=== block 1 ===
`config.mk`:
```
export PLATFORM = sky130hd
export DESIGN_NAME = fetch_sequencer
export DESIGN_NICKNAME = d
export VERILOG_FILES = /design/src/rtl/fetch_sequencer_pkg.sv /design/src/rtl/fetch_sequencer.sv
export SDC_FILE = /design/constraint.sdc
export NUM_CORES = 1
export LEC_CHECK = 0
export CAP_MARGIN = 15
export CORE_AREA = 2 2 58 87
export DETAILED_ROUTE_END_ITERATION = 10
export DIE_AREA = 0 0 60 89
export GPL_TIMING_DRIVEN = 0
export SYNTH_ARGS = -nofsm -noshare
export SYNTH_HDL_FRONTEND = slang
export SYNTH_SLANG_ARGS = --single-unit
export TNS_END_PERCENT = 50
```
`constraint.sdc`:
```
create_clock -name clk -period 4.1 [get_ports clk]
set_input_delay 1.025 -clock clk [delete_from_list [all_inputs] [get_ports clk]]
set_output_delay 1.025 -clock clk [all_outputs]
set_load 0.02 [all_outputs]
```
`src/rtl/fetch_sequencer_pkg.sv`:
```
// Shared pipeline definitions for the fetch stage: sequencer state encodings
// and default widths/lengths used by the fetch sequencer.
package fetch_sequencer_pkg;

  typedef enum logic [1:0] {
    ST_RUN   = 2'd0,
    ST_FLUSH = 2'd1,
    ST_HALT  = 2'd2
  } seq_state_e;

  localparam int unsigned DEF_PC_W         = 8;
  localparam int unsigned DEF_FLUSH_CYCLES = 2;
  localparam int unsigned FCNT_W           = 3;

endpackage

```
`src/rtl/fetch_sequencer.sv`:
```
// Fetch-stage sequencer: owns the PC and arbitrates advance / hold / redirect /
// halt, producing the imem address, a fetch qualifier and a wrong-path flush.
module fetch_sequencer
  import fetch_sequencer_pkg::*;
#(
  parameter int unsigned PC_W         = DEF_PC_W,
  parameter int unsigned RESET_PC     = 0,
  parameter int unsigned FLUSH_CYCLES = DEF_FLUSH_CYCLES,
  parameter int unsigned CNT_W        = 16
) (
  input  logic             clk,
  input  logic             reset,
  input  logic             stall_req,
  input  logic             br_taken,
  input  logic [PC_W-1:0]  br_offset,
  input  logic             halt_req,
  input  logic             start,
  output logic [PC_W-1:0]  pc,
  output logic             fetch_valid,
  output logic             flush,
  output logic             halted,
  output logic [CNT_W-1:0] fetch_count,
  output seq_state_e       fsm_state
);

  seq_state_e        state;
  logic [FCNT_W-1:0] fcnt;

  assign fetch_valid = !reset && (state != ST_HALT) && !stall_req;
  assign flush       = (state == ST_FLUSH);
  assign halted      = (state == ST_HALT);
  assign fsm_state   = state;

  always_ff @(posedge clk) begin
    if (reset) begin
      pc          <= PC_W'(RESET_PC);
      state       <= ST_RUN;
      fcnt        <= '0;
      fetch_count <= '0;
    end else begin
      if (fetch_valid) begin
        fetch_count <= fetch_count + CNT_W'(1);
      end
      case (state)
        ST_RUN: begin
          // A resolved branch outranks halt and stall: it is the older instruction.
          if (br_taken) begin
            pc    <= pc + br_offset;
            state <= ST_FLUSH;
            fcnt  <= FCNT_W'(FLUSH_CYCLES);
          end else if (halt_req) begin
            state <= ST_HALT;
          end else if (!stall_req) begin
            pc <= pc + PC_W'(1);
          end
        end
        ST_FLUSH: begin
          // Branch/halt requests here come from wrong-path instructions.
          fcnt <= fcnt - FCNT_W'(1);
          if (!stall_req) begin
            pc <= pc + PC_W'(1);
          end
          if (fcnt == FCNT_W'(1)) begin
            state <= ST_RUN;
          end
        end
        ST_HALT: begin
          if (start) begin
            state <= ST_RUN;
          end
        end
        default: begin
          state <= ST_RUN;
        end
      endcase
    end
  end

endmodule

```
Block 1, pin map:
Scale: 4 px per um. Pins as bars across the die edge, other pins in grey.
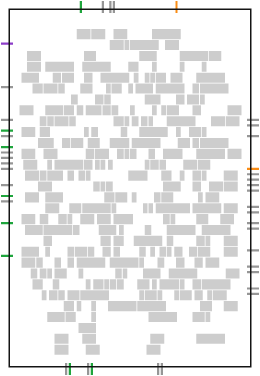
- green: `br_offset` (pins 8; direction input; edge 5 west, 2 south, 1 north)
- orange: `fsm_state` (pins 2; direction output; edge 1 north, 1 east)
- purple: `clk` (pins 1; direction input; edge west)
- all pins by edge: 17 east, 15 west, 6 south, 5 north

==> GITHUB_STEP_SUMMARY <==
## Implementation flow summary

| Metric | Value |
|---|---|
| Syn_nets | 239 |
| GRT Max-Usage Layer | met2 |
| Pwr top | sequential cells |
| Flop share of the area | 0.248 |
| Status | finished, final reports clean |
| Initial antenna violation count | 0 |
| R2R setup slack | 1.93 ns |
| Synth area leader | dfxtp_1 |
| Final WL | 4370 um |
| Gate Count Post-Synth | 213 |
| Hold depth | 2 |
| XOR/XNOR share of the synthesized area | 0.0945 |
| Core footprint | 0.00454 mm^2 |
| Post-Layout Cell Count | ~330 |
| Synth Flop Type | dfxtp_1 |
| IO buf count | around 42 |
| N_taps | 64 |
| Critical path's top delay family | buffers and inverters |
| Main area contributors | dfxtp_1 (33%), ha_1 (7.8%), nor2_1 (6.4%), xor2_1 (6.0%), xnor2_1 (3.5%) |
| DRT antenna net count | 0 |
| Measured slew at the worst slew-check pin | ~0.66 ns |
| Worst Path Required | a little over 3 ns |
| Hold_ws | 0.507 ns |
| Crit path kind | primary input to primary output |
| Row count | 30 |
| Logic share of the area | 0.473 |
| Clock sinks | 29 |
| CP most frequent cell | clkdlybuf4s50_1 |
| ClkCell Share | 0.0352 |
| Synth warn | 0 |
Block 1, signal wires on met3:
Scale: 4 px per um.
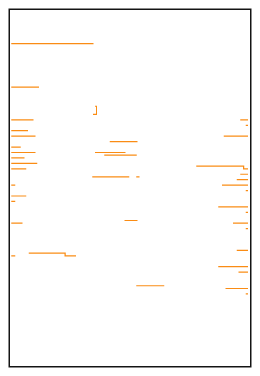
- longest straight run: 20.2 um
- main direction: horizontal

## cell usage in the layout (no fill, tap or decap), types with 2 or more instances in the layout
cell / synthesis / layout
o21ai_0: 11 / 11
nand2_1: 11 / 11
buf_1: 2 / 2
and3_1: 6 / 6
and4b_1: 2 / 2
o31ai_1: 2 / 2
nand4_1: 5 / 5
nor2_1: 30 / 30
buf_2: 3 / 3
nor2b_1: 4 / 4
nand3_1: 8 / 8
a211oi_1: 4 / 4
a21oi_1: 12 / 12
inv_1: 11 / 11
clkinv_2: 0 / 2
nand2b_1: 2 / 2
ha_1: 11 / 11
a221oi_1: 2 / 2
and2_1: 2 / 2
o41a_1: 2 / 2
clkdlybuf4s50_1: 0 / 42
xnor2_1: 7 / 7
a21o_1: 3 / 3
dfxtp_1: 29 / 29
clkbuf_8: 0 / 5
nand3b_1: 2 / 2
xor2_1: 12 / 12
nor3_1: 8 / 8
clkbuf_1: 2 / 3
## registers in the layout (all words and copies together), names as in the netlist
| signal | cells |
|---|---|
| fsm_state | 2 |
| fcnt | 3 |
| pc | 8 |
| fetch_count | 16 |

=== block 2 ===
### src/rtl/fault_monitor_n_pkg.sv
// Shared defaults, first-fault cause codes and filter modes for fault_monitor_n.
package fault_mon_pkg;

   localparam int NCH_DEF           = 4;
   localparam int FILT_LEN_DEF      = 8;
   localparam int WDOG_MAX_DEF      = 400;
   localparam int SYNC_MISS_MAX_DEF = 4;
   localparam int CHK_BASE_DEF      = 5000;
   localparam int CHK_STEP_DEF      = 10000;

   typedef enum logic [3:0] {
      FC_NONE = 4'd0,
      FC_CALL = 4'd1,
      FC_OV   = 4'd2,
      FC_TEM  = 4'd3,
      FC_CH0  = 4'd4
   } first_code_e;

   typedef enum logic {
      FILT_LATCH  = 1'b0,
      FILT_UPDOWN = 1'b1
   } filt_mode_e;

   // Lowest code wins when several sources are active together.
   function automatic logic [3:0] first_code_enc(input logic i_call, input logic i_ov,
                                                 input logic i_tem, input logic [7:0] i_ch);
      logic [3:0] code;
      code = FC_NONE;
      for (int k = 7; k >= 0; k--) begin
         if (i_ch[k]) code = FC_CH0 + 4'(k);
      end
      if (i_tem)  code = FC_TEM;
      if (i_ov)   code = FC_OV;
      if (i_call) code = FC_CALL;
      return code;
   endfunction

endpackage

### src/rtl/fault_monitor_n_if.sv
// Alarm inputs and fault outputs of fault_monitor_n; master drives inputs, slave is the monitor.
interface fault_monitor_n_if #(parameter int NCH = fault_mon_pkg::NCH_DEF);

   logic           start, check, syn, rcvd, clr_fault;
   logic [15:0]    tri_cnt, fre_data, check_data;
   logic [NCH-1:0] tr, col;
   logic           ov, uv, tem, db;

   logic [NCH-1:0] ch_fault;
   logic           call_fault, ov_fault, uv_fault, tem_fault, db_fault, fault;
   logic [3:0]     first_code;

   modport master (
      output start, check, syn, rcvd, clr_fault, tri_cnt, fre_data, check_data,
             tr, col, ov, uv, tem, db,
      input  ch_fault, call_fault, ov_fault, uv_fault, tem_fault, db_fault, fault, first_code
   );

   modport slave (
      input  start, check, syn, rcvd, clr_fault, tri_cnt, fre_data, check_data,
             tr, col, ov, uv, tem, db,
      output ch_fault, call_fault, ov_fault, uv_fault, tem_fault, db_fault, fault, first_code
   );

endinterface

### src/rtl/fault_monitor_n_filter.sv
// Alarm qualification filter: FILT_LATCH holds once qualified (clearable when input idle),
// FILT_UPDOWN is a saturating up/down integrator with hysteresis at 0 and LEN.
module fm_filter import fault_mon_pkg::*; #(
   parameter filt_mode_e MODE = FILT_LATCH,
   parameter int         LEN  = FILT_LEN_DEF
) (
   input  logic clk,
   input  logic rst,
   input  logic i_in,
   input  logic i_clr,
   output logic o_out
);

   localparam int            CW    = $clog2(LEN + 1);
   localparam logic [CW-1:0] LEN_C = CW'(LEN);

   logic [CW-1:0] r_cnt, w_cnt_nxt;
   logic          r_out, w_out_nxt;

   always_comb begin
      // NOTE: every comb output gets a default first so no path infers a latch.
      w_cnt_nxt = r_cnt;
      w_out_nxt = r_out;
      if (MODE == FILT_LATCH) begin
         if (i_in) begin
            if (r_cnt != LEN_C) w_cnt_nxt = r_cnt + 1'b1;
            if (w_cnt_nxt == LEN_C) w_out_nxt = 1'b1;
         end else begin
            w_cnt_nxt = '0;
            if (i_clr) w_out_nxt = 1'b0;
         end
      end else begin
         if (i_in) begin
            if (r_cnt != LEN_C) w_cnt_nxt = r_cnt + 1'b1;
         end else if (r_cnt != '0) begin
            w_cnt_nxt = r_cnt - 1'b1;
         end
         if (w_cnt_nxt == LEN_C)   w_out_nxt = 1'b1;
         else if (w_cnt_nxt == '0) w_out_nxt = 1'b0;
      end
   end

   // NOTE: state updates use non-blocking assignment; reset is in the sensitivity list (async).
   always_ff @(posedge clk or posedge rst) begin
      if (rst) begin
         r_cnt <= '0;
         r_out <= 1'b0;
      end else begin
         r_cnt <= w_cnt_nxt;
         r_out <= w_out_nxt;
      end
   end

   assign o_out = r_out;

endmodule

### src/rtl/fault_monitor_n.sv
// Converter fault monitor: switch/alarm filters, comm watchdog, first-fault capture.
// Optional channel self-check under `define FAULT_MON_SELFTEST_EN.
module fault_monitor_n import fault_mon_pkg::*; #(
   parameter int NCH           = NCH_DEF,
   parameter int FILT_LEN      = FILT_LEN_DEF,
   parameter int WDOG_MAX      = WDOG_MAX_DEF,
   parameter int SYNC_MISS_MAX = SYNC_MISS_MAX_DEF,
   parameter int CHK_BASE      = CHK_BASE_DEF,
   parameter int CHK_STEP      = CHK_STEP_DEF
) (
   input  logic clk,
   input  logic rst,
   fault_monitor_n_if.slave bus
);

   localparam int             WCW    = $clog2(WDOG_MAX + 1);
   localparam int             MCW    = $clog2(SYNC_MISS_MAX + 1);
   localparam logic [WCW-1:0] WDOG_C = WCW'(WDOG_MAX);
   localparam logic [MCW-1:0] MISS_C = MCW'(SYNC_MISS_MAX);

   logic           r_ready, r_syn_seen, r_call, r_fault_q;
   logic [WCW-1:0] r_rcvd_cnt;
   logic [MCW-1:0] r_miss_cnt;
   logic [3:0]     r_code;
   logic           w_match, w_syn_since, w_call_cause, w_fault;
   logic           w_ov, w_uv, w_tem, w_db;
   logic [NCH-1:0] w_tr_flt, w_ch_fault;
   logic [3:0]     w_code_now;

   assign w_match      = r_ready && (bus.tri_cnt == bus.fre_data);
   assign w_syn_since  = r_syn_seen | bus.syn;
   assign w_call_cause = (r_rcvd_cnt == WDOG_C) || (r_miss_cnt == MISS_C);

   always_ff @(posedge clk or posedge rst) begin
      if (rst) begin
         r_ready    <= 1'b0;
         r_rcvd_cnt <= '0;
         r_miss_cnt <= '0;
         r_syn_seen <= 1'b0;
         r_call     <= 1'b0;
      end else begin
         if (bus.syn | bus.start | bus.check) r_ready <= 1'b1;

         if (!r_ready || !bus.rcvd)  r_rcvd_cnt <= '0;
         else if (r_rcvd_cnt != WDOG_C) r_rcvd_cnt <= r_rcvd_cnt + 1'b1;

         // A syn in the matching cycle itself still counts as seen for that period.
         if (w_match) begin
            r_syn_seen <= 1'b0;
            if (w_syn_since)                r_miss_cnt <= '0;
            else if (r_miss_cnt != MISS_C) r_miss_cnt <= r_miss_cnt + 1'b1;
         end else begin
            r_syn_seen <= w_syn_since;
         end

         if (w_call_cause)       r_call <= 1'b1;
         else if (bus.clr_fault) r_call <= 1'b0;
      end
   end

   for (genvar k = 0; k < NCH; k++) begin : g_tr
      fm_filter #(.MODE(FILT_LATCH), .LEN(FILT_LEN)) u_tr_flt (
         .clk(clk), .rst(rst), .i_in(~bus.tr[k]), .i_clr(bus.clr_fault), .o_out(w_tr_flt[k])
      );
   end

   fm_filter #(.MODE(FILT_LATCH), .LEN(FILT_LEN)) u_ov_flt (
      .clk(clk), .rst(rst), .i_in(bus.ov), .i_clr(bus.clr_fault), .o_out(w_ov)
   );
   fm_filter #(.MODE(FILT_LATCH), .LEN(FILT_LEN)) u_tem_flt (
      .clk(clk), .rst(rst), .i_in(bus.tem), .i_clr(bus.clr_fault), .o_out(w_tem)
   );
   fm_filter #(.MODE(FILT_UPDOWN), .LEN(FILT_LEN)) u_uv_flt (
      .clk(clk), .rst(rst), .i_in(bus.uv), .i_clr(bus.clr_fault), .o_out(w_uv)
   );
   fm_filter #(.MODE(FILT_UPDOWN), .LEN(FILT_LEN)) u_db_flt (
      .clk(clk), .rst(rst), .i_in(bus.db), .i_clr(bus.clr_fault), .o_out(w_db)
   );

`ifdef FAULT_MON_SELFTEST_EN
   logic [NCH-1:0] r_st_fault, w_st_set;

   // At sample point k only switch k may report collector current.
   always_comb begin
      w_st_set = '0;
      for (int k = 0; k < NCH; k++) begin
         if (int'(bus.check_data) == CHK_BASE + k * CHK_STEP) begin
            for (int j = 0; j < NCH; j++) begin
               if (j == k) w_st_set[j] = w_st_set[j] | bus.col[j];
               else        w_st_set[j] = w_st_set[j] | ~bus.col[j];
            end
         end
      end
   end

   always_ff @(posedge clk or posedge rst) begin
      if (rst) r_st_fault <= '0;
      else     r_st_fault <= w_st_set | (r_st_fault & ~{NCH{bus.clr_fault}});
   end

   assign w_ch_fault = w_tr_flt | r_st_fault;
`else
   logic w_unused_ok;
   assign w_unused_ok = ^{bus.col, bus.check_data, CHK_BASE[0], CHK_STEP[0]};
   assign w_ch_fault  = w_tr_flt;
`endif

   assign w_fault    = r_call | w_ov | w_tem | (|w_ch_fault);
   assign w_code_now = first_code_enc(r_call, w_ov, w_tem, 8'(w_ch_fault));

   always_ff @(posedge clk or posedge rst) begin
      if (rst) begin
         r_fault_q <= 1'b0;
         r_code    <= FC_NONE;
      end else begin
         r_fault_q <= w_fault;
         if (!w_fault)        r_code <= FC_NONE;
         else if (!r_fault_q) r_code <= w_code_now;
      end
   end

   assign bus.ch_fault   = w_ch_fault;
   assign bus.call_fault = r_call;
   assign bus.ov_fault   = w_ov;
   assign bus.uv_fault   = w_uv;
   assign bus.tem_fault  = w_tem;
   assign bus.db_fault   = w_db;
   assign bus.fault      = w_fault;
   assign bus.first_code = !w_fault ? 4'(FC_NONE) : (r_fault_q ? r_code : w_code_now);

endmodule

### src/flat_wrapper.sv
// flat-port wrapper written by rule: the top's interface ports become plain ports
module fault_monitor_n_flat import fault_mon_pkg::*;
#(
   parameter int NCH           = NCH_DEF,
   parameter int FILT_LEN      = FILT_LEN_DEF,
   parameter int WDOG_MAX      = WDOG_MAX_DEF,
   parameter int SYNC_MISS_MAX = SYNC_MISS_MAX_DEF,
   parameter int CHK_BASE      = CHK_BASE_DEF,
   parameter int CHK_STEP      = CHK_STEP_DEF
)
  (clk, rst, bus_start, bus_check, bus_syn, bus_rcvd, bus_clr_fault, bus_tri_cnt, bus_fre_data, bus_check_data, bus_tr, bus_col, bus_ov, bus_uv, bus_tem, bus_db, bus_ch_fault, bus_call_fault, bus_ov_fault, bus_uv_fault, bus_tem_fault, bus_db_fault, bus_fault, bus_first_code);
  fault_monitor_n_if #(.NCH(NCH)) bus_i ();
  input  logic clk;
  input  logic rst;
  input wire logic [$bits(bus_i.start)-1:0] bus_start;
  input wire logic [$bits(bus_i.check)-1:0] bus_check;
  input wire logic [$bits(bus_i.syn)-1:0] bus_syn;
  input wire logic [$bits(bus_i.rcvd)-1:0] bus_rcvd;
  input wire logic [$bits(bus_i.clr_fault)-1:0] bus_clr_fault;
  input wire logic [$bits(bus_i.tri_cnt)-1:0] bus_tri_cnt;
  input wire logic [$bits(bus_i.fre_data)-1:0] bus_fre_data;
  input wire logic [$bits(bus_i.check_data)-1:0] bus_check_data;
  input wire logic [$bits(bus_i.tr)-1:0] bus_tr;
  input wire logic [$bits(bus_i.col)-1:0] bus_col;
  input wire logic [$bits(bus_i.ov)-1:0] bus_ov;
  input wire logic [$bits(bus_i.uv)-1:0] bus_uv;
  input wire logic [$bits(bus_i.tem)-1:0] bus_tem;
  input wire logic [$bits(bus_i.db)-1:0] bus_db;
  output wire logic [$bits(bus_i.ch_fault)-1:0] bus_ch_fault;
  output wire logic [$bits(bus_i.call_fault)-1:0] bus_call_fault;
  output wire logic [$bits(bus_i.ov_fault)-1:0] bus_ov_fault;
  output wire logic [$bits(bus_i.uv_fault)-1:0] bus_uv_fault;
  output wire logic [$bits(bus_i.tem_fault)-1:0] bus_tem_fault;
  output wire logic [$bits(bus_i.db_fault)-1:0] bus_db_fault;
  output wire logic [$bits(bus_i.fault)-1:0] bus_fault;
  output wire logic [$bits(bus_i.first_code)-1:0] bus_first_code;
  assign bus_i.start = bus_start;
  assign bus_i.check = bus_check;
  assign bus_i.syn = bus_syn;
  assign bus_i.rcvd = bus_rcvd;
  assign bus_i.clr_fault = bus_clr_fault;
  assign bus_i.tri_cnt = bus_tri_cnt;
  assign bus_i.fre_data = bus_fre_data;
  assign bus_i.check_data = bus_check_data;
  assign bus_i.tr = bus_tr;
  assign bus_i.col = bus_col;
  assign bus_i.ov = bus_ov;
  assign bus_i.uv = bus_uv;
  assign bus_i.tem = bus_tem;
  assign bus_i.db = bus_db;
  assign bus_ch_fault = bus_i.ch_fault;
  assign bus_call_fault = bus_i.call_fault;
  assign bus_ov_fault = bus_i.ov_fault;
  assign bus_uv_fault = bus_i.uv_fault;
  assign bus_tem_fault = bus_i.tem_fault;
  assign bus_db_fault = bus_i.db_fault;
  assign bus_fault = bus_i.fault;
  assign bus_first_code = bus_i.first_code;
  fault_monitor_n #(.NCH(NCH), .FILT_LEN(FILT_LEN), .WDOG_MAX(WDOG_MAX), .SYNC_MISS_MAX(SYNC_MISS_MAX), .CHK_BASE(CHK_BASE), .CHK_STEP(CHK_STEP)) u_core (.clk(clk), .rst(rst), .bus(bus_i));
endmodule
### config.mk
export PLATFORM = sky130hd
export DESIGN_NAME = fault_monitor_n_flat
export DESIGN_NICKNAME = d
export VERILOG_FILES = /design/src/rtl/fault_monitor_n_pkg.sv /design/src/rtl/fault_monitor_n_if.sv /design/src/rtl/fault_monitor_n_filter.sv /design/src/rtl/fault_monitor_n.sv /design/src/flat_wrapper.sv
export SDC_FILE = /design/constraint.sdc
export NUM_CORES = 1
export LEC_CHECK = 0
export CORE_ASPECT_RATIO = 1.5
export CORE_MARGIN = 2
export CORE_UTILIZATION = 52
export CTS_BUF_LIST = sky130_fd_sc_hd__clkbuf_8
export CTS_CLUSTER_SIZE = 10
export DETAILED_ROUTE_END_ITERATION = 12
export GPL_ROUTABILITY_DRIVEN = 1
export PLACE_DENSITY = 0.82
export SLEW_MARGIN = 0
export SYNTH_ARGS = -nofsm -noshare
export SYNTH_HDL_FRONTEND = slang
export SYNTH_HIERARCHICAL = 1
export SYNTH_SLANG_ARGS = --single-unit
### constraint.sdc
create_clock -name clk -period 2.6 [get_ports clk]
set_input_delay 0.26 -clock clk [delete_from_list [all_inputs] [get_ports clk]]
set_output_delay 0.26 -clock clk [all_outputs]
set_load 0.1 [all_outputs]
==> GITHUB_STEP_SUMMARY <==
## Implementation flow summary

| Metric | Value |
|---|---|
| CTS tree | built |
| Htree depth | 3 |
| Syn_nets | around 450 |
| Worst-path fanout max | 7 |
| WL met3 | between 300 and 400 um |
| HPWL Detailed | 5850 um |
| N_taps | between 70 and 80 |
| Multi-input logic area | approximately 0.0019 mm^2 |
| Final WL | 7400 um |
| Setup repair bufs after CTS | 0 |
| Normalized max-slew margin | 0.704 |
| Synth warn | 6 |
| Root Buffer | clkbuf_8 |
| Yosys cell count | roughly 360 |
| Slowest cell delay on critical path | 0.47 ns |
| Register Area | 0.00151 mm^2 |
| RSZ-0062 raised after global routing | no |
| Measured slew at the worst slew-check pin | ~0.44 ns |
| Worst reg-to-reg path cell count | 7 |
| Metal2 WL | 4110 um |
| Logic power comb | 0.952 mW |
| Critical Path Source Type | flip-flop |
| Status | finished, final reports clean |
kinds of logic after synthesis:
logic type,share of synthesized area
AND/OR/NAND/NOR,0.169
AND-OR/OR-AND,0.151
flip-flops,0.422
buffers and inverters,0.0598
XOR/XNOR,0.0960
adder cells (fa/ha/maj),0.0703
multiplexers,0.0313
per-stage QoR:
step           total power [mW]  hold slack [ns]  area (um^2)
3_5_place_dp               2.17            0.497         4220
4_1_cts                    3.02            0.437         4420
3_3_place_gp               2.12            0.483         4220
6_report                   3.00            0.443         4420
2_1_floorplan              1.92           0.0385         3580
5_1_grt                    3.16            0.489         4420
synthesized netlist by cell type, drive strengths merged:
cell / n
a211oi: 6
a21bo: 8
a21oi: 9
a221oi: 1
a22o: 2
a22oi: 2
a2bb2oi: 1
a31oi: 2
a32oi: 2
and2: 6
and3: 2
and3b: 6
buf: 4
dfrtp: 60
ha: 20
inv: 50
mux2: 3
mux2i: 7
nand2: 15
nand2b: 2
nand3: 15
nand3b: 4
nand4: 4
nand4b: 2
nor2: 39
nor2b: 4
nor3: 6
nor4b: 1
o21a: 2
o21ai: 16
o21bai: 1
o22ai: 6
o311a: 2
o31ai: 3
o41ai: 6
or3: 2
or3b: 2
or4: 2
xnor2: 26
xor2: 13
Block 2, metal 1:
Scale: 4 px per um. Supply wires on this layer in grey.
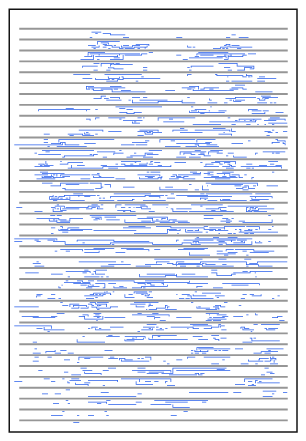
- nets with wire on the layer: 423
- share of all routed wire: 38%
- wire length on this layer: 2840 um


=== block 3 ===
Block 3, metal 1:
Scale: 3 px per um. Supply wires on this layer in grey.
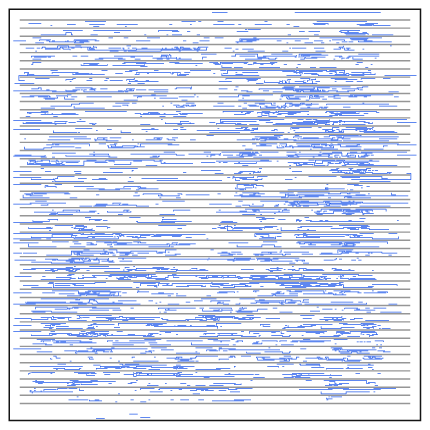
Block 3, signal wires on met2:
Scale: 2 px per um.
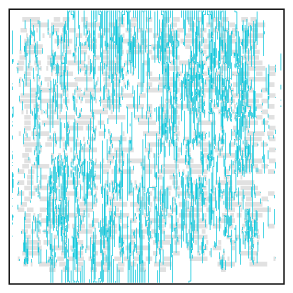
## src/rtl/lsu.sv

```systemverilog
// -----------------------------------------------------------------------------
// lsu: memory-stage load/store unit.
//
// Takes the ALU result as the effective address, plus the rs2 store data and
// the RV32I funct3. It issues one transaction at a time on a valid/ready data
// memory port and returns formatted load data or a store acknowledge to
// writeback.
//
// Ports
//   clk, rst            rising-edge clock, asynchronous active-high reset
//   req_valid/req_ready request handshake from EX (ready only while idle)
//   is_load, is_store   request kind (exactly one must be set)
//   funct3              RV32I load/store width/sign encoding
//   addr                effective address
//   store_data          rs2 value
//   mem_req/mem_ready   memory request handshake
//   mem_we, mem_addr    write enable, word-aligned address
//   mem_wdata/mem_wstrb lane-positioned store data and byte enables
//   mem_rvalid/rdata    load return data (earliest the cycle after handshake)
//   rsp_valid           one-cycle completion pulse
//   rsp_data            formatted load data (0 for stores and errors)
//   rsp_err             00 ok, 01 misaligned, 10 illegal, 11 timeout
// -----------------------------------------------------------------------------
module lsu #(
    parameter int unsigned TIMEOUT_CYCLES = 255
) (
    input  logic        clk,
    input  logic        rst,
    input  logic        req_valid,
    output logic        req_ready,
    input  logic        is_load,
    input  logic        is_store,
    input  logic [2:0]  funct3,
    input  logic [31:0] addr,
    input  logic [31:0] store_data,
    output logic        mem_req,
    input  logic        mem_ready,
    output logic        mem_we,
    output logic [31:0] mem_addr,
    output logic [31:0] mem_wdata,
    output logic [3:0]  mem_wstrb,
    input  logic        mem_rvalid,
    input  logic [31:0] mem_rdata,
    output logic        rsp_valid,
    output logic [31:0] rsp_data,
    output logic [1:0]  rsp_err
);

    // The counter only has to represent 0 .. TIMEOUT_CYCLES-1: the cycle in
    // which it holds the last value is the final cycle allowed.
    localparam int unsigned      CNT_W    = (TIMEOUT_CYCLES > 1) ? $clog2(TIMEOUT_CYCLES) : 1;
    localparam logic [CNT_W-1:0] CNT_LAST = CNT_W'(TIMEOUT_CYCLES - 1);

    localparam logic [1:0] ERR_OK      = 2'b00;
    localparam logic [1:0] ERR_MISALGN = 2'b01;
    localparam logic [1:0] ERR_ILLEGAL = 2'b10;
    localparam logic [1:0] ERR_TIMEOUT = 2'b11;

    typedef enum logic [1:0] {
        ST_IDLE = 2'd0,
        ST_REQ  = 2'd1,
        ST_WAIT = 2'd2,
        ST_RESP = 2'd3
    } state_t;

    // ---------------------------------------------------------------- helpers
    function automatic logic f3_legal(input logic load, input logic [2:0] f3);
        case (f3)
            3'b000, 3'b001, 3'b010: f3_legal = 1'b1;
            3'b100, 3'b101:         f3_legal = load;
            default:                f3_legal = 1'b0;
        endcase
    endfunction

    function automatic logic f3_aligned(input logic [2:0] f3, input logic [1:0] off);
        case (f3)
            3'b000, 3'b100: f3_aligned = 1'b1;
            3'b001, 3'b101: f3_aligned = (off[0] == 1'b0);
            3'b010:         f3_aligned = (off == 2'b00);
            default:        f3_aligned = 1'b0;
        endcase
    endfunction

    // Replicating the low byte/half across the word puts it in every lane;
    // the strobes then pick the lane that is actually written.
    function automatic logic [31:0] st_wdata(input logic [2:0] f3, input logic [31:0] sd);
        case (f3)
            3'b000:  st_wdata = {4{sd[7:0]}};
            3'b001:  st_wdata = {2{sd[15:0]}};
            3'b010:  st_wdata = sd;
            default: st_wdata = 32'd0;
        endcase
    endfunction

    function automatic logic [3:0] st_wstrb(input logic [2:0] f3, input logic [1:0] off);
        case (f3)
            3'b000:  st_wstrb = 4'b0001 << off;
            3'b001:  st_wstrb = 4'b0011 << {off[1], 1'b0};
            3'b010:  st_wstrb = 4'b1111;
            default: st_wstrb = 4'b0000;
        endcase
    endfunction

    function automatic logic [31:0] ld_format(input logic [2:0] f3, input logic [1:0] off,
                                              input logic [31:0] rd);
        logic [31:0] sh;
        logic [7:0]  b;
        logic [15:0] h;
        sh = rd >> {off, 3'b000};
        b  = sh[7:0];
        h  = off[1] ? rd[31:16] : rd[15:0];
        case (f3)
            3'b000:  ld_format = {{24{b[7]}}, b};
            3'b100:  ld_format = {24'd0, b};
            3'b001:  ld_format = {{16{h[15]}}, h};
            3'b101:  ld_format = {16'd0, h};
            3'b010:  ld_format = rd;
            default: ld_format = 32'd0;
        endcase
    endfunction

    // ---------------------------------------------------------------- state
    state_t           state_r, state_s;
    logic [CNT_W-1:0] cnt_r, cnt_s;
    logic [2:0]       lat_f3_r, lat_f3_s;
    logic [1:0]       lat_off_r, lat_off_s;
    logic             lat_load_r, lat_load_s;
    logic             mem_req_r, mem_req_s;
    logic             mem_we_r, mem_we_s;
    logic [31:0]      mem_addr_r, mem_addr_s;
    logic [31:0]      mem_wdata_r, mem_wdata_s;
    logic [3:0]       mem_wstrb_r, mem_wstrb_s;
    logic             rsp_valid_r, rsp_valid_s;
    logic [31:0]      rsp_data_r, rsp_data_s;
    logic [1:0]       rsp_err_r, rsp_err_s;

    // Next-state and next-output decode for the transaction FSM.
    always_comb begin
        state_s     = state_r;
        cnt_s       = cnt_r;
        lat_f3_s    = lat_f3_r;
        lat_off_s   = lat_off_r;
        lat_load_s  = lat_load_r;
        mem_req_s   = mem_req_r;
        mem_we_s    = mem_we_r;
        mem_addr_s  = mem_addr_r;
        mem_wdata_s = mem_wdata_r;
        mem_wstrb_s = mem_wstrb_r;
        rsp_valid_s = 1'b0;
        rsp_data_s  = rsp_data_r;
        rsp_err_s   = rsp_err_r;

        case (state_r)
            ST_IDLE: begin
                if (req_valid && (is_load || is_store)) begin
                    lat_f3_s   = funct3;
                    lat_off_s  = addr[1:0];
                    lat_load_s = is_load;
                    // Illegal encodings win over misalignment.
                    if ((is_load && is_store) || !f3_legal(is_load, funct3)) begin
                        state_s     = ST_RESP;
                        rsp_valid_s = 1'b1;
                        rsp_data_s  = 32'd0;
                        rsp_err_s   = ERR_ILLEGAL;
                    end else if (!f3_aligned(funct3, addr[1:0])) begin
                        state_s     = ST_RESP;
                        rsp_valid_s = 1'b1;
                        rsp_data_s  = 32'd0;
                        rsp_err_s   = ERR_MISALGN;
                    end else begin
                        state_s    = ST_REQ;
                        cnt_s      = {CNT_W{1'b0}};
                        mem_req_s  = 1'b1;
                        mem_we_s   = is_store;
                        mem_addr_s = {addr[31:2], 2'b00};
                        if (is_store) begin
                            mem_wdata_s = st_wdata(funct3, store_data);
                            mem_wstrb_s = st_wstrb(funct3, addr[1:0]);
                        end else begin
                            mem_wdata_s = 32'd0;
                            mem_wstrb_s = 4'b0000;
                        end
                    end
                end else begin
                    state_s = ST_IDLE;
                end
            end

            ST_REQ: begin
                cnt_s = cnt_r + CNT_W'(1);
                if (mem_ready) begin
                    mem_req_s = 1'b0;
                    if (lat_load_r) begin
                        state_s = ST_WAIT;
                    end else begin
                        state_s     = ST_RESP;
                        rsp_valid_s = 1'b1;
                        rsp_data_s  = 32'd0;
                        rsp_err_s   = ERR_OK;
                    end
                end else if (cnt_r == CNT_LAST) begin
                    mem_req_s   = 1'b0;
                    state_s     = ST_RESP;
                    rsp_valid_s = 1'b1;
                    rsp_data_s  = 32'd0;
                    rsp_err_s   = ERR_TIMEOUT;
                end else begin
                    state_s = ST_REQ;
                end
            end

            ST_WAIT: begin
                cnt_s = cnt_r + CNT_W'(1);
                if (mem_rvalid) begin
                    state_s     = ST_RESP;
                    rsp_valid_s = 1'b1;
                    rsp_data_s  = ld_format(lat_f3_r, lat_off_r, mem_rdata);
                    rsp_err_s   = ERR_OK;
                end else if (cnt_r == CNT_LAST) begin
                    state_s     = ST_RESP;
                    rsp_valid_s = 1'b1;
                    rsp_data_s  = 32'd0;
                    rsp_err_s   = ERR_TIMEOUT;
                end else begin
                    state_s = ST_WAIT;
                end
            end

            ST_RESP: begin
                state_s = ST_IDLE;
            end

            default: begin
                state_s   = ST_IDLE;
                mem_req_s = 1'b0;
            end
        endcase
    end

    // State and registered-output flops; reset abandons any transaction.
    always_ff @(posedge clk or posedge rst) begin
        if (rst) begin
            state_r     <= ST_IDLE;
            cnt_r       <= {CNT_W{1'b0}};
            lat_f3_r    <= 3'b000;
            lat_off_r   <= 2'b00;
            lat_load_r  <= 1'b0;
            mem_req_r   <= 1'b0;
            mem_we_r    <= 1'b0;
            mem_addr_r  <= 32'd0;
            mem_wdata_r <= 32'd0;
            mem_wstrb_r <= 4'b0000;
            rsp_valid_r <= 1'b0;
            rsp_data_r  <= 32'd0;
            rsp_err_r   <= 2'b00;
        end else begin
            state_r     <= state_s;
            cnt_r       <= cnt_s;
            lat_f3_r    <= lat_f3_s;
            lat_off_r   <= lat_off_s;
            lat_load_r  <= lat_load_s;
            mem_req_r   <= mem_req_s;
            mem_we_r    <= mem_we_s;
            mem_addr_r  <= mem_addr_s;
            mem_wdata_r <= mem_wdata_s;
            mem_wstrb_r <= mem_wstrb_s;
            rsp_valid_r <= rsp_valid_s;
            rsp_data_r  <= rsp_data_s;
            rsp_err_r   <= rsp_err_s;
        end
    end

    assign req_ready = (state_r == ST_IDLE);
    assign mem_req   = mem_req_r;
    assign mem_we    = mem_we_r;
    assign mem_addr  = mem_addr_r;
    assign mem_wdata = mem_wdata_r;
    assign mem_wstrb = mem_wstrb_r;
    assign rsp_valid = rsp_valid_r;
    assign rsp_data  = rsp_data_r;
    assign rsp_err   = rsp_err_r;

endmodule

```

## config.mk

```make
export PLATFORM = sky130hd
export DESIGN_NAME = lsu
export DESIGN_NICKNAME = d
export VERILOG_FILES = /design/src/rtl/lsu.sv
export SDC_FILE = /design/constraint.sdc
export NUM_CORES = 1
export LEC_CHECK = 0
export CAP_MARGIN = 25
export CELL_PAD_IN_SITES_DETAIL_PLACEMENT = 1
export CELL_PAD_IN_SITES_GLOBAL_PLACEMENT = 1
export CORE_MARGIN = 3
export CORE_UTILIZATION = 36
export DETAILED_ROUTE_END_ITERATION = 8
export PLACE_DENSITY_LB_ADDON = 0.1
export SLEW_MARGIN = 20
export SYNTH_ARGS = -nofsm -noshare
export SYNTH_HDL_FRONTEND = slang
export SYNTH_SLANG_ARGS = --single-unit
```

## constraint.sdc

```tcl
create_clock -name clk -period 6.5 [get_ports clk]
set_clock_uncertainty 0.2 [all_clocks]
set_input_delay 1.3 -clock clk [delete_from_list [all_inputs] [get_ports clk]]
set_output_delay 1.3 -clock clk [all_outputs]
set_load 0.005 [all_outputs]
```

==> GITHUB_STEP_SUMMARY <==
## Implementation flow summary

| Metric | Value |
|---|---|
| CP endpoint kind | flip-flop |
| Initial antenna violation count | 0 |
| Clock Tree Buf Depth | 2 |
| Wire per inst | about 20 um |
| Worst setup path startpoint | funct3[0] |
| DR iter-0 viols | 328 |
| R2R setup slack | approximately 3.2 ns |
| Most common logic cell in the routed design | clkdlybuf4s50_1 |
| Aoi share | 0.223 |
| RSZ-0062 raised after global routing | no |
| Top cells by count | nand2_1 (162), dfrtp_1 (119), o21ai_0 (42), a21oi_1 (31), nor2_1 (29) |
| Cts bufs inserted | 17 |
| Min cycle time layout | approximately 4.3 ns |
| HPWL Detailed | 15300 um |
| Power, Total | 3.38 mW |
| CTS resizes | 0 |
| Synth Area per Inst | about 9.3 um^2 |
| Fa+ha+maj area frac | 0.0122 |
| Main area contributors | dfrtp_1 (48%), nand2_1 (9.9%), o21ai_0 (3.4%), o2bb2ai_1 (2.7%), a21oi_1 (2.5%) |
| Htree depth | 4 |
| Critical Path Source Type | primary input |
| Max Cap Viol | 0 |
| Multi-input logic area | 0.00288 mm^2 |
| Status | finished, final reports clean |
| Clock sinks | 119 |
| Worst r2r src | state_r[0]$_DFF_PP0_ |
| R2r endpoint | rsp_data[18]$_DFFE_PP0P_ |
| # fillers | 1856 |
| Synth warn | 0 |
Notes on 'metal 1' of block 3 above:
- main direction: horizontal
- longest straight run: 34.5 um
- share of all routed wire: 41%
- nets with wire on the layer: 858
- wire length on this layer: 8760 um

Notes on 'signal wires on met2' of block 3 above:
- longest straight run: 48.5 um
- nets with wire on the layer: 865
- main direction: vertical

[layout make-up]
type / count / area share
multi-input cells: 482 / 0.322
flip-flops and latches: 119 / 0.333
inverters: 12 / 0.00532
well taps: 220 / 0.0308
clock buffers: 18 / 0.0491
repair buffers: 216 / 0.242
clock inverters: 14 / 0.0169
[power by group]
part	internal (mW)	switching, mW
logic	0.648	0.634
clock network	0.576	0.366
registers	0.952	0.201
[metal layers]
| layer | vias up | share of wire | GRT usage |
|---|---|---|---|
| met5 | - | 0 | 0 |
| met4 | 0 | 0.016 | 0.0622 |
| met3 | 30 | 0.067 | 0.0875 |
| met2 | 178 | 0.51 | 0.389 |
| met1 | 2954 | 0.41 | 0.285 |
| li1 | 2753 | - | - |
[critical path: stages]
cell	delay [ns]
clkdlybuf4s50_1	0.99
a21oi_1	0.23
o211ai_2	0.40
a21o_1	0.59
nand2_2	0.56
o211ai_1	0.36
[per-stage QoR]
stage          setup slack, ns  cell area, um^2  std cells   util
2_1_floorplan             1.84             6140        664      -
3_3_place_gp              1.67             8300       1047  0.499
3_5_place_dp              1.39             8310       1048  0.499
4_1_cts                   1.80             8900       1080  0.535
5_1_grt                   1.92             8940       1081  0.537
6_report                  2.16             8940       1081  0.537

=== block 4 ===
Block 4, metal 1:
Scale: 4 px per um. Supply wires on this layer in grey.
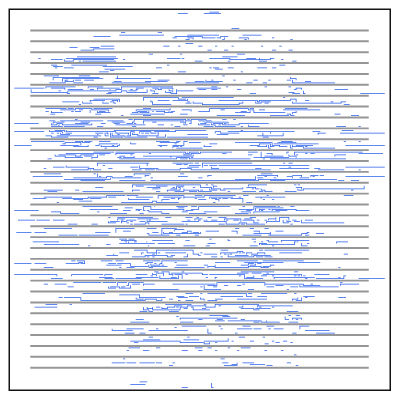
### config.mk
export PLATFORM = sky130hd
export DESIGN_NAME = fb_write_scheduler
export DESIGN_NICKNAME = d
export VERILOG_FILES = /design/src/rtl/fb_write_scheduler.sv
export SDC_FILE = /design/constraint.sdc
export NUM_CORES = 1
export LEC_CHECK = 0
export CORE_MARGIN = 5
export CORE_UTILIZATION = 48
export CTS_CLUSTER_DIAMETER = 30
export CTS_CLUSTER_SIZE = 14
export DETAILED_ROUTE_END_ITERATION = 10
export GPL_ROUTABILITY_DRIVEN = 0
export PLACE_DENSITY = 0.95
export SKIP_CTS_REPAIR_TIMING = 1
export SYNTH_ARGS = -nofsm -noshare
export SYNTH_HDL_FRONTEND = slang
export SYNTH_HIERARCHICAL = 1
export SYNTH_SLANG_ARGS = --single-unit
### constraint.sdc
create_clock -name clk -period 3.5 [get_ports clk]
set_clock_uncertainty 0.05 [all_clocks]
set_input_delay 1.05 -clock clk [delete_from_list [all_inputs] [get_ports clk]]
set_output_delay 1.05 -clock clk [all_outputs]
set_load 0.02 [all_outputs]
### src/rtl/fb_write_scheduler.sv
// Framebuffer write-port scheduler: round-robin burst grants to NREQ drawing
// engines plus a built-in full-screen clear sweep that preempts at burst boundaries.

module fb_ws_lane #(
   parameter int OW  = 2,
   parameter int IDX = 0
) (
   input  logic          req,
   input  logic [OW-1:0] ptr,
   output logic          hi
);
   // requester sits at or above the round-robin pointer
   assign hi = req & (OW'(IDX) >= ptr);
endmodule

module fb_write_scheduler #(
   parameter int NREQ = 4,
   parameter int XW   = 11,
   parameter int YW   = 11,
   parameter int XMAX = 639,
   parameter int YMAX = 479
) (
   input  logic                      clk,
   input  logic                      rst,
   input  logic                      clear_req,
   input  logic [NREQ-1:0]           req,
   input  logic [NREQ-1:0]           req_last,
   input  logic [NREQ-1:0][XW-1:0]   req_x,
   input  logic [NREQ-1:0][YW-1:0]   req_y,
   input  logic [NREQ-1:0]           req_colour,
   output logic [NREQ-1:0]           grant,
   output logic [XW-1:0]             x,
   output logic [YW-1:0]             y,
   output logic                      colour,
   output logic                      pixel_write,
   output logic                      clear_busy,
   output logic                      clear_done
);
   localparam int OW = (NREQ > 1) ? $clog2(NREQ) : 1;

   typedef enum logic [1:0] {IDLE, SERVE, CLEAR} state_t;

   typedef struct packed {
      logic [XW-1:0] x;
      logic [YW-1:0] y;
      logic          colour;
   } pix_t;

   state_t          state, state_nx;
   logic [OW-1:0]   owner, owner_nx, ptr, ptr_nx, pick;
   logic            pending, pending_nx;
   logic [XW-1:0]   cx, cx_nx;
   logic [YW-1:0]   cy, cy_nx;
   logic            wr, done_nx, accept;
   pix_t            wr_pix;
   logic [NREQ-1:0] hi;

   for (genvar i = 0; i < NREQ; i++) begin : g_lane
      fb_ws_lane #(.OW(OW), .IDX(i)) u_lane (
         .req (req[i]),
         .ptr (ptr),
         .hi  (hi[i])
      );
   end

   // lowest requester at/above the pointer wins; otherwise wrap to the lowest overall
   always_comb begin
      pick = '0;
      for (int i = NREQ - 1; i >= 0; i--) if (req[i]) pick = OW'(i);
      for (int i = NREQ - 1; i >= 0; i--) if (hi[i])  pick = OW'(i);
   end

   always_comb begin
      grant = '0;
      if (state == SERVE) grant[owner] = 1'b1;
   end

   assign accept     = req[owner] & grant[owner];
   assign clear_busy = (state == CLEAR);

   always_comb begin
      state_nx   = state;
      owner_nx   = owner;
      ptr_nx     = ptr;
      pending_nx = pending | clear_req;
      cx_nx      = cx;
      cy_nx      = cy;
      wr         = 1'b0;
      done_nx    = 1'b0;
      wr_pix     = '{x: x, y: y, colour: colour};
      case (state)
         IDLE: begin
            if (pending) begin
               state_nx   = CLEAR;
               pending_nx = 1'b0;
            end else if (|req) begin
               owner_nx = pick;
               state_nx = SERVE;
            end
         end
         SERVE: begin
            if (accept) begin
               wr     = 1'b1;
               wr_pix = '{x: req_x[owner], y: req_y[owner], colour: req_colour[owner]};
               if (req_last[owner]) begin
                  state_nx = IDLE;
                  ptr_nx   = (owner == OW'(NREQ - 1)) ? '0 : owner + OW'(1);
               end
            end
         end
         CLEAR: begin
            pending_nx = pending;
            wr         = 1'b1;
            wr_pix     = '{x: cx, y: cy, colour: 1'b0};
            if (cx == XW'(XMAX)) begin
               cx_nx = '0;
               if (cy == YW'(YMAX)) begin
                  cy_nx    = '0;
                  done_nx  = 1'b1;
                  state_nx = IDLE;
               end else begin
                  cy_nx = cy + YW'(1);
               end
            end else begin
               cx_nx = cx + XW'(1);
            end
         end
         default: state_nx = IDLE;
      endcase
   end

   always_ff @(posedge clk or posedge rst) begin
      if (rst) begin
         state       <= IDLE;
         owner       <= '0;
         ptr         <= '0;
         pending     <= 1'b0;
         cx          <= '0;
         cy          <= '0;
         x           <= '0;
         y           <= '0;
         colour      <= 1'b0;
         pixel_write <= 1'b0;
         clear_done  <= 1'b0;
      end else begin
         state       <= state_nx;
         owner       <= owner_nx;
         ptr         <= ptr_nx;
         pending     <= pending_nx;
         cx          <= cx_nx;
         cy          <= cy_nx;
         pixel_write <= wr;
         clear_done  <= done_nx;
         if (wr) begin
            x      <= wr_pix.x;
            y      <= wr_pix.y;
            colour <= wr_pix.colour;
         end
      end
   end
endmodule
==> GITHUB_STEP_SUMMARY <==
## Implementation flow summary

| Metric | Value |
|---|---|
| DRT antenna net count | 0 |
| Gate Count Post-Synth | 314 |
| HPWL Detailed | 7400 um |
| Main area contributors | dfrtp_1 (39%), mux4_2 (16%), mux2_4 (8.7%), nand2_1 (7.9%), ha_1 (3.3%) |
| Max Slew Vio Count | 0 |
| IO buf count | ~130 |
| Clk pin slew, worst setup/hold paths | 0.11 ns |
| Vias in the first global route | 3224 |
| Seq cells | 54 |
| Synth Seq Share | 0.391 |
| N_taps | 99 |
| Synth warn | 6 |
| Top cells by count | nand2_1 (73), dfrtp_1 (54), mux4_2 (25), mux2_4 (20), nor2_1 (15) |
| DR pass1 iterations | 4 |
| Status | finished, final reports clean |
| Fa+ha+maj area frac | 0.0326 |
| Sw Ratio | 0.386 |
| # fillers | 517 |
| Maximum vdd drop | 0.000483 V |
About 'metal 1' of block 4:
- main direction: horizontal
- share of all routed wire: 36%
- longest straight run: 26.9 um
- wire length on this layer: 3390 um

## worst max-delay path, stage by stage, from the launching register on
cell and delay (ns):
dfrtp_2 0.55, inv_1 0.14, ha_1 0.25, and2_1 0.17, clkdlybuf4s50_1 0.53
## state kept, by name, summed over array words and instances, names as in the netlist
signal       flops
colour           1
clear_done       1
pixel_write      1
ptr              2
y               11
x               11
cx              11
state            2
cy              11
pending          1
owner            2
## per-layer routing
layer / routed length, um / GRT usage / share of wire / vias to the layer above
li1: - / - / - / 1376
met1: 3390 / 0.242 / 0.36 / 1522
met2: 5290 / 0.423 / 0.57 / 104
met3: 575 / 0.0470 / 0.062 / 9
met4: 80 / 0.0349 / 0.0086 / 0
met5: 0 / 0 / 0 / -
## cell families (layout without fill, tap and decap cells)
| logic type | after synthesis | in the layout |
|---|---|---|
| AND-OR/OR-AND | 23 | 23 |
| XOR/XNOR | 18 | 18 |
| adder cells (fa/ha/maj) | 9 | 9 |
| buffers and inverters | 30 | 164 |
| flip-flops | 54 | 54 |
| multiplexers | 51 | 51 |
| AND/OR/NAND/NOR | 129 | 129 |

=== block 5 ===
==> src/rtl/pipe_hazard_ctrl.sv <==
// Hazard and PC-sequencing controller for the 5-stage pipeline.
// Handles stalls, redirects, ID operand forwarding and saturating perf counters.
module pipe_hazard_ctrl #(
   parameter int unsigned CTRL_PENALTY = 1,
   parameter int unsigned CNT_W        = 16
) (
   input  logic             Clock,
   input  logic             Resetn,
   input  logic             id_valid,
   input  logic [4:0]       id_rs,
   input  logic [4:0]       id_rt,
   input  logic             id_use_rs,
   input  logic             id_use_rt,
   input  logic             id_is_branch,
   input  logic             id_is_jump,
   input  logic             id_is_jr,
   input  logic             id_br_taken,
   input  logic             exe_wreg,
   input  logic             exe_m2reg,
   input  logic [4:0]       exe_rd,
   input  logic             mem_wreg,
   input  logic             mem_m2reg,
   input  logic [4:0]       mem_rd,
   output logic             pc_we,
   output logic             ifid_we,
   output logic             ifid_flush,
   output logic             idexe_bubble,
   output logic [1:0]       pcsource,
   output logic [1:0]       fwda,
   output logic [1:0]       fwdb,
   output logic             stall,
   output logic [CNT_W-1:0] stall_cnt,
   output logic [CNT_W-1:0] flush_cnt
);

   typedef enum logic [0:0] {StRun, StFlush} state_e;

   state_e     state_q;
   logic [1:0] flush_left_q;

   logic exe_hit_rs, exe_hit_rt, mem_hit_rs, mem_hit_rt;
   logic exe_hit, mem_hit, br_or_jr;
   logic data_stall, redirect;
   logic [1:0] fwda_raw, fwdb_raw, redir_src;

   assign exe_hit_rs = exe_wreg && (exe_rd != 5'd0) && id_use_rs && (exe_rd == id_rs);
   assign exe_hit_rt = exe_wreg && (exe_rd != 5'd0) && id_use_rt && (exe_rd == id_rt);
   assign mem_hit_rs = mem_wreg && (mem_rd != 5'd0) && id_use_rs && (mem_rd == id_rs);
   assign mem_hit_rt = mem_wreg && (mem_rd != 5'd0) && id_use_rt && (mem_rd == id_rt);
   assign exe_hit    = exe_hit_rs || exe_hit_rt;
   assign mem_hit    = mem_hit_rs || mem_hit_rt;
   assign br_or_jr   = id_is_branch || id_is_jr;

   always_comb begin
      fwda_raw = 2'b00;
      if (exe_hit_rs && !exe_m2reg)  fwda_raw = 2'b01;
      else if (mem_hit_rs)           fwda_raw = mem_m2reg ? 2'b11 : 2'b10;
      fwdb_raw = 2'b00;
      if (exe_hit_rt && !exe_m2reg)  fwdb_raw = 2'b01;
      else if (mem_hit_rt)           fwdb_raw = mem_m2reg ? 2'b11 : 2'b10;
   end

   // ID-stage compare/target cannot see a same-cycle EXE result or MEM load data
   assign data_stall = id_valid && ((exe_hit && exe_m2reg) || (br_or_jr && exe_hit) ||
                                    (br_or_jr && mem_hit && mem_m2reg));

   always_comb begin
      redirect  = 1'b0;
      redir_src = 2'b00;
      if (id_valid) begin
         if (id_is_branch && id_br_taken) begin
            redirect  = 1'b1;
            redir_src = 2'b01;
         end else if (id_is_jr) begin
            redirect  = 1'b1;
            redir_src = 2'b10;
         end else if (id_is_jump) begin
            redirect  = 1'b1;
            redir_src = 2'b11;
         end
      end
   end

   always_comb begin
      pc_we        = 1'b1;
      ifid_we      = 1'b1;
      ifid_flush   = 1'b0;
      idexe_bubble = 1'b0;
      pcsource     = 2'b00;
      fwda         = fwda_raw;
      fwdb         = fwdb_raw;
      stall        = 1'b0;
      if (!Resetn) begin
         pc_we        = 1'b0;
         ifid_we      = 1'b0;
         ifid_flush   = 1'b1;
         idexe_bubble = 1'b1;
         fwda         = 2'b00;
         fwdb         = 2'b00;
      end else if (state_q == StFlush) begin
         pc_we      = 1'b0;
         ifid_we    = 1'b0;
         ifid_flush = 1'b1;
         fwda       = 2'b00;
         fwdb       = 2'b00;
      end else if (data_stall) begin
         pc_we        = 1'b0;
         ifid_we      = 1'b0;
         idexe_bubble = 1'b1;
         stall        = 1'b1;
      end else if (redirect) begin
         ifid_flush = 1'b1;
         pcsource   = redir_src;
      end
   end

   always_ff @(posedge Clock or negedge Resetn) begin
      if (!Resetn) begin
         state_q      <= StRun;
         flush_left_q <= 2'd0;
         stall_cnt    <= '0;
         flush_cnt    <= '0;
      end else begin
         unique case (state_q)
            StRun: begin
               if (!data_stall && redirect && (CTRL_PENALTY > 1)) begin
                  state_q      <= StFlush;
                  flush_left_q <= 2'(CTRL_PENALTY - 1);
               end
            end
            StFlush: begin
               flush_left_q <= flush_left_q - 2'd1;
               if (flush_left_q <= 2'd1) state_q <= StRun;
            end
            default: state_q <= StRun;
         endcase
         if (stall && (stall_cnt != '1))      stall_cnt <= stall_cnt + 1'b1;
         if (ifid_flush && (flush_cnt != '1)) flush_cnt <= flush_cnt + 1'b1;
      end
   end

endmodule
==> config.mk <==
export PLATFORM = sky130hd
export DESIGN_NAME = pipe_hazard_ctrl
export DESIGN_NICKNAME = d
export VERILOG_FILES = /design/src/rtl/pipe_hazard_ctrl.sv
export SDC_FILE = /design/constraint.sdc
export NUM_CORES = 1
export LEC_CHECK = 0
export CORE_MARGIN = 5
export CORE_UTILIZATION = 45
export DETAILED_ROUTE_END_ITERATION = 7
export PLACE_DENSITY = 0.86
export SETUP_SLACK_MARGIN = 0.15
export SYNTH_ARGS = -nofsm -noshare
export SYNTH_HDL_FRONTEND = slang
export SYNTH_SLANG_ARGS = --single-unit
==> constraint.sdc <==
create_clock -name Clock -period 4.3 [get_ports Clock]
set_input_delay 0.645 -clock Clock [delete_from_list [all_inputs] [get_ports Clock]]
set_output_delay 0.645 -clock Clock [all_outputs]
set_load 0.01 [all_outputs]
Block 5, signal wires on met2:
Scale: 3 px per um.
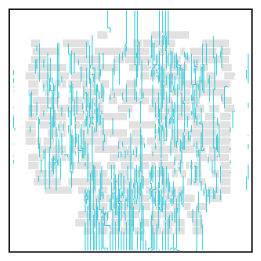
- nets with wire on the layer: 306
- wire length on this layer: 2650 um
- longest straight run: 38.8 um
- main direction: vertical
- share of all routed wire: 49%

==> GITHUB_STEP_SUMMARY <==
## Implementation flow summary

| Metric | Value |
|---|---|
| IO buf count | 75 |
| N_taps | 67 |
| Number of logic gates | 185 |
| Wire per inst | between 10 and 15 um |
| Seq. pwr | approximately 0.44 mW |
| Syn_nets | roughly 270 |
| Row count | 25 |
| HPWL Detailed | 4260 um |
| GRT Resource Usage Total | 0.181 |
| Root Buffer | clkbuf_8 |
| Status | finished, final reports clean |
| Top layer in use | met4 |
| GRT Max-Usage Layer | met2 |
| CP endpoint kind | primary output |
| Main area contributors | dfrtp_1 (39%), xor2_1 (15%), xnor2_1 (4.3%), nand3_1 (3.8%), nor4_1 (3.1%) |
| Clock power frac | 0.291 |
| Die area | 0.00647 mm^2 |
| Min cycle time layout | 3.77 ns |
| Total Nets Final | around 350 |
| Hold depth | 1 |
| ClkCell Share | 0.0372 |
| Setup slack at placement | 0.529 ns |
| Normalized max-slew margin | 0.327 |
| Logic share of the area | 0.410 |
-- path summary, 6_finish.rpt --
path	startpoint	slack, ns	endpoint
hold reg to reg	flush_left_q[0]$_DFFE_PN0P_	0.48	flush_left_q[0]$_DFFE_PN0P_
setup reg to reg	stall_cnt[3]$_DFFE_PN0P_	1.67	stall_cnt[1]$_DFFE_PN0P_
max in group asynchronous	Resetn	3.13	flush_cnt[11]$_DFFE_PN0P_
hold / removal	flush_left_q[0]$_DFFE_PN0P_	0.48	flush_left_q[0]$_DFFE_PN0P_
min in group asynchronous	Resetn	0.85	stall_cnt[14]$_DFFE_PN0P_
setup / recovery	mem_rd[4]	0.53	stall
-- worst max-delay path, cell delays in order --
cell	delay, ns
clkdlybuf4s50_1	0.48
xor2_1	0.18
nor4_1	0.35
nand3_1	0.20
a21oi_2	0.28
o21ai_4	0.11
buf_4	0.21
nor2_1	0.12
clkdlybuf4s50_1	0.54
-- per-stage QoR --
stage,utilization,instances,power (mW)
after CTS,0.664,377,1.07
after global routing,0.664,377,1.13
after floorplan,-,231,0.582
final,0.664,377,1.06
after global placement,0.639,369,0.754
after detailed placement,0.639,369,0.761

=== block 6 ===
Block 6, metal 1:
Scale: 4 px per um. Supply wires on this layer in grey.
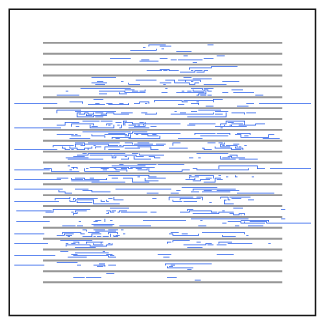
Block 6, signal wires on met2:
Scale: 4 px per um.
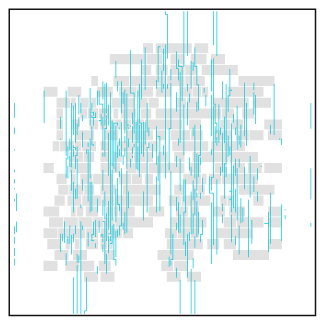
Block 6, signal wires on met3:
Scale: 4 px per um.
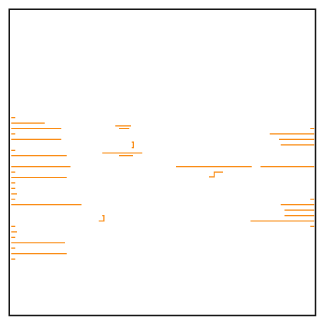
$ cat src/rtl/legv8_multicycle_ctrl.sv
// Multi-cycle LEGv8 control sequencer: steps one opcode through DECODE/EXEC/MEM/WB,
// drives datapath selects/enables and counts retired instructions.
module legv8_multicycle_ctrl #(
   parameter int RET_W = 16
) (
   input  logic             clk,
   input  logic             rst_n,
   input  logic             instr_valid,
   input  logic [10:0]      opcode,
   output logic             instr_ready,
   input  logic             alu_zero,
   input  logic             mem_ready,
   output logic             alu_src,
   output logic             reg2loc,
   output logic [1:0]       alu_op,
   output logic             mem_read,
   output logic             mem_write,
   output logic             mem_to_reg,
   output logic             reg_write,
   output logic             pc_write,
   output logic             pc_src,
   output logic             illegal,
   input  logic             trap_clr,
   output logic [RET_W-1:0] retired
);

   typedef enum logic [2:0] {
      S_IDLE   = 3'd0,
      S_DECODE = 3'd2,
      S_EXEC   = 3'd3,
      S_MEM    = 3'd4,
      S_WB     = 3'd5,
      S_TRAP   = 3'd6
   } state_t;

   typedef enum logic [2:0] {
      C_R, C_LDUR, C_STUR, C_CBZ, C_B, C_ILL
   } cls_t;

   state_t state, state_next;
   cls_t   cls, dec_cls;

   always_comb begin
      dec_cls = C_ILL;
      if (opcode == 11'b10001011000 || opcode == 11'b11001011000 ||
          opcode == 11'b10001010000 || opcode == 11'b10101010000)
         dec_cls = C_R;
      else if (opcode == 11'b11111000010)
         dec_cls = C_LDUR;
      else if (opcode == 11'b11111000000)
         dec_cls = C_STUR;
      else if (opcode[10:3] == 8'b10110100)
         dec_cls = C_CBZ;
      else if (opcode[10:5] == 6'b000101)
         dec_cls = C_B;
   end

   // The opcode is only looked at on the accept edge; afterwards everything keys off cls.
   always_ff @(posedge clk or negedge rst_n) begin
      if (!rst_n) begin
         state   <= S_IDLE;
         cls     <= C_ILL;
         retired <= '0;
      end else begin
         state <= state_next;
         if (state == S_IDLE && instr_valid)
            cls <= dec_cls;
         if (pc_write)
            retired <= retired + RET_W'(1);
      end
   end

   always_comb begin
      state_next  = state;
      instr_ready = 1'b0;
      alu_src     = 1'b0;
      alu_op      = 2'b00;
      mem_read    = 1'b0;
      mem_write   = 1'b0;
      mem_to_reg  = 1'b0;
      reg_write   = 1'b0;
      pc_write    = 1'b0;
      pc_src      = 1'b0;
      illegal     = 1'b0;
      reg2loc     = 1'b0;
      case (state)
         S_IDLE: begin
            instr_ready = 1'b1;
            if (instr_valid)
               state_next = S_DECODE;
         end
         S_DECODE: begin
            state_next = (cls == C_ILL) ? S_TRAP : S_EXEC;
         end
         S_EXEC: begin
            case (cls)
               C_R: begin
                  alu_op     = 2'b10;
                  state_next = S_WB;
               end
               C_LDUR, C_STUR: begin
                  alu_src    = 1'b1;
                  state_next = S_MEM;
               end
               C_CBZ: begin
                  alu_op     = 2'b01;
                  pc_write   = 1'b1;
                  pc_src     = alu_zero;
                  state_next = S_IDLE;
               end
               C_B: begin
                  pc_write   = 1'b1;
                  pc_src     = 1'b1;
                  state_next = S_IDLE;
               end
               default: state_next = S_IDLE;
            endcase
         end
         S_MEM: begin
            alu_src   = 1'b1;
            mem_read  = (cls == C_LDUR);
            mem_write = (cls == C_STUR);
            if (mem_ready) begin
               if (cls == C_LDUR) begin
                  state_next = S_WB;
               end else begin
                  pc_write   = (cls == C_STUR);
                  state_next = S_IDLE;
               end
            end
         end
         S_WB: begin
            reg_write  = 1'b1;
            pc_write   = 1'b1;
            mem_to_reg = (cls == C_LDUR);
            state_next = S_IDLE;
         end
         S_TRAP: begin
            illegal = 1'b1;
            if (trap_clr)
               state_next = S_IDLE;
         end
         default: state_next = S_IDLE;
      endcase
      // Rt stays selected for stores and CBZ for the whole time the instruction is in flight.
      if ((state == S_DECODE || state == S_EXEC || state == S_MEM || state == S_WB) &&
          (cls == C_STUR || cls == C_CBZ))
         reg2loc = 1'b1;
   end

endmodule

$ cat config.mk
export PLATFORM = sky130hd
export DESIGN_NAME = legv8_multicycle_ctrl
export DESIGN_NICKNAME = d
export VERILOG_FILES = /design/src/rtl/legv8_multicycle_ctrl.sv
export SDC_FILE = /design/constraint.sdc
export NUM_CORES = 1
export LEC_CHECK = 0
export CAP_MARGIN = 0
export CORE_MARGIN = 8
export CORE_UTILIZATION = 40
export DETAILED_ROUTE_END_ITERATION = 8
export PLACE_DENSITY = 0.69
export SETUP_SLACK_MARGIN = 0.4
export SLEW_MARGIN = 20
export SYNTH_ARGS = -nofsm -noshare
export SYNTH_HDL_FRONTEND = slang
export SYNTH_SLANG_ARGS = --single-unit
$ cat constraint.sdc
create_clock -name clk -period 2.3 [get_ports clk]
set_input_delay 0.46 -clock clk [delete_from_list [all_inputs] [get_ports clk]]
set_output_delay 0.46 -clock clk [all_outputs]
set_load 0.02 [all_outputs]
==> GITHUB_STEP_SUMMARY <==
## Implementation flow summary

| Metric | Value |
|---|---|
| Gate Count Post-Synth | between 100 and 150 |
| Post-synth EDFFs | 0 |
| Crit path kind | flip-flop to primary output |
| Most frequent cell after synthesis | dfrtp_1 |
| Clock Tree Buf Depth | 2 |
| N_taps | 48 |
| Syn Std Cell Area | about 0.0015 mm^2 |
| Synth Flop Type | dfrtp_1 |
| Clock sinks | 22 |
| Row count | 22 |
| Status | finished, final reports clean |
| Top cells by count | dfrtp_1 (20), xor2_1 (15), nand2_1 (12), a21oi_2 (9) |
| Worst setup path endpoint | pc_write |
| Setup repair bufs after CTS | 7 |
| Core footprint | 0.00358 mm^2 |
| Starting Density | 0.405 |
| Distinct lib cells used | ~46 |
| Slowest cell delay on critical path | 0.60 ns |
| First-pass GRT wire length | ~6300 um |
| Final setup skew | 0.00107 ns |
| Register Area | 556 um^2 |
| # IOs | 45 |
| Final core occ | 0.604 |
| Regs by FF count | retired (16), cls (3), state (3) |
| Power density cells | 907 mW/mm^2 |
| Top Layout Cells | clkdlybuf4s50_1 (29), buf_4 (18), dfrtp_1 (18) |
| Initial antenna violation count | 0 |
| Fraction of registers with async set/reset | 1.00 |
## Picture notes: 'metal 1' of block 6
- share of all routed wire: 44%
- longest straight run: 14.3 um
- wire length on this layer: 1660 um
- nets with wire on the layer: 200

## Picture notes: 'signal wires on met2' of block 6
- nets with wire on the layer: 194
- share of all routed wire: 49%
- wire length on this layer: 1830 um
- longest straight run: 35.4 um

## Picture notes: 'signal wires on met3' of block 6
- nets with wire on the layer: 40
- wire length on this layer: 255 um
- longest straight run: 18.6 um
- main direction: horizontal
- share of all routed wire: 6.8%

## logic make-up (layout without fill, tap and decap cells)
logic type / count (synthesis) / in the layout / synth area share
AOI/OAI and AO/OA: 36 / 36 / 0.196
xor gates and xnor gates: 16 / 16 / 0.0966
adders and majority gates: 1 / 1 / 0.00863
buffers and inverters: 11 / 68 / 0.0500
DFF: 22 / 22 / 0.381
muxes: 2 / 2 / 0.0147
and+or+nand+nor: 60 / 60 / 0.253
## where the power goes
group / total (mW) / switching (mW) / internal (mW) / leakage, nW
logic: 1.15 / 0.587 / 0.558 / 0.572
registers: 0.607 / 0.116 / 0.491 / 0.223
clock network: 0.209 / 0.113 / 0.0964 / 0.0210
total: 1.96 / 0.815 / 1.15 / 0.816
## worst reg2reg max path: cells and delay by family (launching register included)
kind / cells / cell delay, ns
compound gates: 2 / 0.32
simple gates: 1 / 0.22
flops: 1 / 0.61
xor+xnor: 1 / 0.17
buf+inv: 3 / 0.45
## per-stage QoR
step | power, mW | setup slack (ns)
3_5_place_dp | 1.55 | -0.123
5_1_grt | 2.09 | 0.179
6_report | 1.96 | 0.250
3_3_place_gp | 1.52 | -0.104
2_1_floorplan | 1.21 | 0.466
4_1_cts | 1.86 | 0.255

=== block 7 ===
--- src/rtl/wide_div_pkg.sv ---
// Shared types for the iterative wide divider.
package wide_div_pkg;

  typedef enum logic [1:0] {
    IDLE = 2'd0,
    CALC = 2'd1,
    FIX  = 2'd2,
    DONE = 2'd3
  } div_state_t;

endpackage

--- src/rtl/wide_div.sv ---
// Iterative restoring divider: sign-magnitude operands, one quotient bit per
// cycle, with a two-cycle sign fix-up before the result is presented.
module wide_div
  import wide_div_pkg::*;
#(
  parameter int DIVIDEND_WIDTH    = 34,
  parameter int DIVIDEND_UNSIGNED = 1,
  parameter int DIVISOR_WIDTH     = 24,
  parameter int DIVISOR_UNSIGNED  = 1
) (
  input  logic                      clk,
  input  logic                      rst_n,
  input  logic                      s_valid,
  output logic                      s_ready,
  input  logic [DIVIDEND_WIDTH-1:0] dividend,
  input  logic [DIVISOR_WIDTH-1:0]  divisor,
  output logic                      m_valid,
  input  logic                      m_ready,
  output logic [DIVIDEND_WIDTH-1:0] quotient,
  output logic [DIVISOR_WIDTH-1:0]  remainder,
  output logic                      div_by_zero
);

  localparam int DW = DIVIDEND_WIDTH;
  localparam int VW = DIVISOR_WIDTH;
  localparam int CW = $clog2(DW + 1);

  if ((DIVIDEND_UNSIGNED != 0 && DIVIDEND_UNSIGNED != 1) ||
      (DIVISOR_UNSIGNED  != 0 && DIVISOR_UNSIGNED  != 1) ||
      DW < 2 || VW < 2) begin : g_param_err
    $error("wide_div: *_UNSIGNED must be 0 or 1 and widths must be >= 2");
  end

  div_state_t state_q, state_d;
  logic [CW-1:0] cnt_q;
  logic [DW-1:0] quo_q;
  logic [VW-1:0] rem_q, dvs_q, dvd_lo_q;
  logic          qneg_q, rneg_q, dbz_q, fix_q;

  // Operand conditioning: an unsigned operand is treated as a zero-extended
  // non-negative value, so only signed operands can contribute a sign.
  logic          dvd_neg, dvs_neg, accept;
  logic [DW-1:0] dvd_mag;
  logic [VW-1:0] dvs_mag, dvd_lo;

  assign dvd_neg = (DIVIDEND_UNSIGNED == 0) && dividend[DW-1];
  assign dvs_neg = (DIVISOR_UNSIGNED == 0) && divisor[VW-1];
  assign dvd_mag = dvd_neg ? (~dividend + DW'(1)) : dividend;
  assign dvs_mag = dvs_neg ? (~divisor + VW'(1)) : divisor;

  // Dividend truncated (or extended by its own signedness) to divisor width,
  // returned as the remainder on divide-by-zero.
  if (DW >= VW) begin : g_lo_trunc
    assign dvd_lo = dividend[VW-1:0];
  end else begin : g_lo_ext
    assign dvd_lo = {{(VW-DW){dvd_neg}}, dividend};
  end

  assign s_ready = rst_n && (state_q == IDLE);
  assign m_valid = (state_q == DONE);
  assign accept  = s_valid && s_ready;

  // Restoring step: the partial remainder is always below the divisor
  // magnitude, so VW bits hold it and the trial needs only one extra bit.
  logic [VW:0]   trial, diff;
  logic          q_bit;
  logic [VW-1:0] rem_nxt;

  always_comb begin
    trial   = {rem_q, quo_q[DW-1]};
    diff    = trial - {1'b0, dvs_q};
    q_bit   = (trial >= {1'b0, dvs_q});
    rem_nxt = q_bit ? diff[VW-1:0] : trial[VW-1:0];
  end

  always_ff @(posedge clk or negedge rst_n) begin
    if (!rst_n) state_q <= IDLE;
    else        state_q <= state_d;
  end

  always_comb begin
    state_d = state_q;
    case (state_q)
      IDLE: if (accept) state_d = CALC;
      CALC: if (cnt_q == CW'(DW - 1)) state_d = FIX;
      FIX:  if (fix_q) state_d = DONE;
      DONE: if (m_ready) state_d = IDLE;
      default: state_d = IDLE;
    endcase
  end

  always_ff @(posedge clk or negedge rst_n) begin
    if (!rst_n) begin
      cnt_q       <= '0;
      quo_q       <= '0;
      rem_q       <= '0;
      dvs_q       <= '0;
      dvd_lo_q    <= '0;
      qneg_q      <= 1'b0;
      rneg_q      <= 1'b0;
      dbz_q       <= 1'b0;
      fix_q       <= 1'b0;
      quotient    <= '0;
      remainder   <= '0;
      div_by_zero <= 1'b0;
    end else begin
      case (state_q)
        IDLE: if (accept) begin
          quo_q    <= dvd_mag;
          dvs_q    <= dvs_mag;
          rem_q    <= '0;
          cnt_q    <= '0;
          qneg_q   <= dvd_neg ^ dvs_neg;
          rneg_q   <= dvd_neg;
          dbz_q    <= (divisor == '0);
          dvd_lo_q <= dvd_lo;
          fix_q    <= 1'b0;
        end
        CALC: begin
          quo_q <= {quo_q[DW-2:0], q_bit};
          rem_q <= rem_nxt;
          cnt_q <= (cnt_q == CW'(DW - 1)) ? '0 : cnt_q + CW'(1);
        end
        // First fix cycle corrects the quotient sign, second one publishes.
        FIX: if (!fix_q) begin
          fix_q <= 1'b1;
          if (qneg_q) quo_q <= ~quo_q + DW'(1);
        end else begin
          fix_q       <= 1'b0;
          quotient    <= dbz_q ? '1 : quo_q;
          remainder   <= dbz_q ? dvd_lo_q : (rneg_q ? (~rem_q + VW'(1)) : rem_q);
          div_by_zero <= dbz_q;
        end
        default: ;
      endcase
    end
  end

endmodule

--- config.mk ---
export PLATFORM = sky130hd
export DESIGN_NAME = wide_div
export DESIGN_NICKNAME = d
export VERILOG_FILES = /design/src/rtl/wide_div_pkg.sv /design/src/rtl/wide_div.sv
export SDC_FILE = /design/constraint.sdc
export NUM_CORES = 1
export LEC_CHECK = 0
export CAP_MARGIN = 20
export CORE_MARGIN = 2
export CORE_UTILIZATION = 60
export DETAILED_ROUTE_END_ITERATION = 7
export GPL_TIMING_DRIVEN = 0
export HOLD_SLACK_MARGIN = 0.15
export PLACE_DENSITY = 0.83
export SYNTH_ARGS = -nofsm -noshare
export SYNTH_HDL_FRONTEND = slang
export SYNTH_SLANG_ARGS = --single-unit
--- constraint.sdc ---
create_clock -name clk -period 4.6 [get_ports clk]
set_input_delay 0.92 -clock clk [delete_from_list [all_inputs] [get_ports clk]]
set_output_delay 0.92 -clock clk [all_outputs]
set_load 0.005 [all_outputs]
==> GITHUB_STEP_SUMMARY <==
## Implementation flow summary

| Metric | Value |
|---|---|
| Synth Flop Type | dfrtp_1 |
| WL met3 | around 1300 um |
| Measured slew at the worst slew-check pin | 1.07 ns |
| Final Hold Vio Count | 0 |
| Maximum vdd drop | about 0.00039 V |
| Power, Total | 8.84 mW |
| RSZ-0062 raised after global routing | no |
| Max Cap Viol | 0 |
| GRT Residual Overflow | 0 |
| Most frequent cell after synthesis | dfrtp_1 |
| Initial antenna violation count | 0 |
| Fa+ha+maj area frac | 0.0455 |
| Post-synth regs | between 150 and 200 |
| Fmax | 313 MHz |
| Top cells by count | dfrtp_1 (175), nor2_1 (120), nand2_1 (91), a21oi_1 (76), o21ai_0 (74) |
| Post-synth EDFFs | 0 |
| Met3 GRT Util | 0.0590 |
| Status | finished, final reports clean |
| # hold bufs at CTS | 0 |
[worst max-delay path, stage by stage]
cell,delay (ns)
buf_8,0.51
and2_1,0.26
clkdlybuf4s50_1,0.51
[where the power goes]
| part | switching, mW | total, mW | internal, mW |
|---|---|---|---|
| Sequential | 0.506 | 2.73 | 2.23 |
| Combinational | 2.53 | 4.72 | 2.19 |
| Clock | 0.635 | 1.39 | 0.751 |
[metrics by stage]
stage	setup slack [ns]	instance area, um^2
6_report	1.41	11000
5_1_grt	1.27	11000
4_1_cts	1.40	11000
3_5_place_dp	1.20	10400
3_3_place_gp	-5.08	10400
2_1_floorplan	2.14	8960
[sequential cells by signal, summed over array words and instances (netlist names)]
register,cells
dvd_lo_q,24
quotient,34
dbz_q,1
rem_q,24
remainder,24
fix_q,1
dvs_q,24
div_by_zero,1
cnt_q,6
state_q,2
quo_q,34
[area by class of cell]
class                   count  share of cell area
multi-input cells         637               0.384
clock buffers              20              0.0397
plain buffers              46              0.0205
clock inverters            12              0.0101
well taps                 184              0.0209
inverters                  34              0.0116
flip-flops and latches    175               0.398
repair buffers            124               0.114
Block 7, metal 1:
Scale: 3 px per um. Supply wires on this layer in grey.
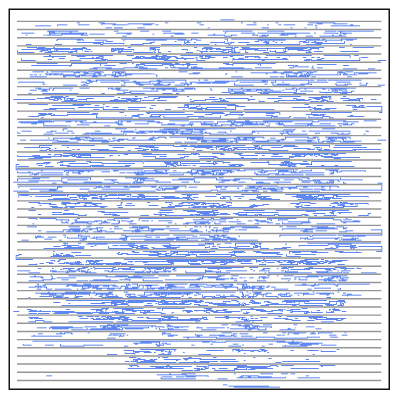
- longest straight run: 59.8 um
- wire length on this layer: 10100 um
- share of all routed wire: 44%


=== block 8 ===
**config.mk**
```make
export PLATFORM = sky130hd
export DESIGN_NAME = i2c_target_rx
export DESIGN_NICKNAME = d
export VERILOG_FILES = /design/src/rtl/i2c_target_rx.sv
export SDC_FILE = /design/constraint.sdc
export NUM_CORES = 1
export LEC_CHECK = 0
export ABC_CLOCK_PERIOD_IN_PS = 2750
export CORE_ASPECT_RATIO = 1.75
export CORE_MARGIN = 2
export CORE_UTILIZATION = 40
export DETAILED_ROUTE_END_ITERATION = 8
export GPL_ROUTABILITY_DRIVEN = 0
export HOLD_SLACK_MARGIN = 0.06
export PLACE_DENSITY_LB_ADDON = 0.3
export SLEW_MARGIN = 40
export SYNTH_ARGS = -nofsm -noshare
export SYNTH_HDL_FRONTEND = slang
export SYNTH_SLANG_ARGS = --single-unit
export TNS_END_PERCENT = 100
```
**constraint.sdc**
```tcl
create_clock -name clk -period 2.75 [get_ports clk]
set_input_delay 0.4125 -clock clk [delete_from_list [all_inputs] [get_ports clk]]
set_output_delay 0.4125 -clock clk [all_outputs]
set_load 0.02 [all_outputs]
```
**src/rtl/i2c_target_rx.sv**
```systemverilog
// Write-only I2C target receiver: synchronizes SCL/SDA, decodes START/STOP, ACKs its address and each data byte.
// Optional macro I2C_TGT_GLITCH_FILTER_EN adds a 3-sample majority filter after each synchronizer.
module i2c_target_rx #(
    parameter logic [6:0] TARGET_ADDR = 7'h42
) (
    input  logic       clk,
    input  logic       rst,
    input  logic       scl_in,
    input  logic       sda_in,
    output logic       sda_oe,
    output logic [7:0] rx_data,
    output logic       rx_valid,
    output logic       busy,
    output logic       addr_match
);

    typedef enum logic [2:0] {IDLE, ADDR, ADDR_ACK, DATA, DATA_ACK, IGNORE} state_t;

    logic [1:0] scl_sync_q, sda_sync_q;
    logic       scl_s, sda_s;
    logic       scl_prev_q, sda_prev_q;
    logic       scl_rise, scl_fall, start_det, stop_det;

    state_t     state_q, state_d;
    logic [3:0] bit_cnt_q, bit_cnt_d;
    logic [7:0] shift_q, shift_d;
    logic [7:0] rx_data_q, rx_data_d;
    logic       sda_oe_q, sda_oe_d;
    logic       rx_valid_q, rx_valid_d;
    logic       busy_q, busy_d;
    logic       addr_match_q, addr_match_d;

    // Synchronizers reset to 1 so a reset looks like an idle bus.
    always_ff @(posedge clk or negedge rst) begin
        if (!rst) begin
            scl_sync_q <= 2'b11;
            sda_sync_q <= 2'b11;
        end else begin
            scl_sync_q <= {scl_sync_q[0], scl_in};
            sda_sync_q <= {sda_sync_q[0], sda_in};
        end
    end

`ifdef I2C_TGT_GLITCH_FILTER_EN
    logic [2:0] scl_hist_q, sda_hist_q;

    always_ff @(posedge clk or negedge rst) begin
        if (!rst) begin
            scl_hist_q <= 3'b111;
            sda_hist_q <= 3'b111;
        end else begin
            scl_hist_q <= {scl_hist_q[1:0], scl_sync_q[1]};
            sda_hist_q <= {sda_hist_q[1:0], sda_sync_q[1]};
        end
    end

    assign scl_s = (scl_hist_q[0] & scl_hist_q[1]) | (scl_hist_q[0] & scl_hist_q[2]) |
                   (scl_hist_q[1] & scl_hist_q[2]);
    assign sda_s = (sda_hist_q[0] & sda_hist_q[1]) | (sda_hist_q[0] & sda_hist_q[2]) |
                   (sda_hist_q[1] & sda_hist_q[2]);
`else
    assign scl_s = scl_sync_q[1];
    assign sda_s = sda_sync_q[1];
`endif

    always_ff @(posedge clk or negedge rst) begin
        if (!rst) begin
            scl_prev_q <= 1'b1;
            sda_prev_q <= 1'b1;
        end else begin
            scl_prev_q <= scl_s;
            sda_prev_q <= sda_s;
        end
    end

    assign scl_rise  = scl_s & ~scl_prev_q;
    assign scl_fall  = ~scl_s & scl_prev_q;
    assign start_det = scl_s & scl_prev_q & sda_prev_q & ~sda_s;
    assign stop_det  = scl_s & scl_prev_q & ~sda_prev_q & sda_s;

    always_comb begin
        state_d      = state_q;
        bit_cnt_d    = bit_cnt_q;
        shift_d      = shift_q;
        rx_data_d    = rx_data_q;
        sda_oe_d     = sda_oe_q;
        rx_valid_d   = 1'b0;
        busy_d       = busy_q;
        addr_match_d = addr_match_q;
        if (stop_det) begin
            state_d      = IDLE;
            sda_oe_d     = 1'b0;
            busy_d       = 1'b0;
            addr_match_d = 1'b0;
            bit_cnt_d    = 4'd0;
        end else if (start_det) begin
            state_d      = ADDR;
            sda_oe_d     = 1'b0;
            busy_d       = 1'b1;
            addr_match_d = 1'b0;
            bit_cnt_d    = 4'd0;
        end else begin
            case (state_q)
                ADDR, DATA: begin
                    // Counter saturates at 8; the byte completes on the following SCL fall.
                    if (scl_rise && bit_cnt_q != 4'd8) begin
                        shift_d   = {shift_q[6:0], sda_s};
                        bit_cnt_d = bit_cnt_q + 4'd1;
                    end else if (scl_fall && bit_cnt_q == 4'd8) begin
                        if (state_q == DATA) begin
                            rx_data_d  = shift_q;
                            rx_valid_d = 1'b1;
                            sda_oe_d   = 1'b1;
                            state_d    = DATA_ACK;
                        end else if (shift_q[7:1] == TARGET_ADDR && !shift_q[0]) begin
                            sda_oe_d     = 1'b1;
                            addr_match_d = 1'b1;
                            state_d      = ADDR_ACK;
                        end else begin
                            state_d = IGNORE;
                        end
                    end
                end
                ADDR_ACK, DATA_ACK: begin
                    if (scl_fall) begin
                        sda_oe_d  = 1'b0;
                        bit_cnt_d = 4'd0;
                        state_d   = DATA;
                    end
                end
                IGNORE:  sda_oe_d = 1'b0;
                IDLE:    state_d  = IDLE;
                default: state_d  = IDLE;
            endcase
        end
    end

    always_ff @(posedge clk or negedge rst) begin
        if (!rst) begin
            state_q      <= IDLE;
            bit_cnt_q    <= 4'd0;
            shift_q      <= 8'h00;
            rx_data_q    <= 8'h00;
            sda_oe_q     <= 1'b0;
            rx_valid_q   <= 1'b0;
            busy_q       <= 1'b0;
            addr_match_q <= 1'b0;
        end else begin
            state_q      <= state_d;
            bit_cnt_q    <= bit_cnt_d;
            shift_q      <= shift_d;
            rx_data_q    <= rx_data_d;
            sda_oe_q     <= sda_oe_d;
            rx_valid_q   <= rx_valid_d;
            busy_q       <= busy_d;
            addr_match_q <= addr_match_d;
        end
    end

    assign sda_oe     = sda_oe_q;
    assign rx_data    = rx_data_q;
    assign rx_valid   = rx_valid_q;
    assign busy       = busy_q;
    assign addr_match = addr_match_q;

endmodule

```
Block 8, signal wires on met2:
Scale: 4 px per um.
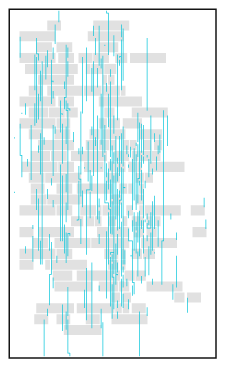
- main direction: vertical
- nets with wire on the layer: 135
- share of all routed wire: 53%
- wire length on this layer: 1550 um

==> GITHUB_STEP_SUMMARY <==
## Implementation flow summary

| Metric | Value |
|---|---|
| Status | finished, final reports clean |
| Power density cells | 789 mW/mm^2 |
| Fmax | around 600 MHz |
| Worst setup path startpoint | scl_prev_q$_DFF_PN1_ |
| Leakage power | 0.796 nW |
| Synth warn | 0 |
| Share of layout cells above drive strength 1 | 0.245 |
| DRC violations left | 0 |
| Pin count of the biggest net entering global routing | 34 |
| Setup repair bufs after CTS | 0 |
| Most common logic cell in the routed design | dfrtp_1 |
| Final WL | 2910 um |
| Post-synth regs | 33 |
| Row count | 30 |
| Fin crit share | 0.620 |
Block 8, metal 1:
Scale: 6 px per um. Supply wires on this layer in grey.
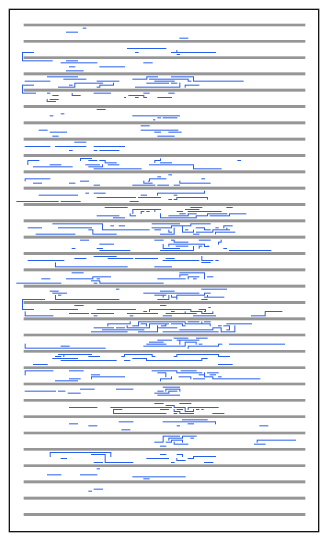
- main direction: horizontal
- nets with wire on the layer: 135
- wire length on this layer: 1130 um
- share of all routed wire: 39%
- longest straight run: 13.3 um

worst paths after layout:
check,endpoint,slack [ns]
worst max-delay path,bit_cnt_q[0]$_DFFE_PN0P_,1.04
worst min-delay path,scl_sync_q[1]$_DFF_PN1_,0.36
worst max register to register,bit_cnt_q[0]$_DFFE_PN0P_,1.04
worst min register to register,scl_sync_q[1]$_DFF_PN1_,0.36
max in group asynchronous,sda_prev_q$_DFF_PN1_,1.91
min in group asynchronous,state_q[1]$_DFFE_PN0P_,0.52
area by class of cell:
class                   instances  share of cell area
inverters                       6              0.0121
clock buffers                   6              0.0444
well taps                      48              0.0323
multi-input cells              84               0.359
flip-flops and latches         33               0.448
clock inverters                 2              0.0202
repair buffers                 16              0.0847
routing by layer:
layer | wire length [um] | track usage
met5 | 0 | 0
met4 | 101 | 0.115
met3 | 117 | 0.0448
met2 | 1550 | 0.273
met1 | 1130 | 0.163
worst max-delay path, stage by stage, from the launching register on:
cell and delay (ns):
dfstp_2 0.61, nand4bb_1 0.19, nand2b_1 0.39, inv_1 0.13, mux2_2 0.28


==> notes/layouts.md <==
Pictures saved along the way, in no particular order.

Signal wires on met3.
panel A
Scale: 3 px per um.
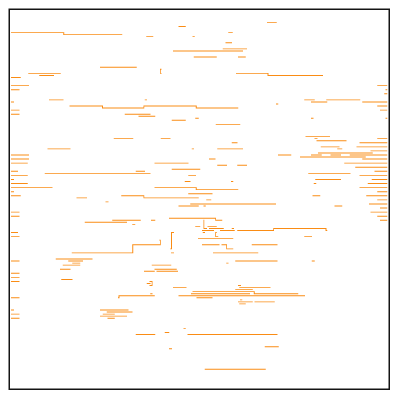
panel B
Scale: 3 px per um.
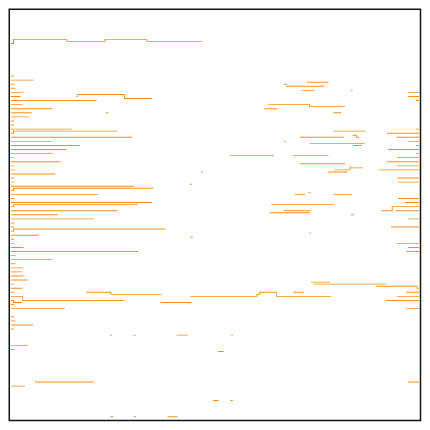
panel C
Scale: 4 px per um.
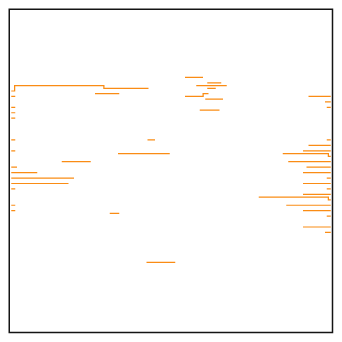
panel D
Scale: 6 px per um.
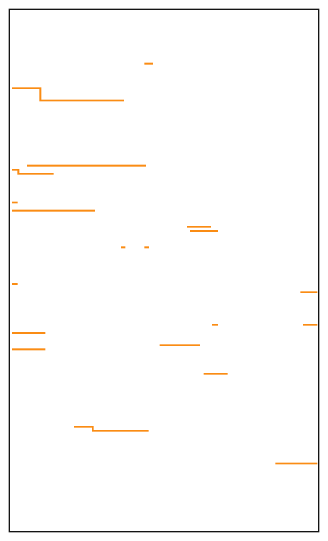
panel E
Scale: 4 px per um.
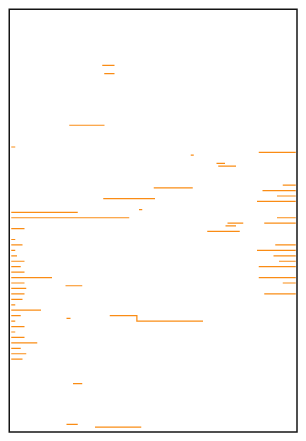
panel F
Scale: 4 px per um.
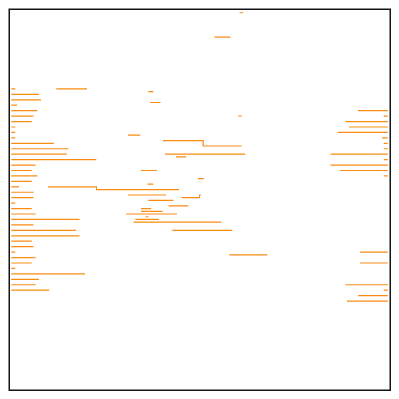
Panel B comes from block 3.
Panel C comes from block 5.
Panel F comes from block 4.
Panel E comes from block 2.
Panel D comes from block 8.
Panel A comes from block 7.
Of these, smallest die: panel D
Of these, largest die: panel B

Key to panel A:
- nets with wire on the layer: 152
- longest straight run: 41.9 um
- share of all routed wire: 5.7%
- wire length on this layer: 1300 um
- main direction: horizontal


==> screenshots <==
Placement view.
(a)
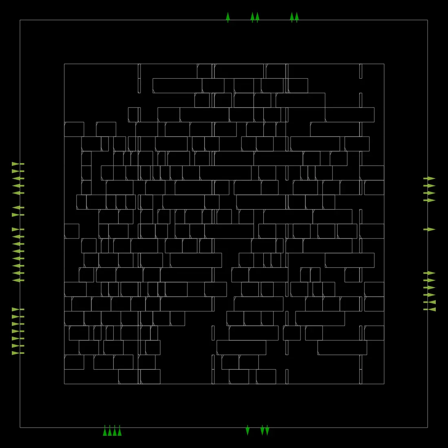
(b)
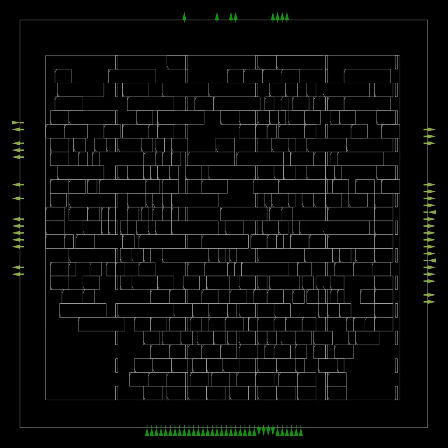
(c)
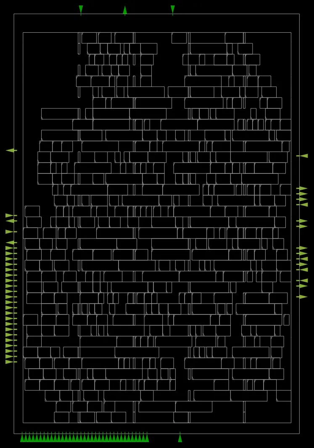
(d)
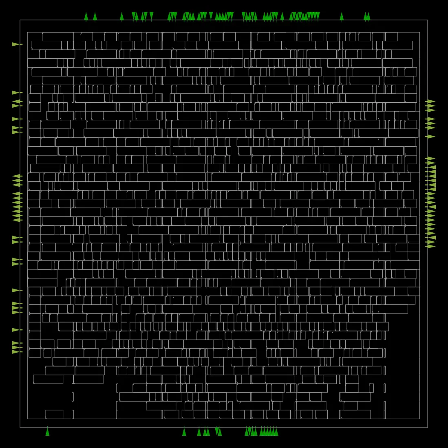
(e)
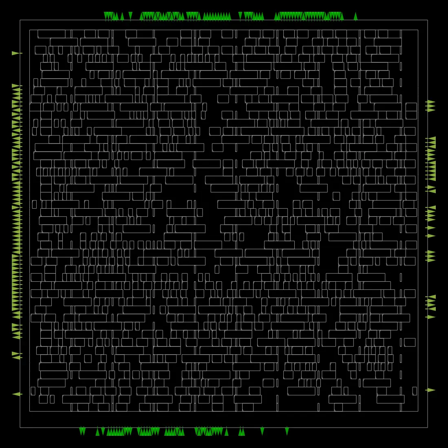
(f)
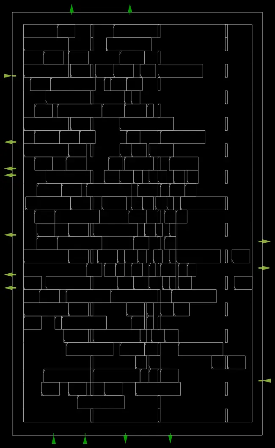
For block 8, see (f).
For block 7, see (d).
For block 6, see (a).
For block 2, see (c).
For block 3, see (e).
For block 5, see (b).

No activity file was given, so power comes from the tool's default toggle rates.
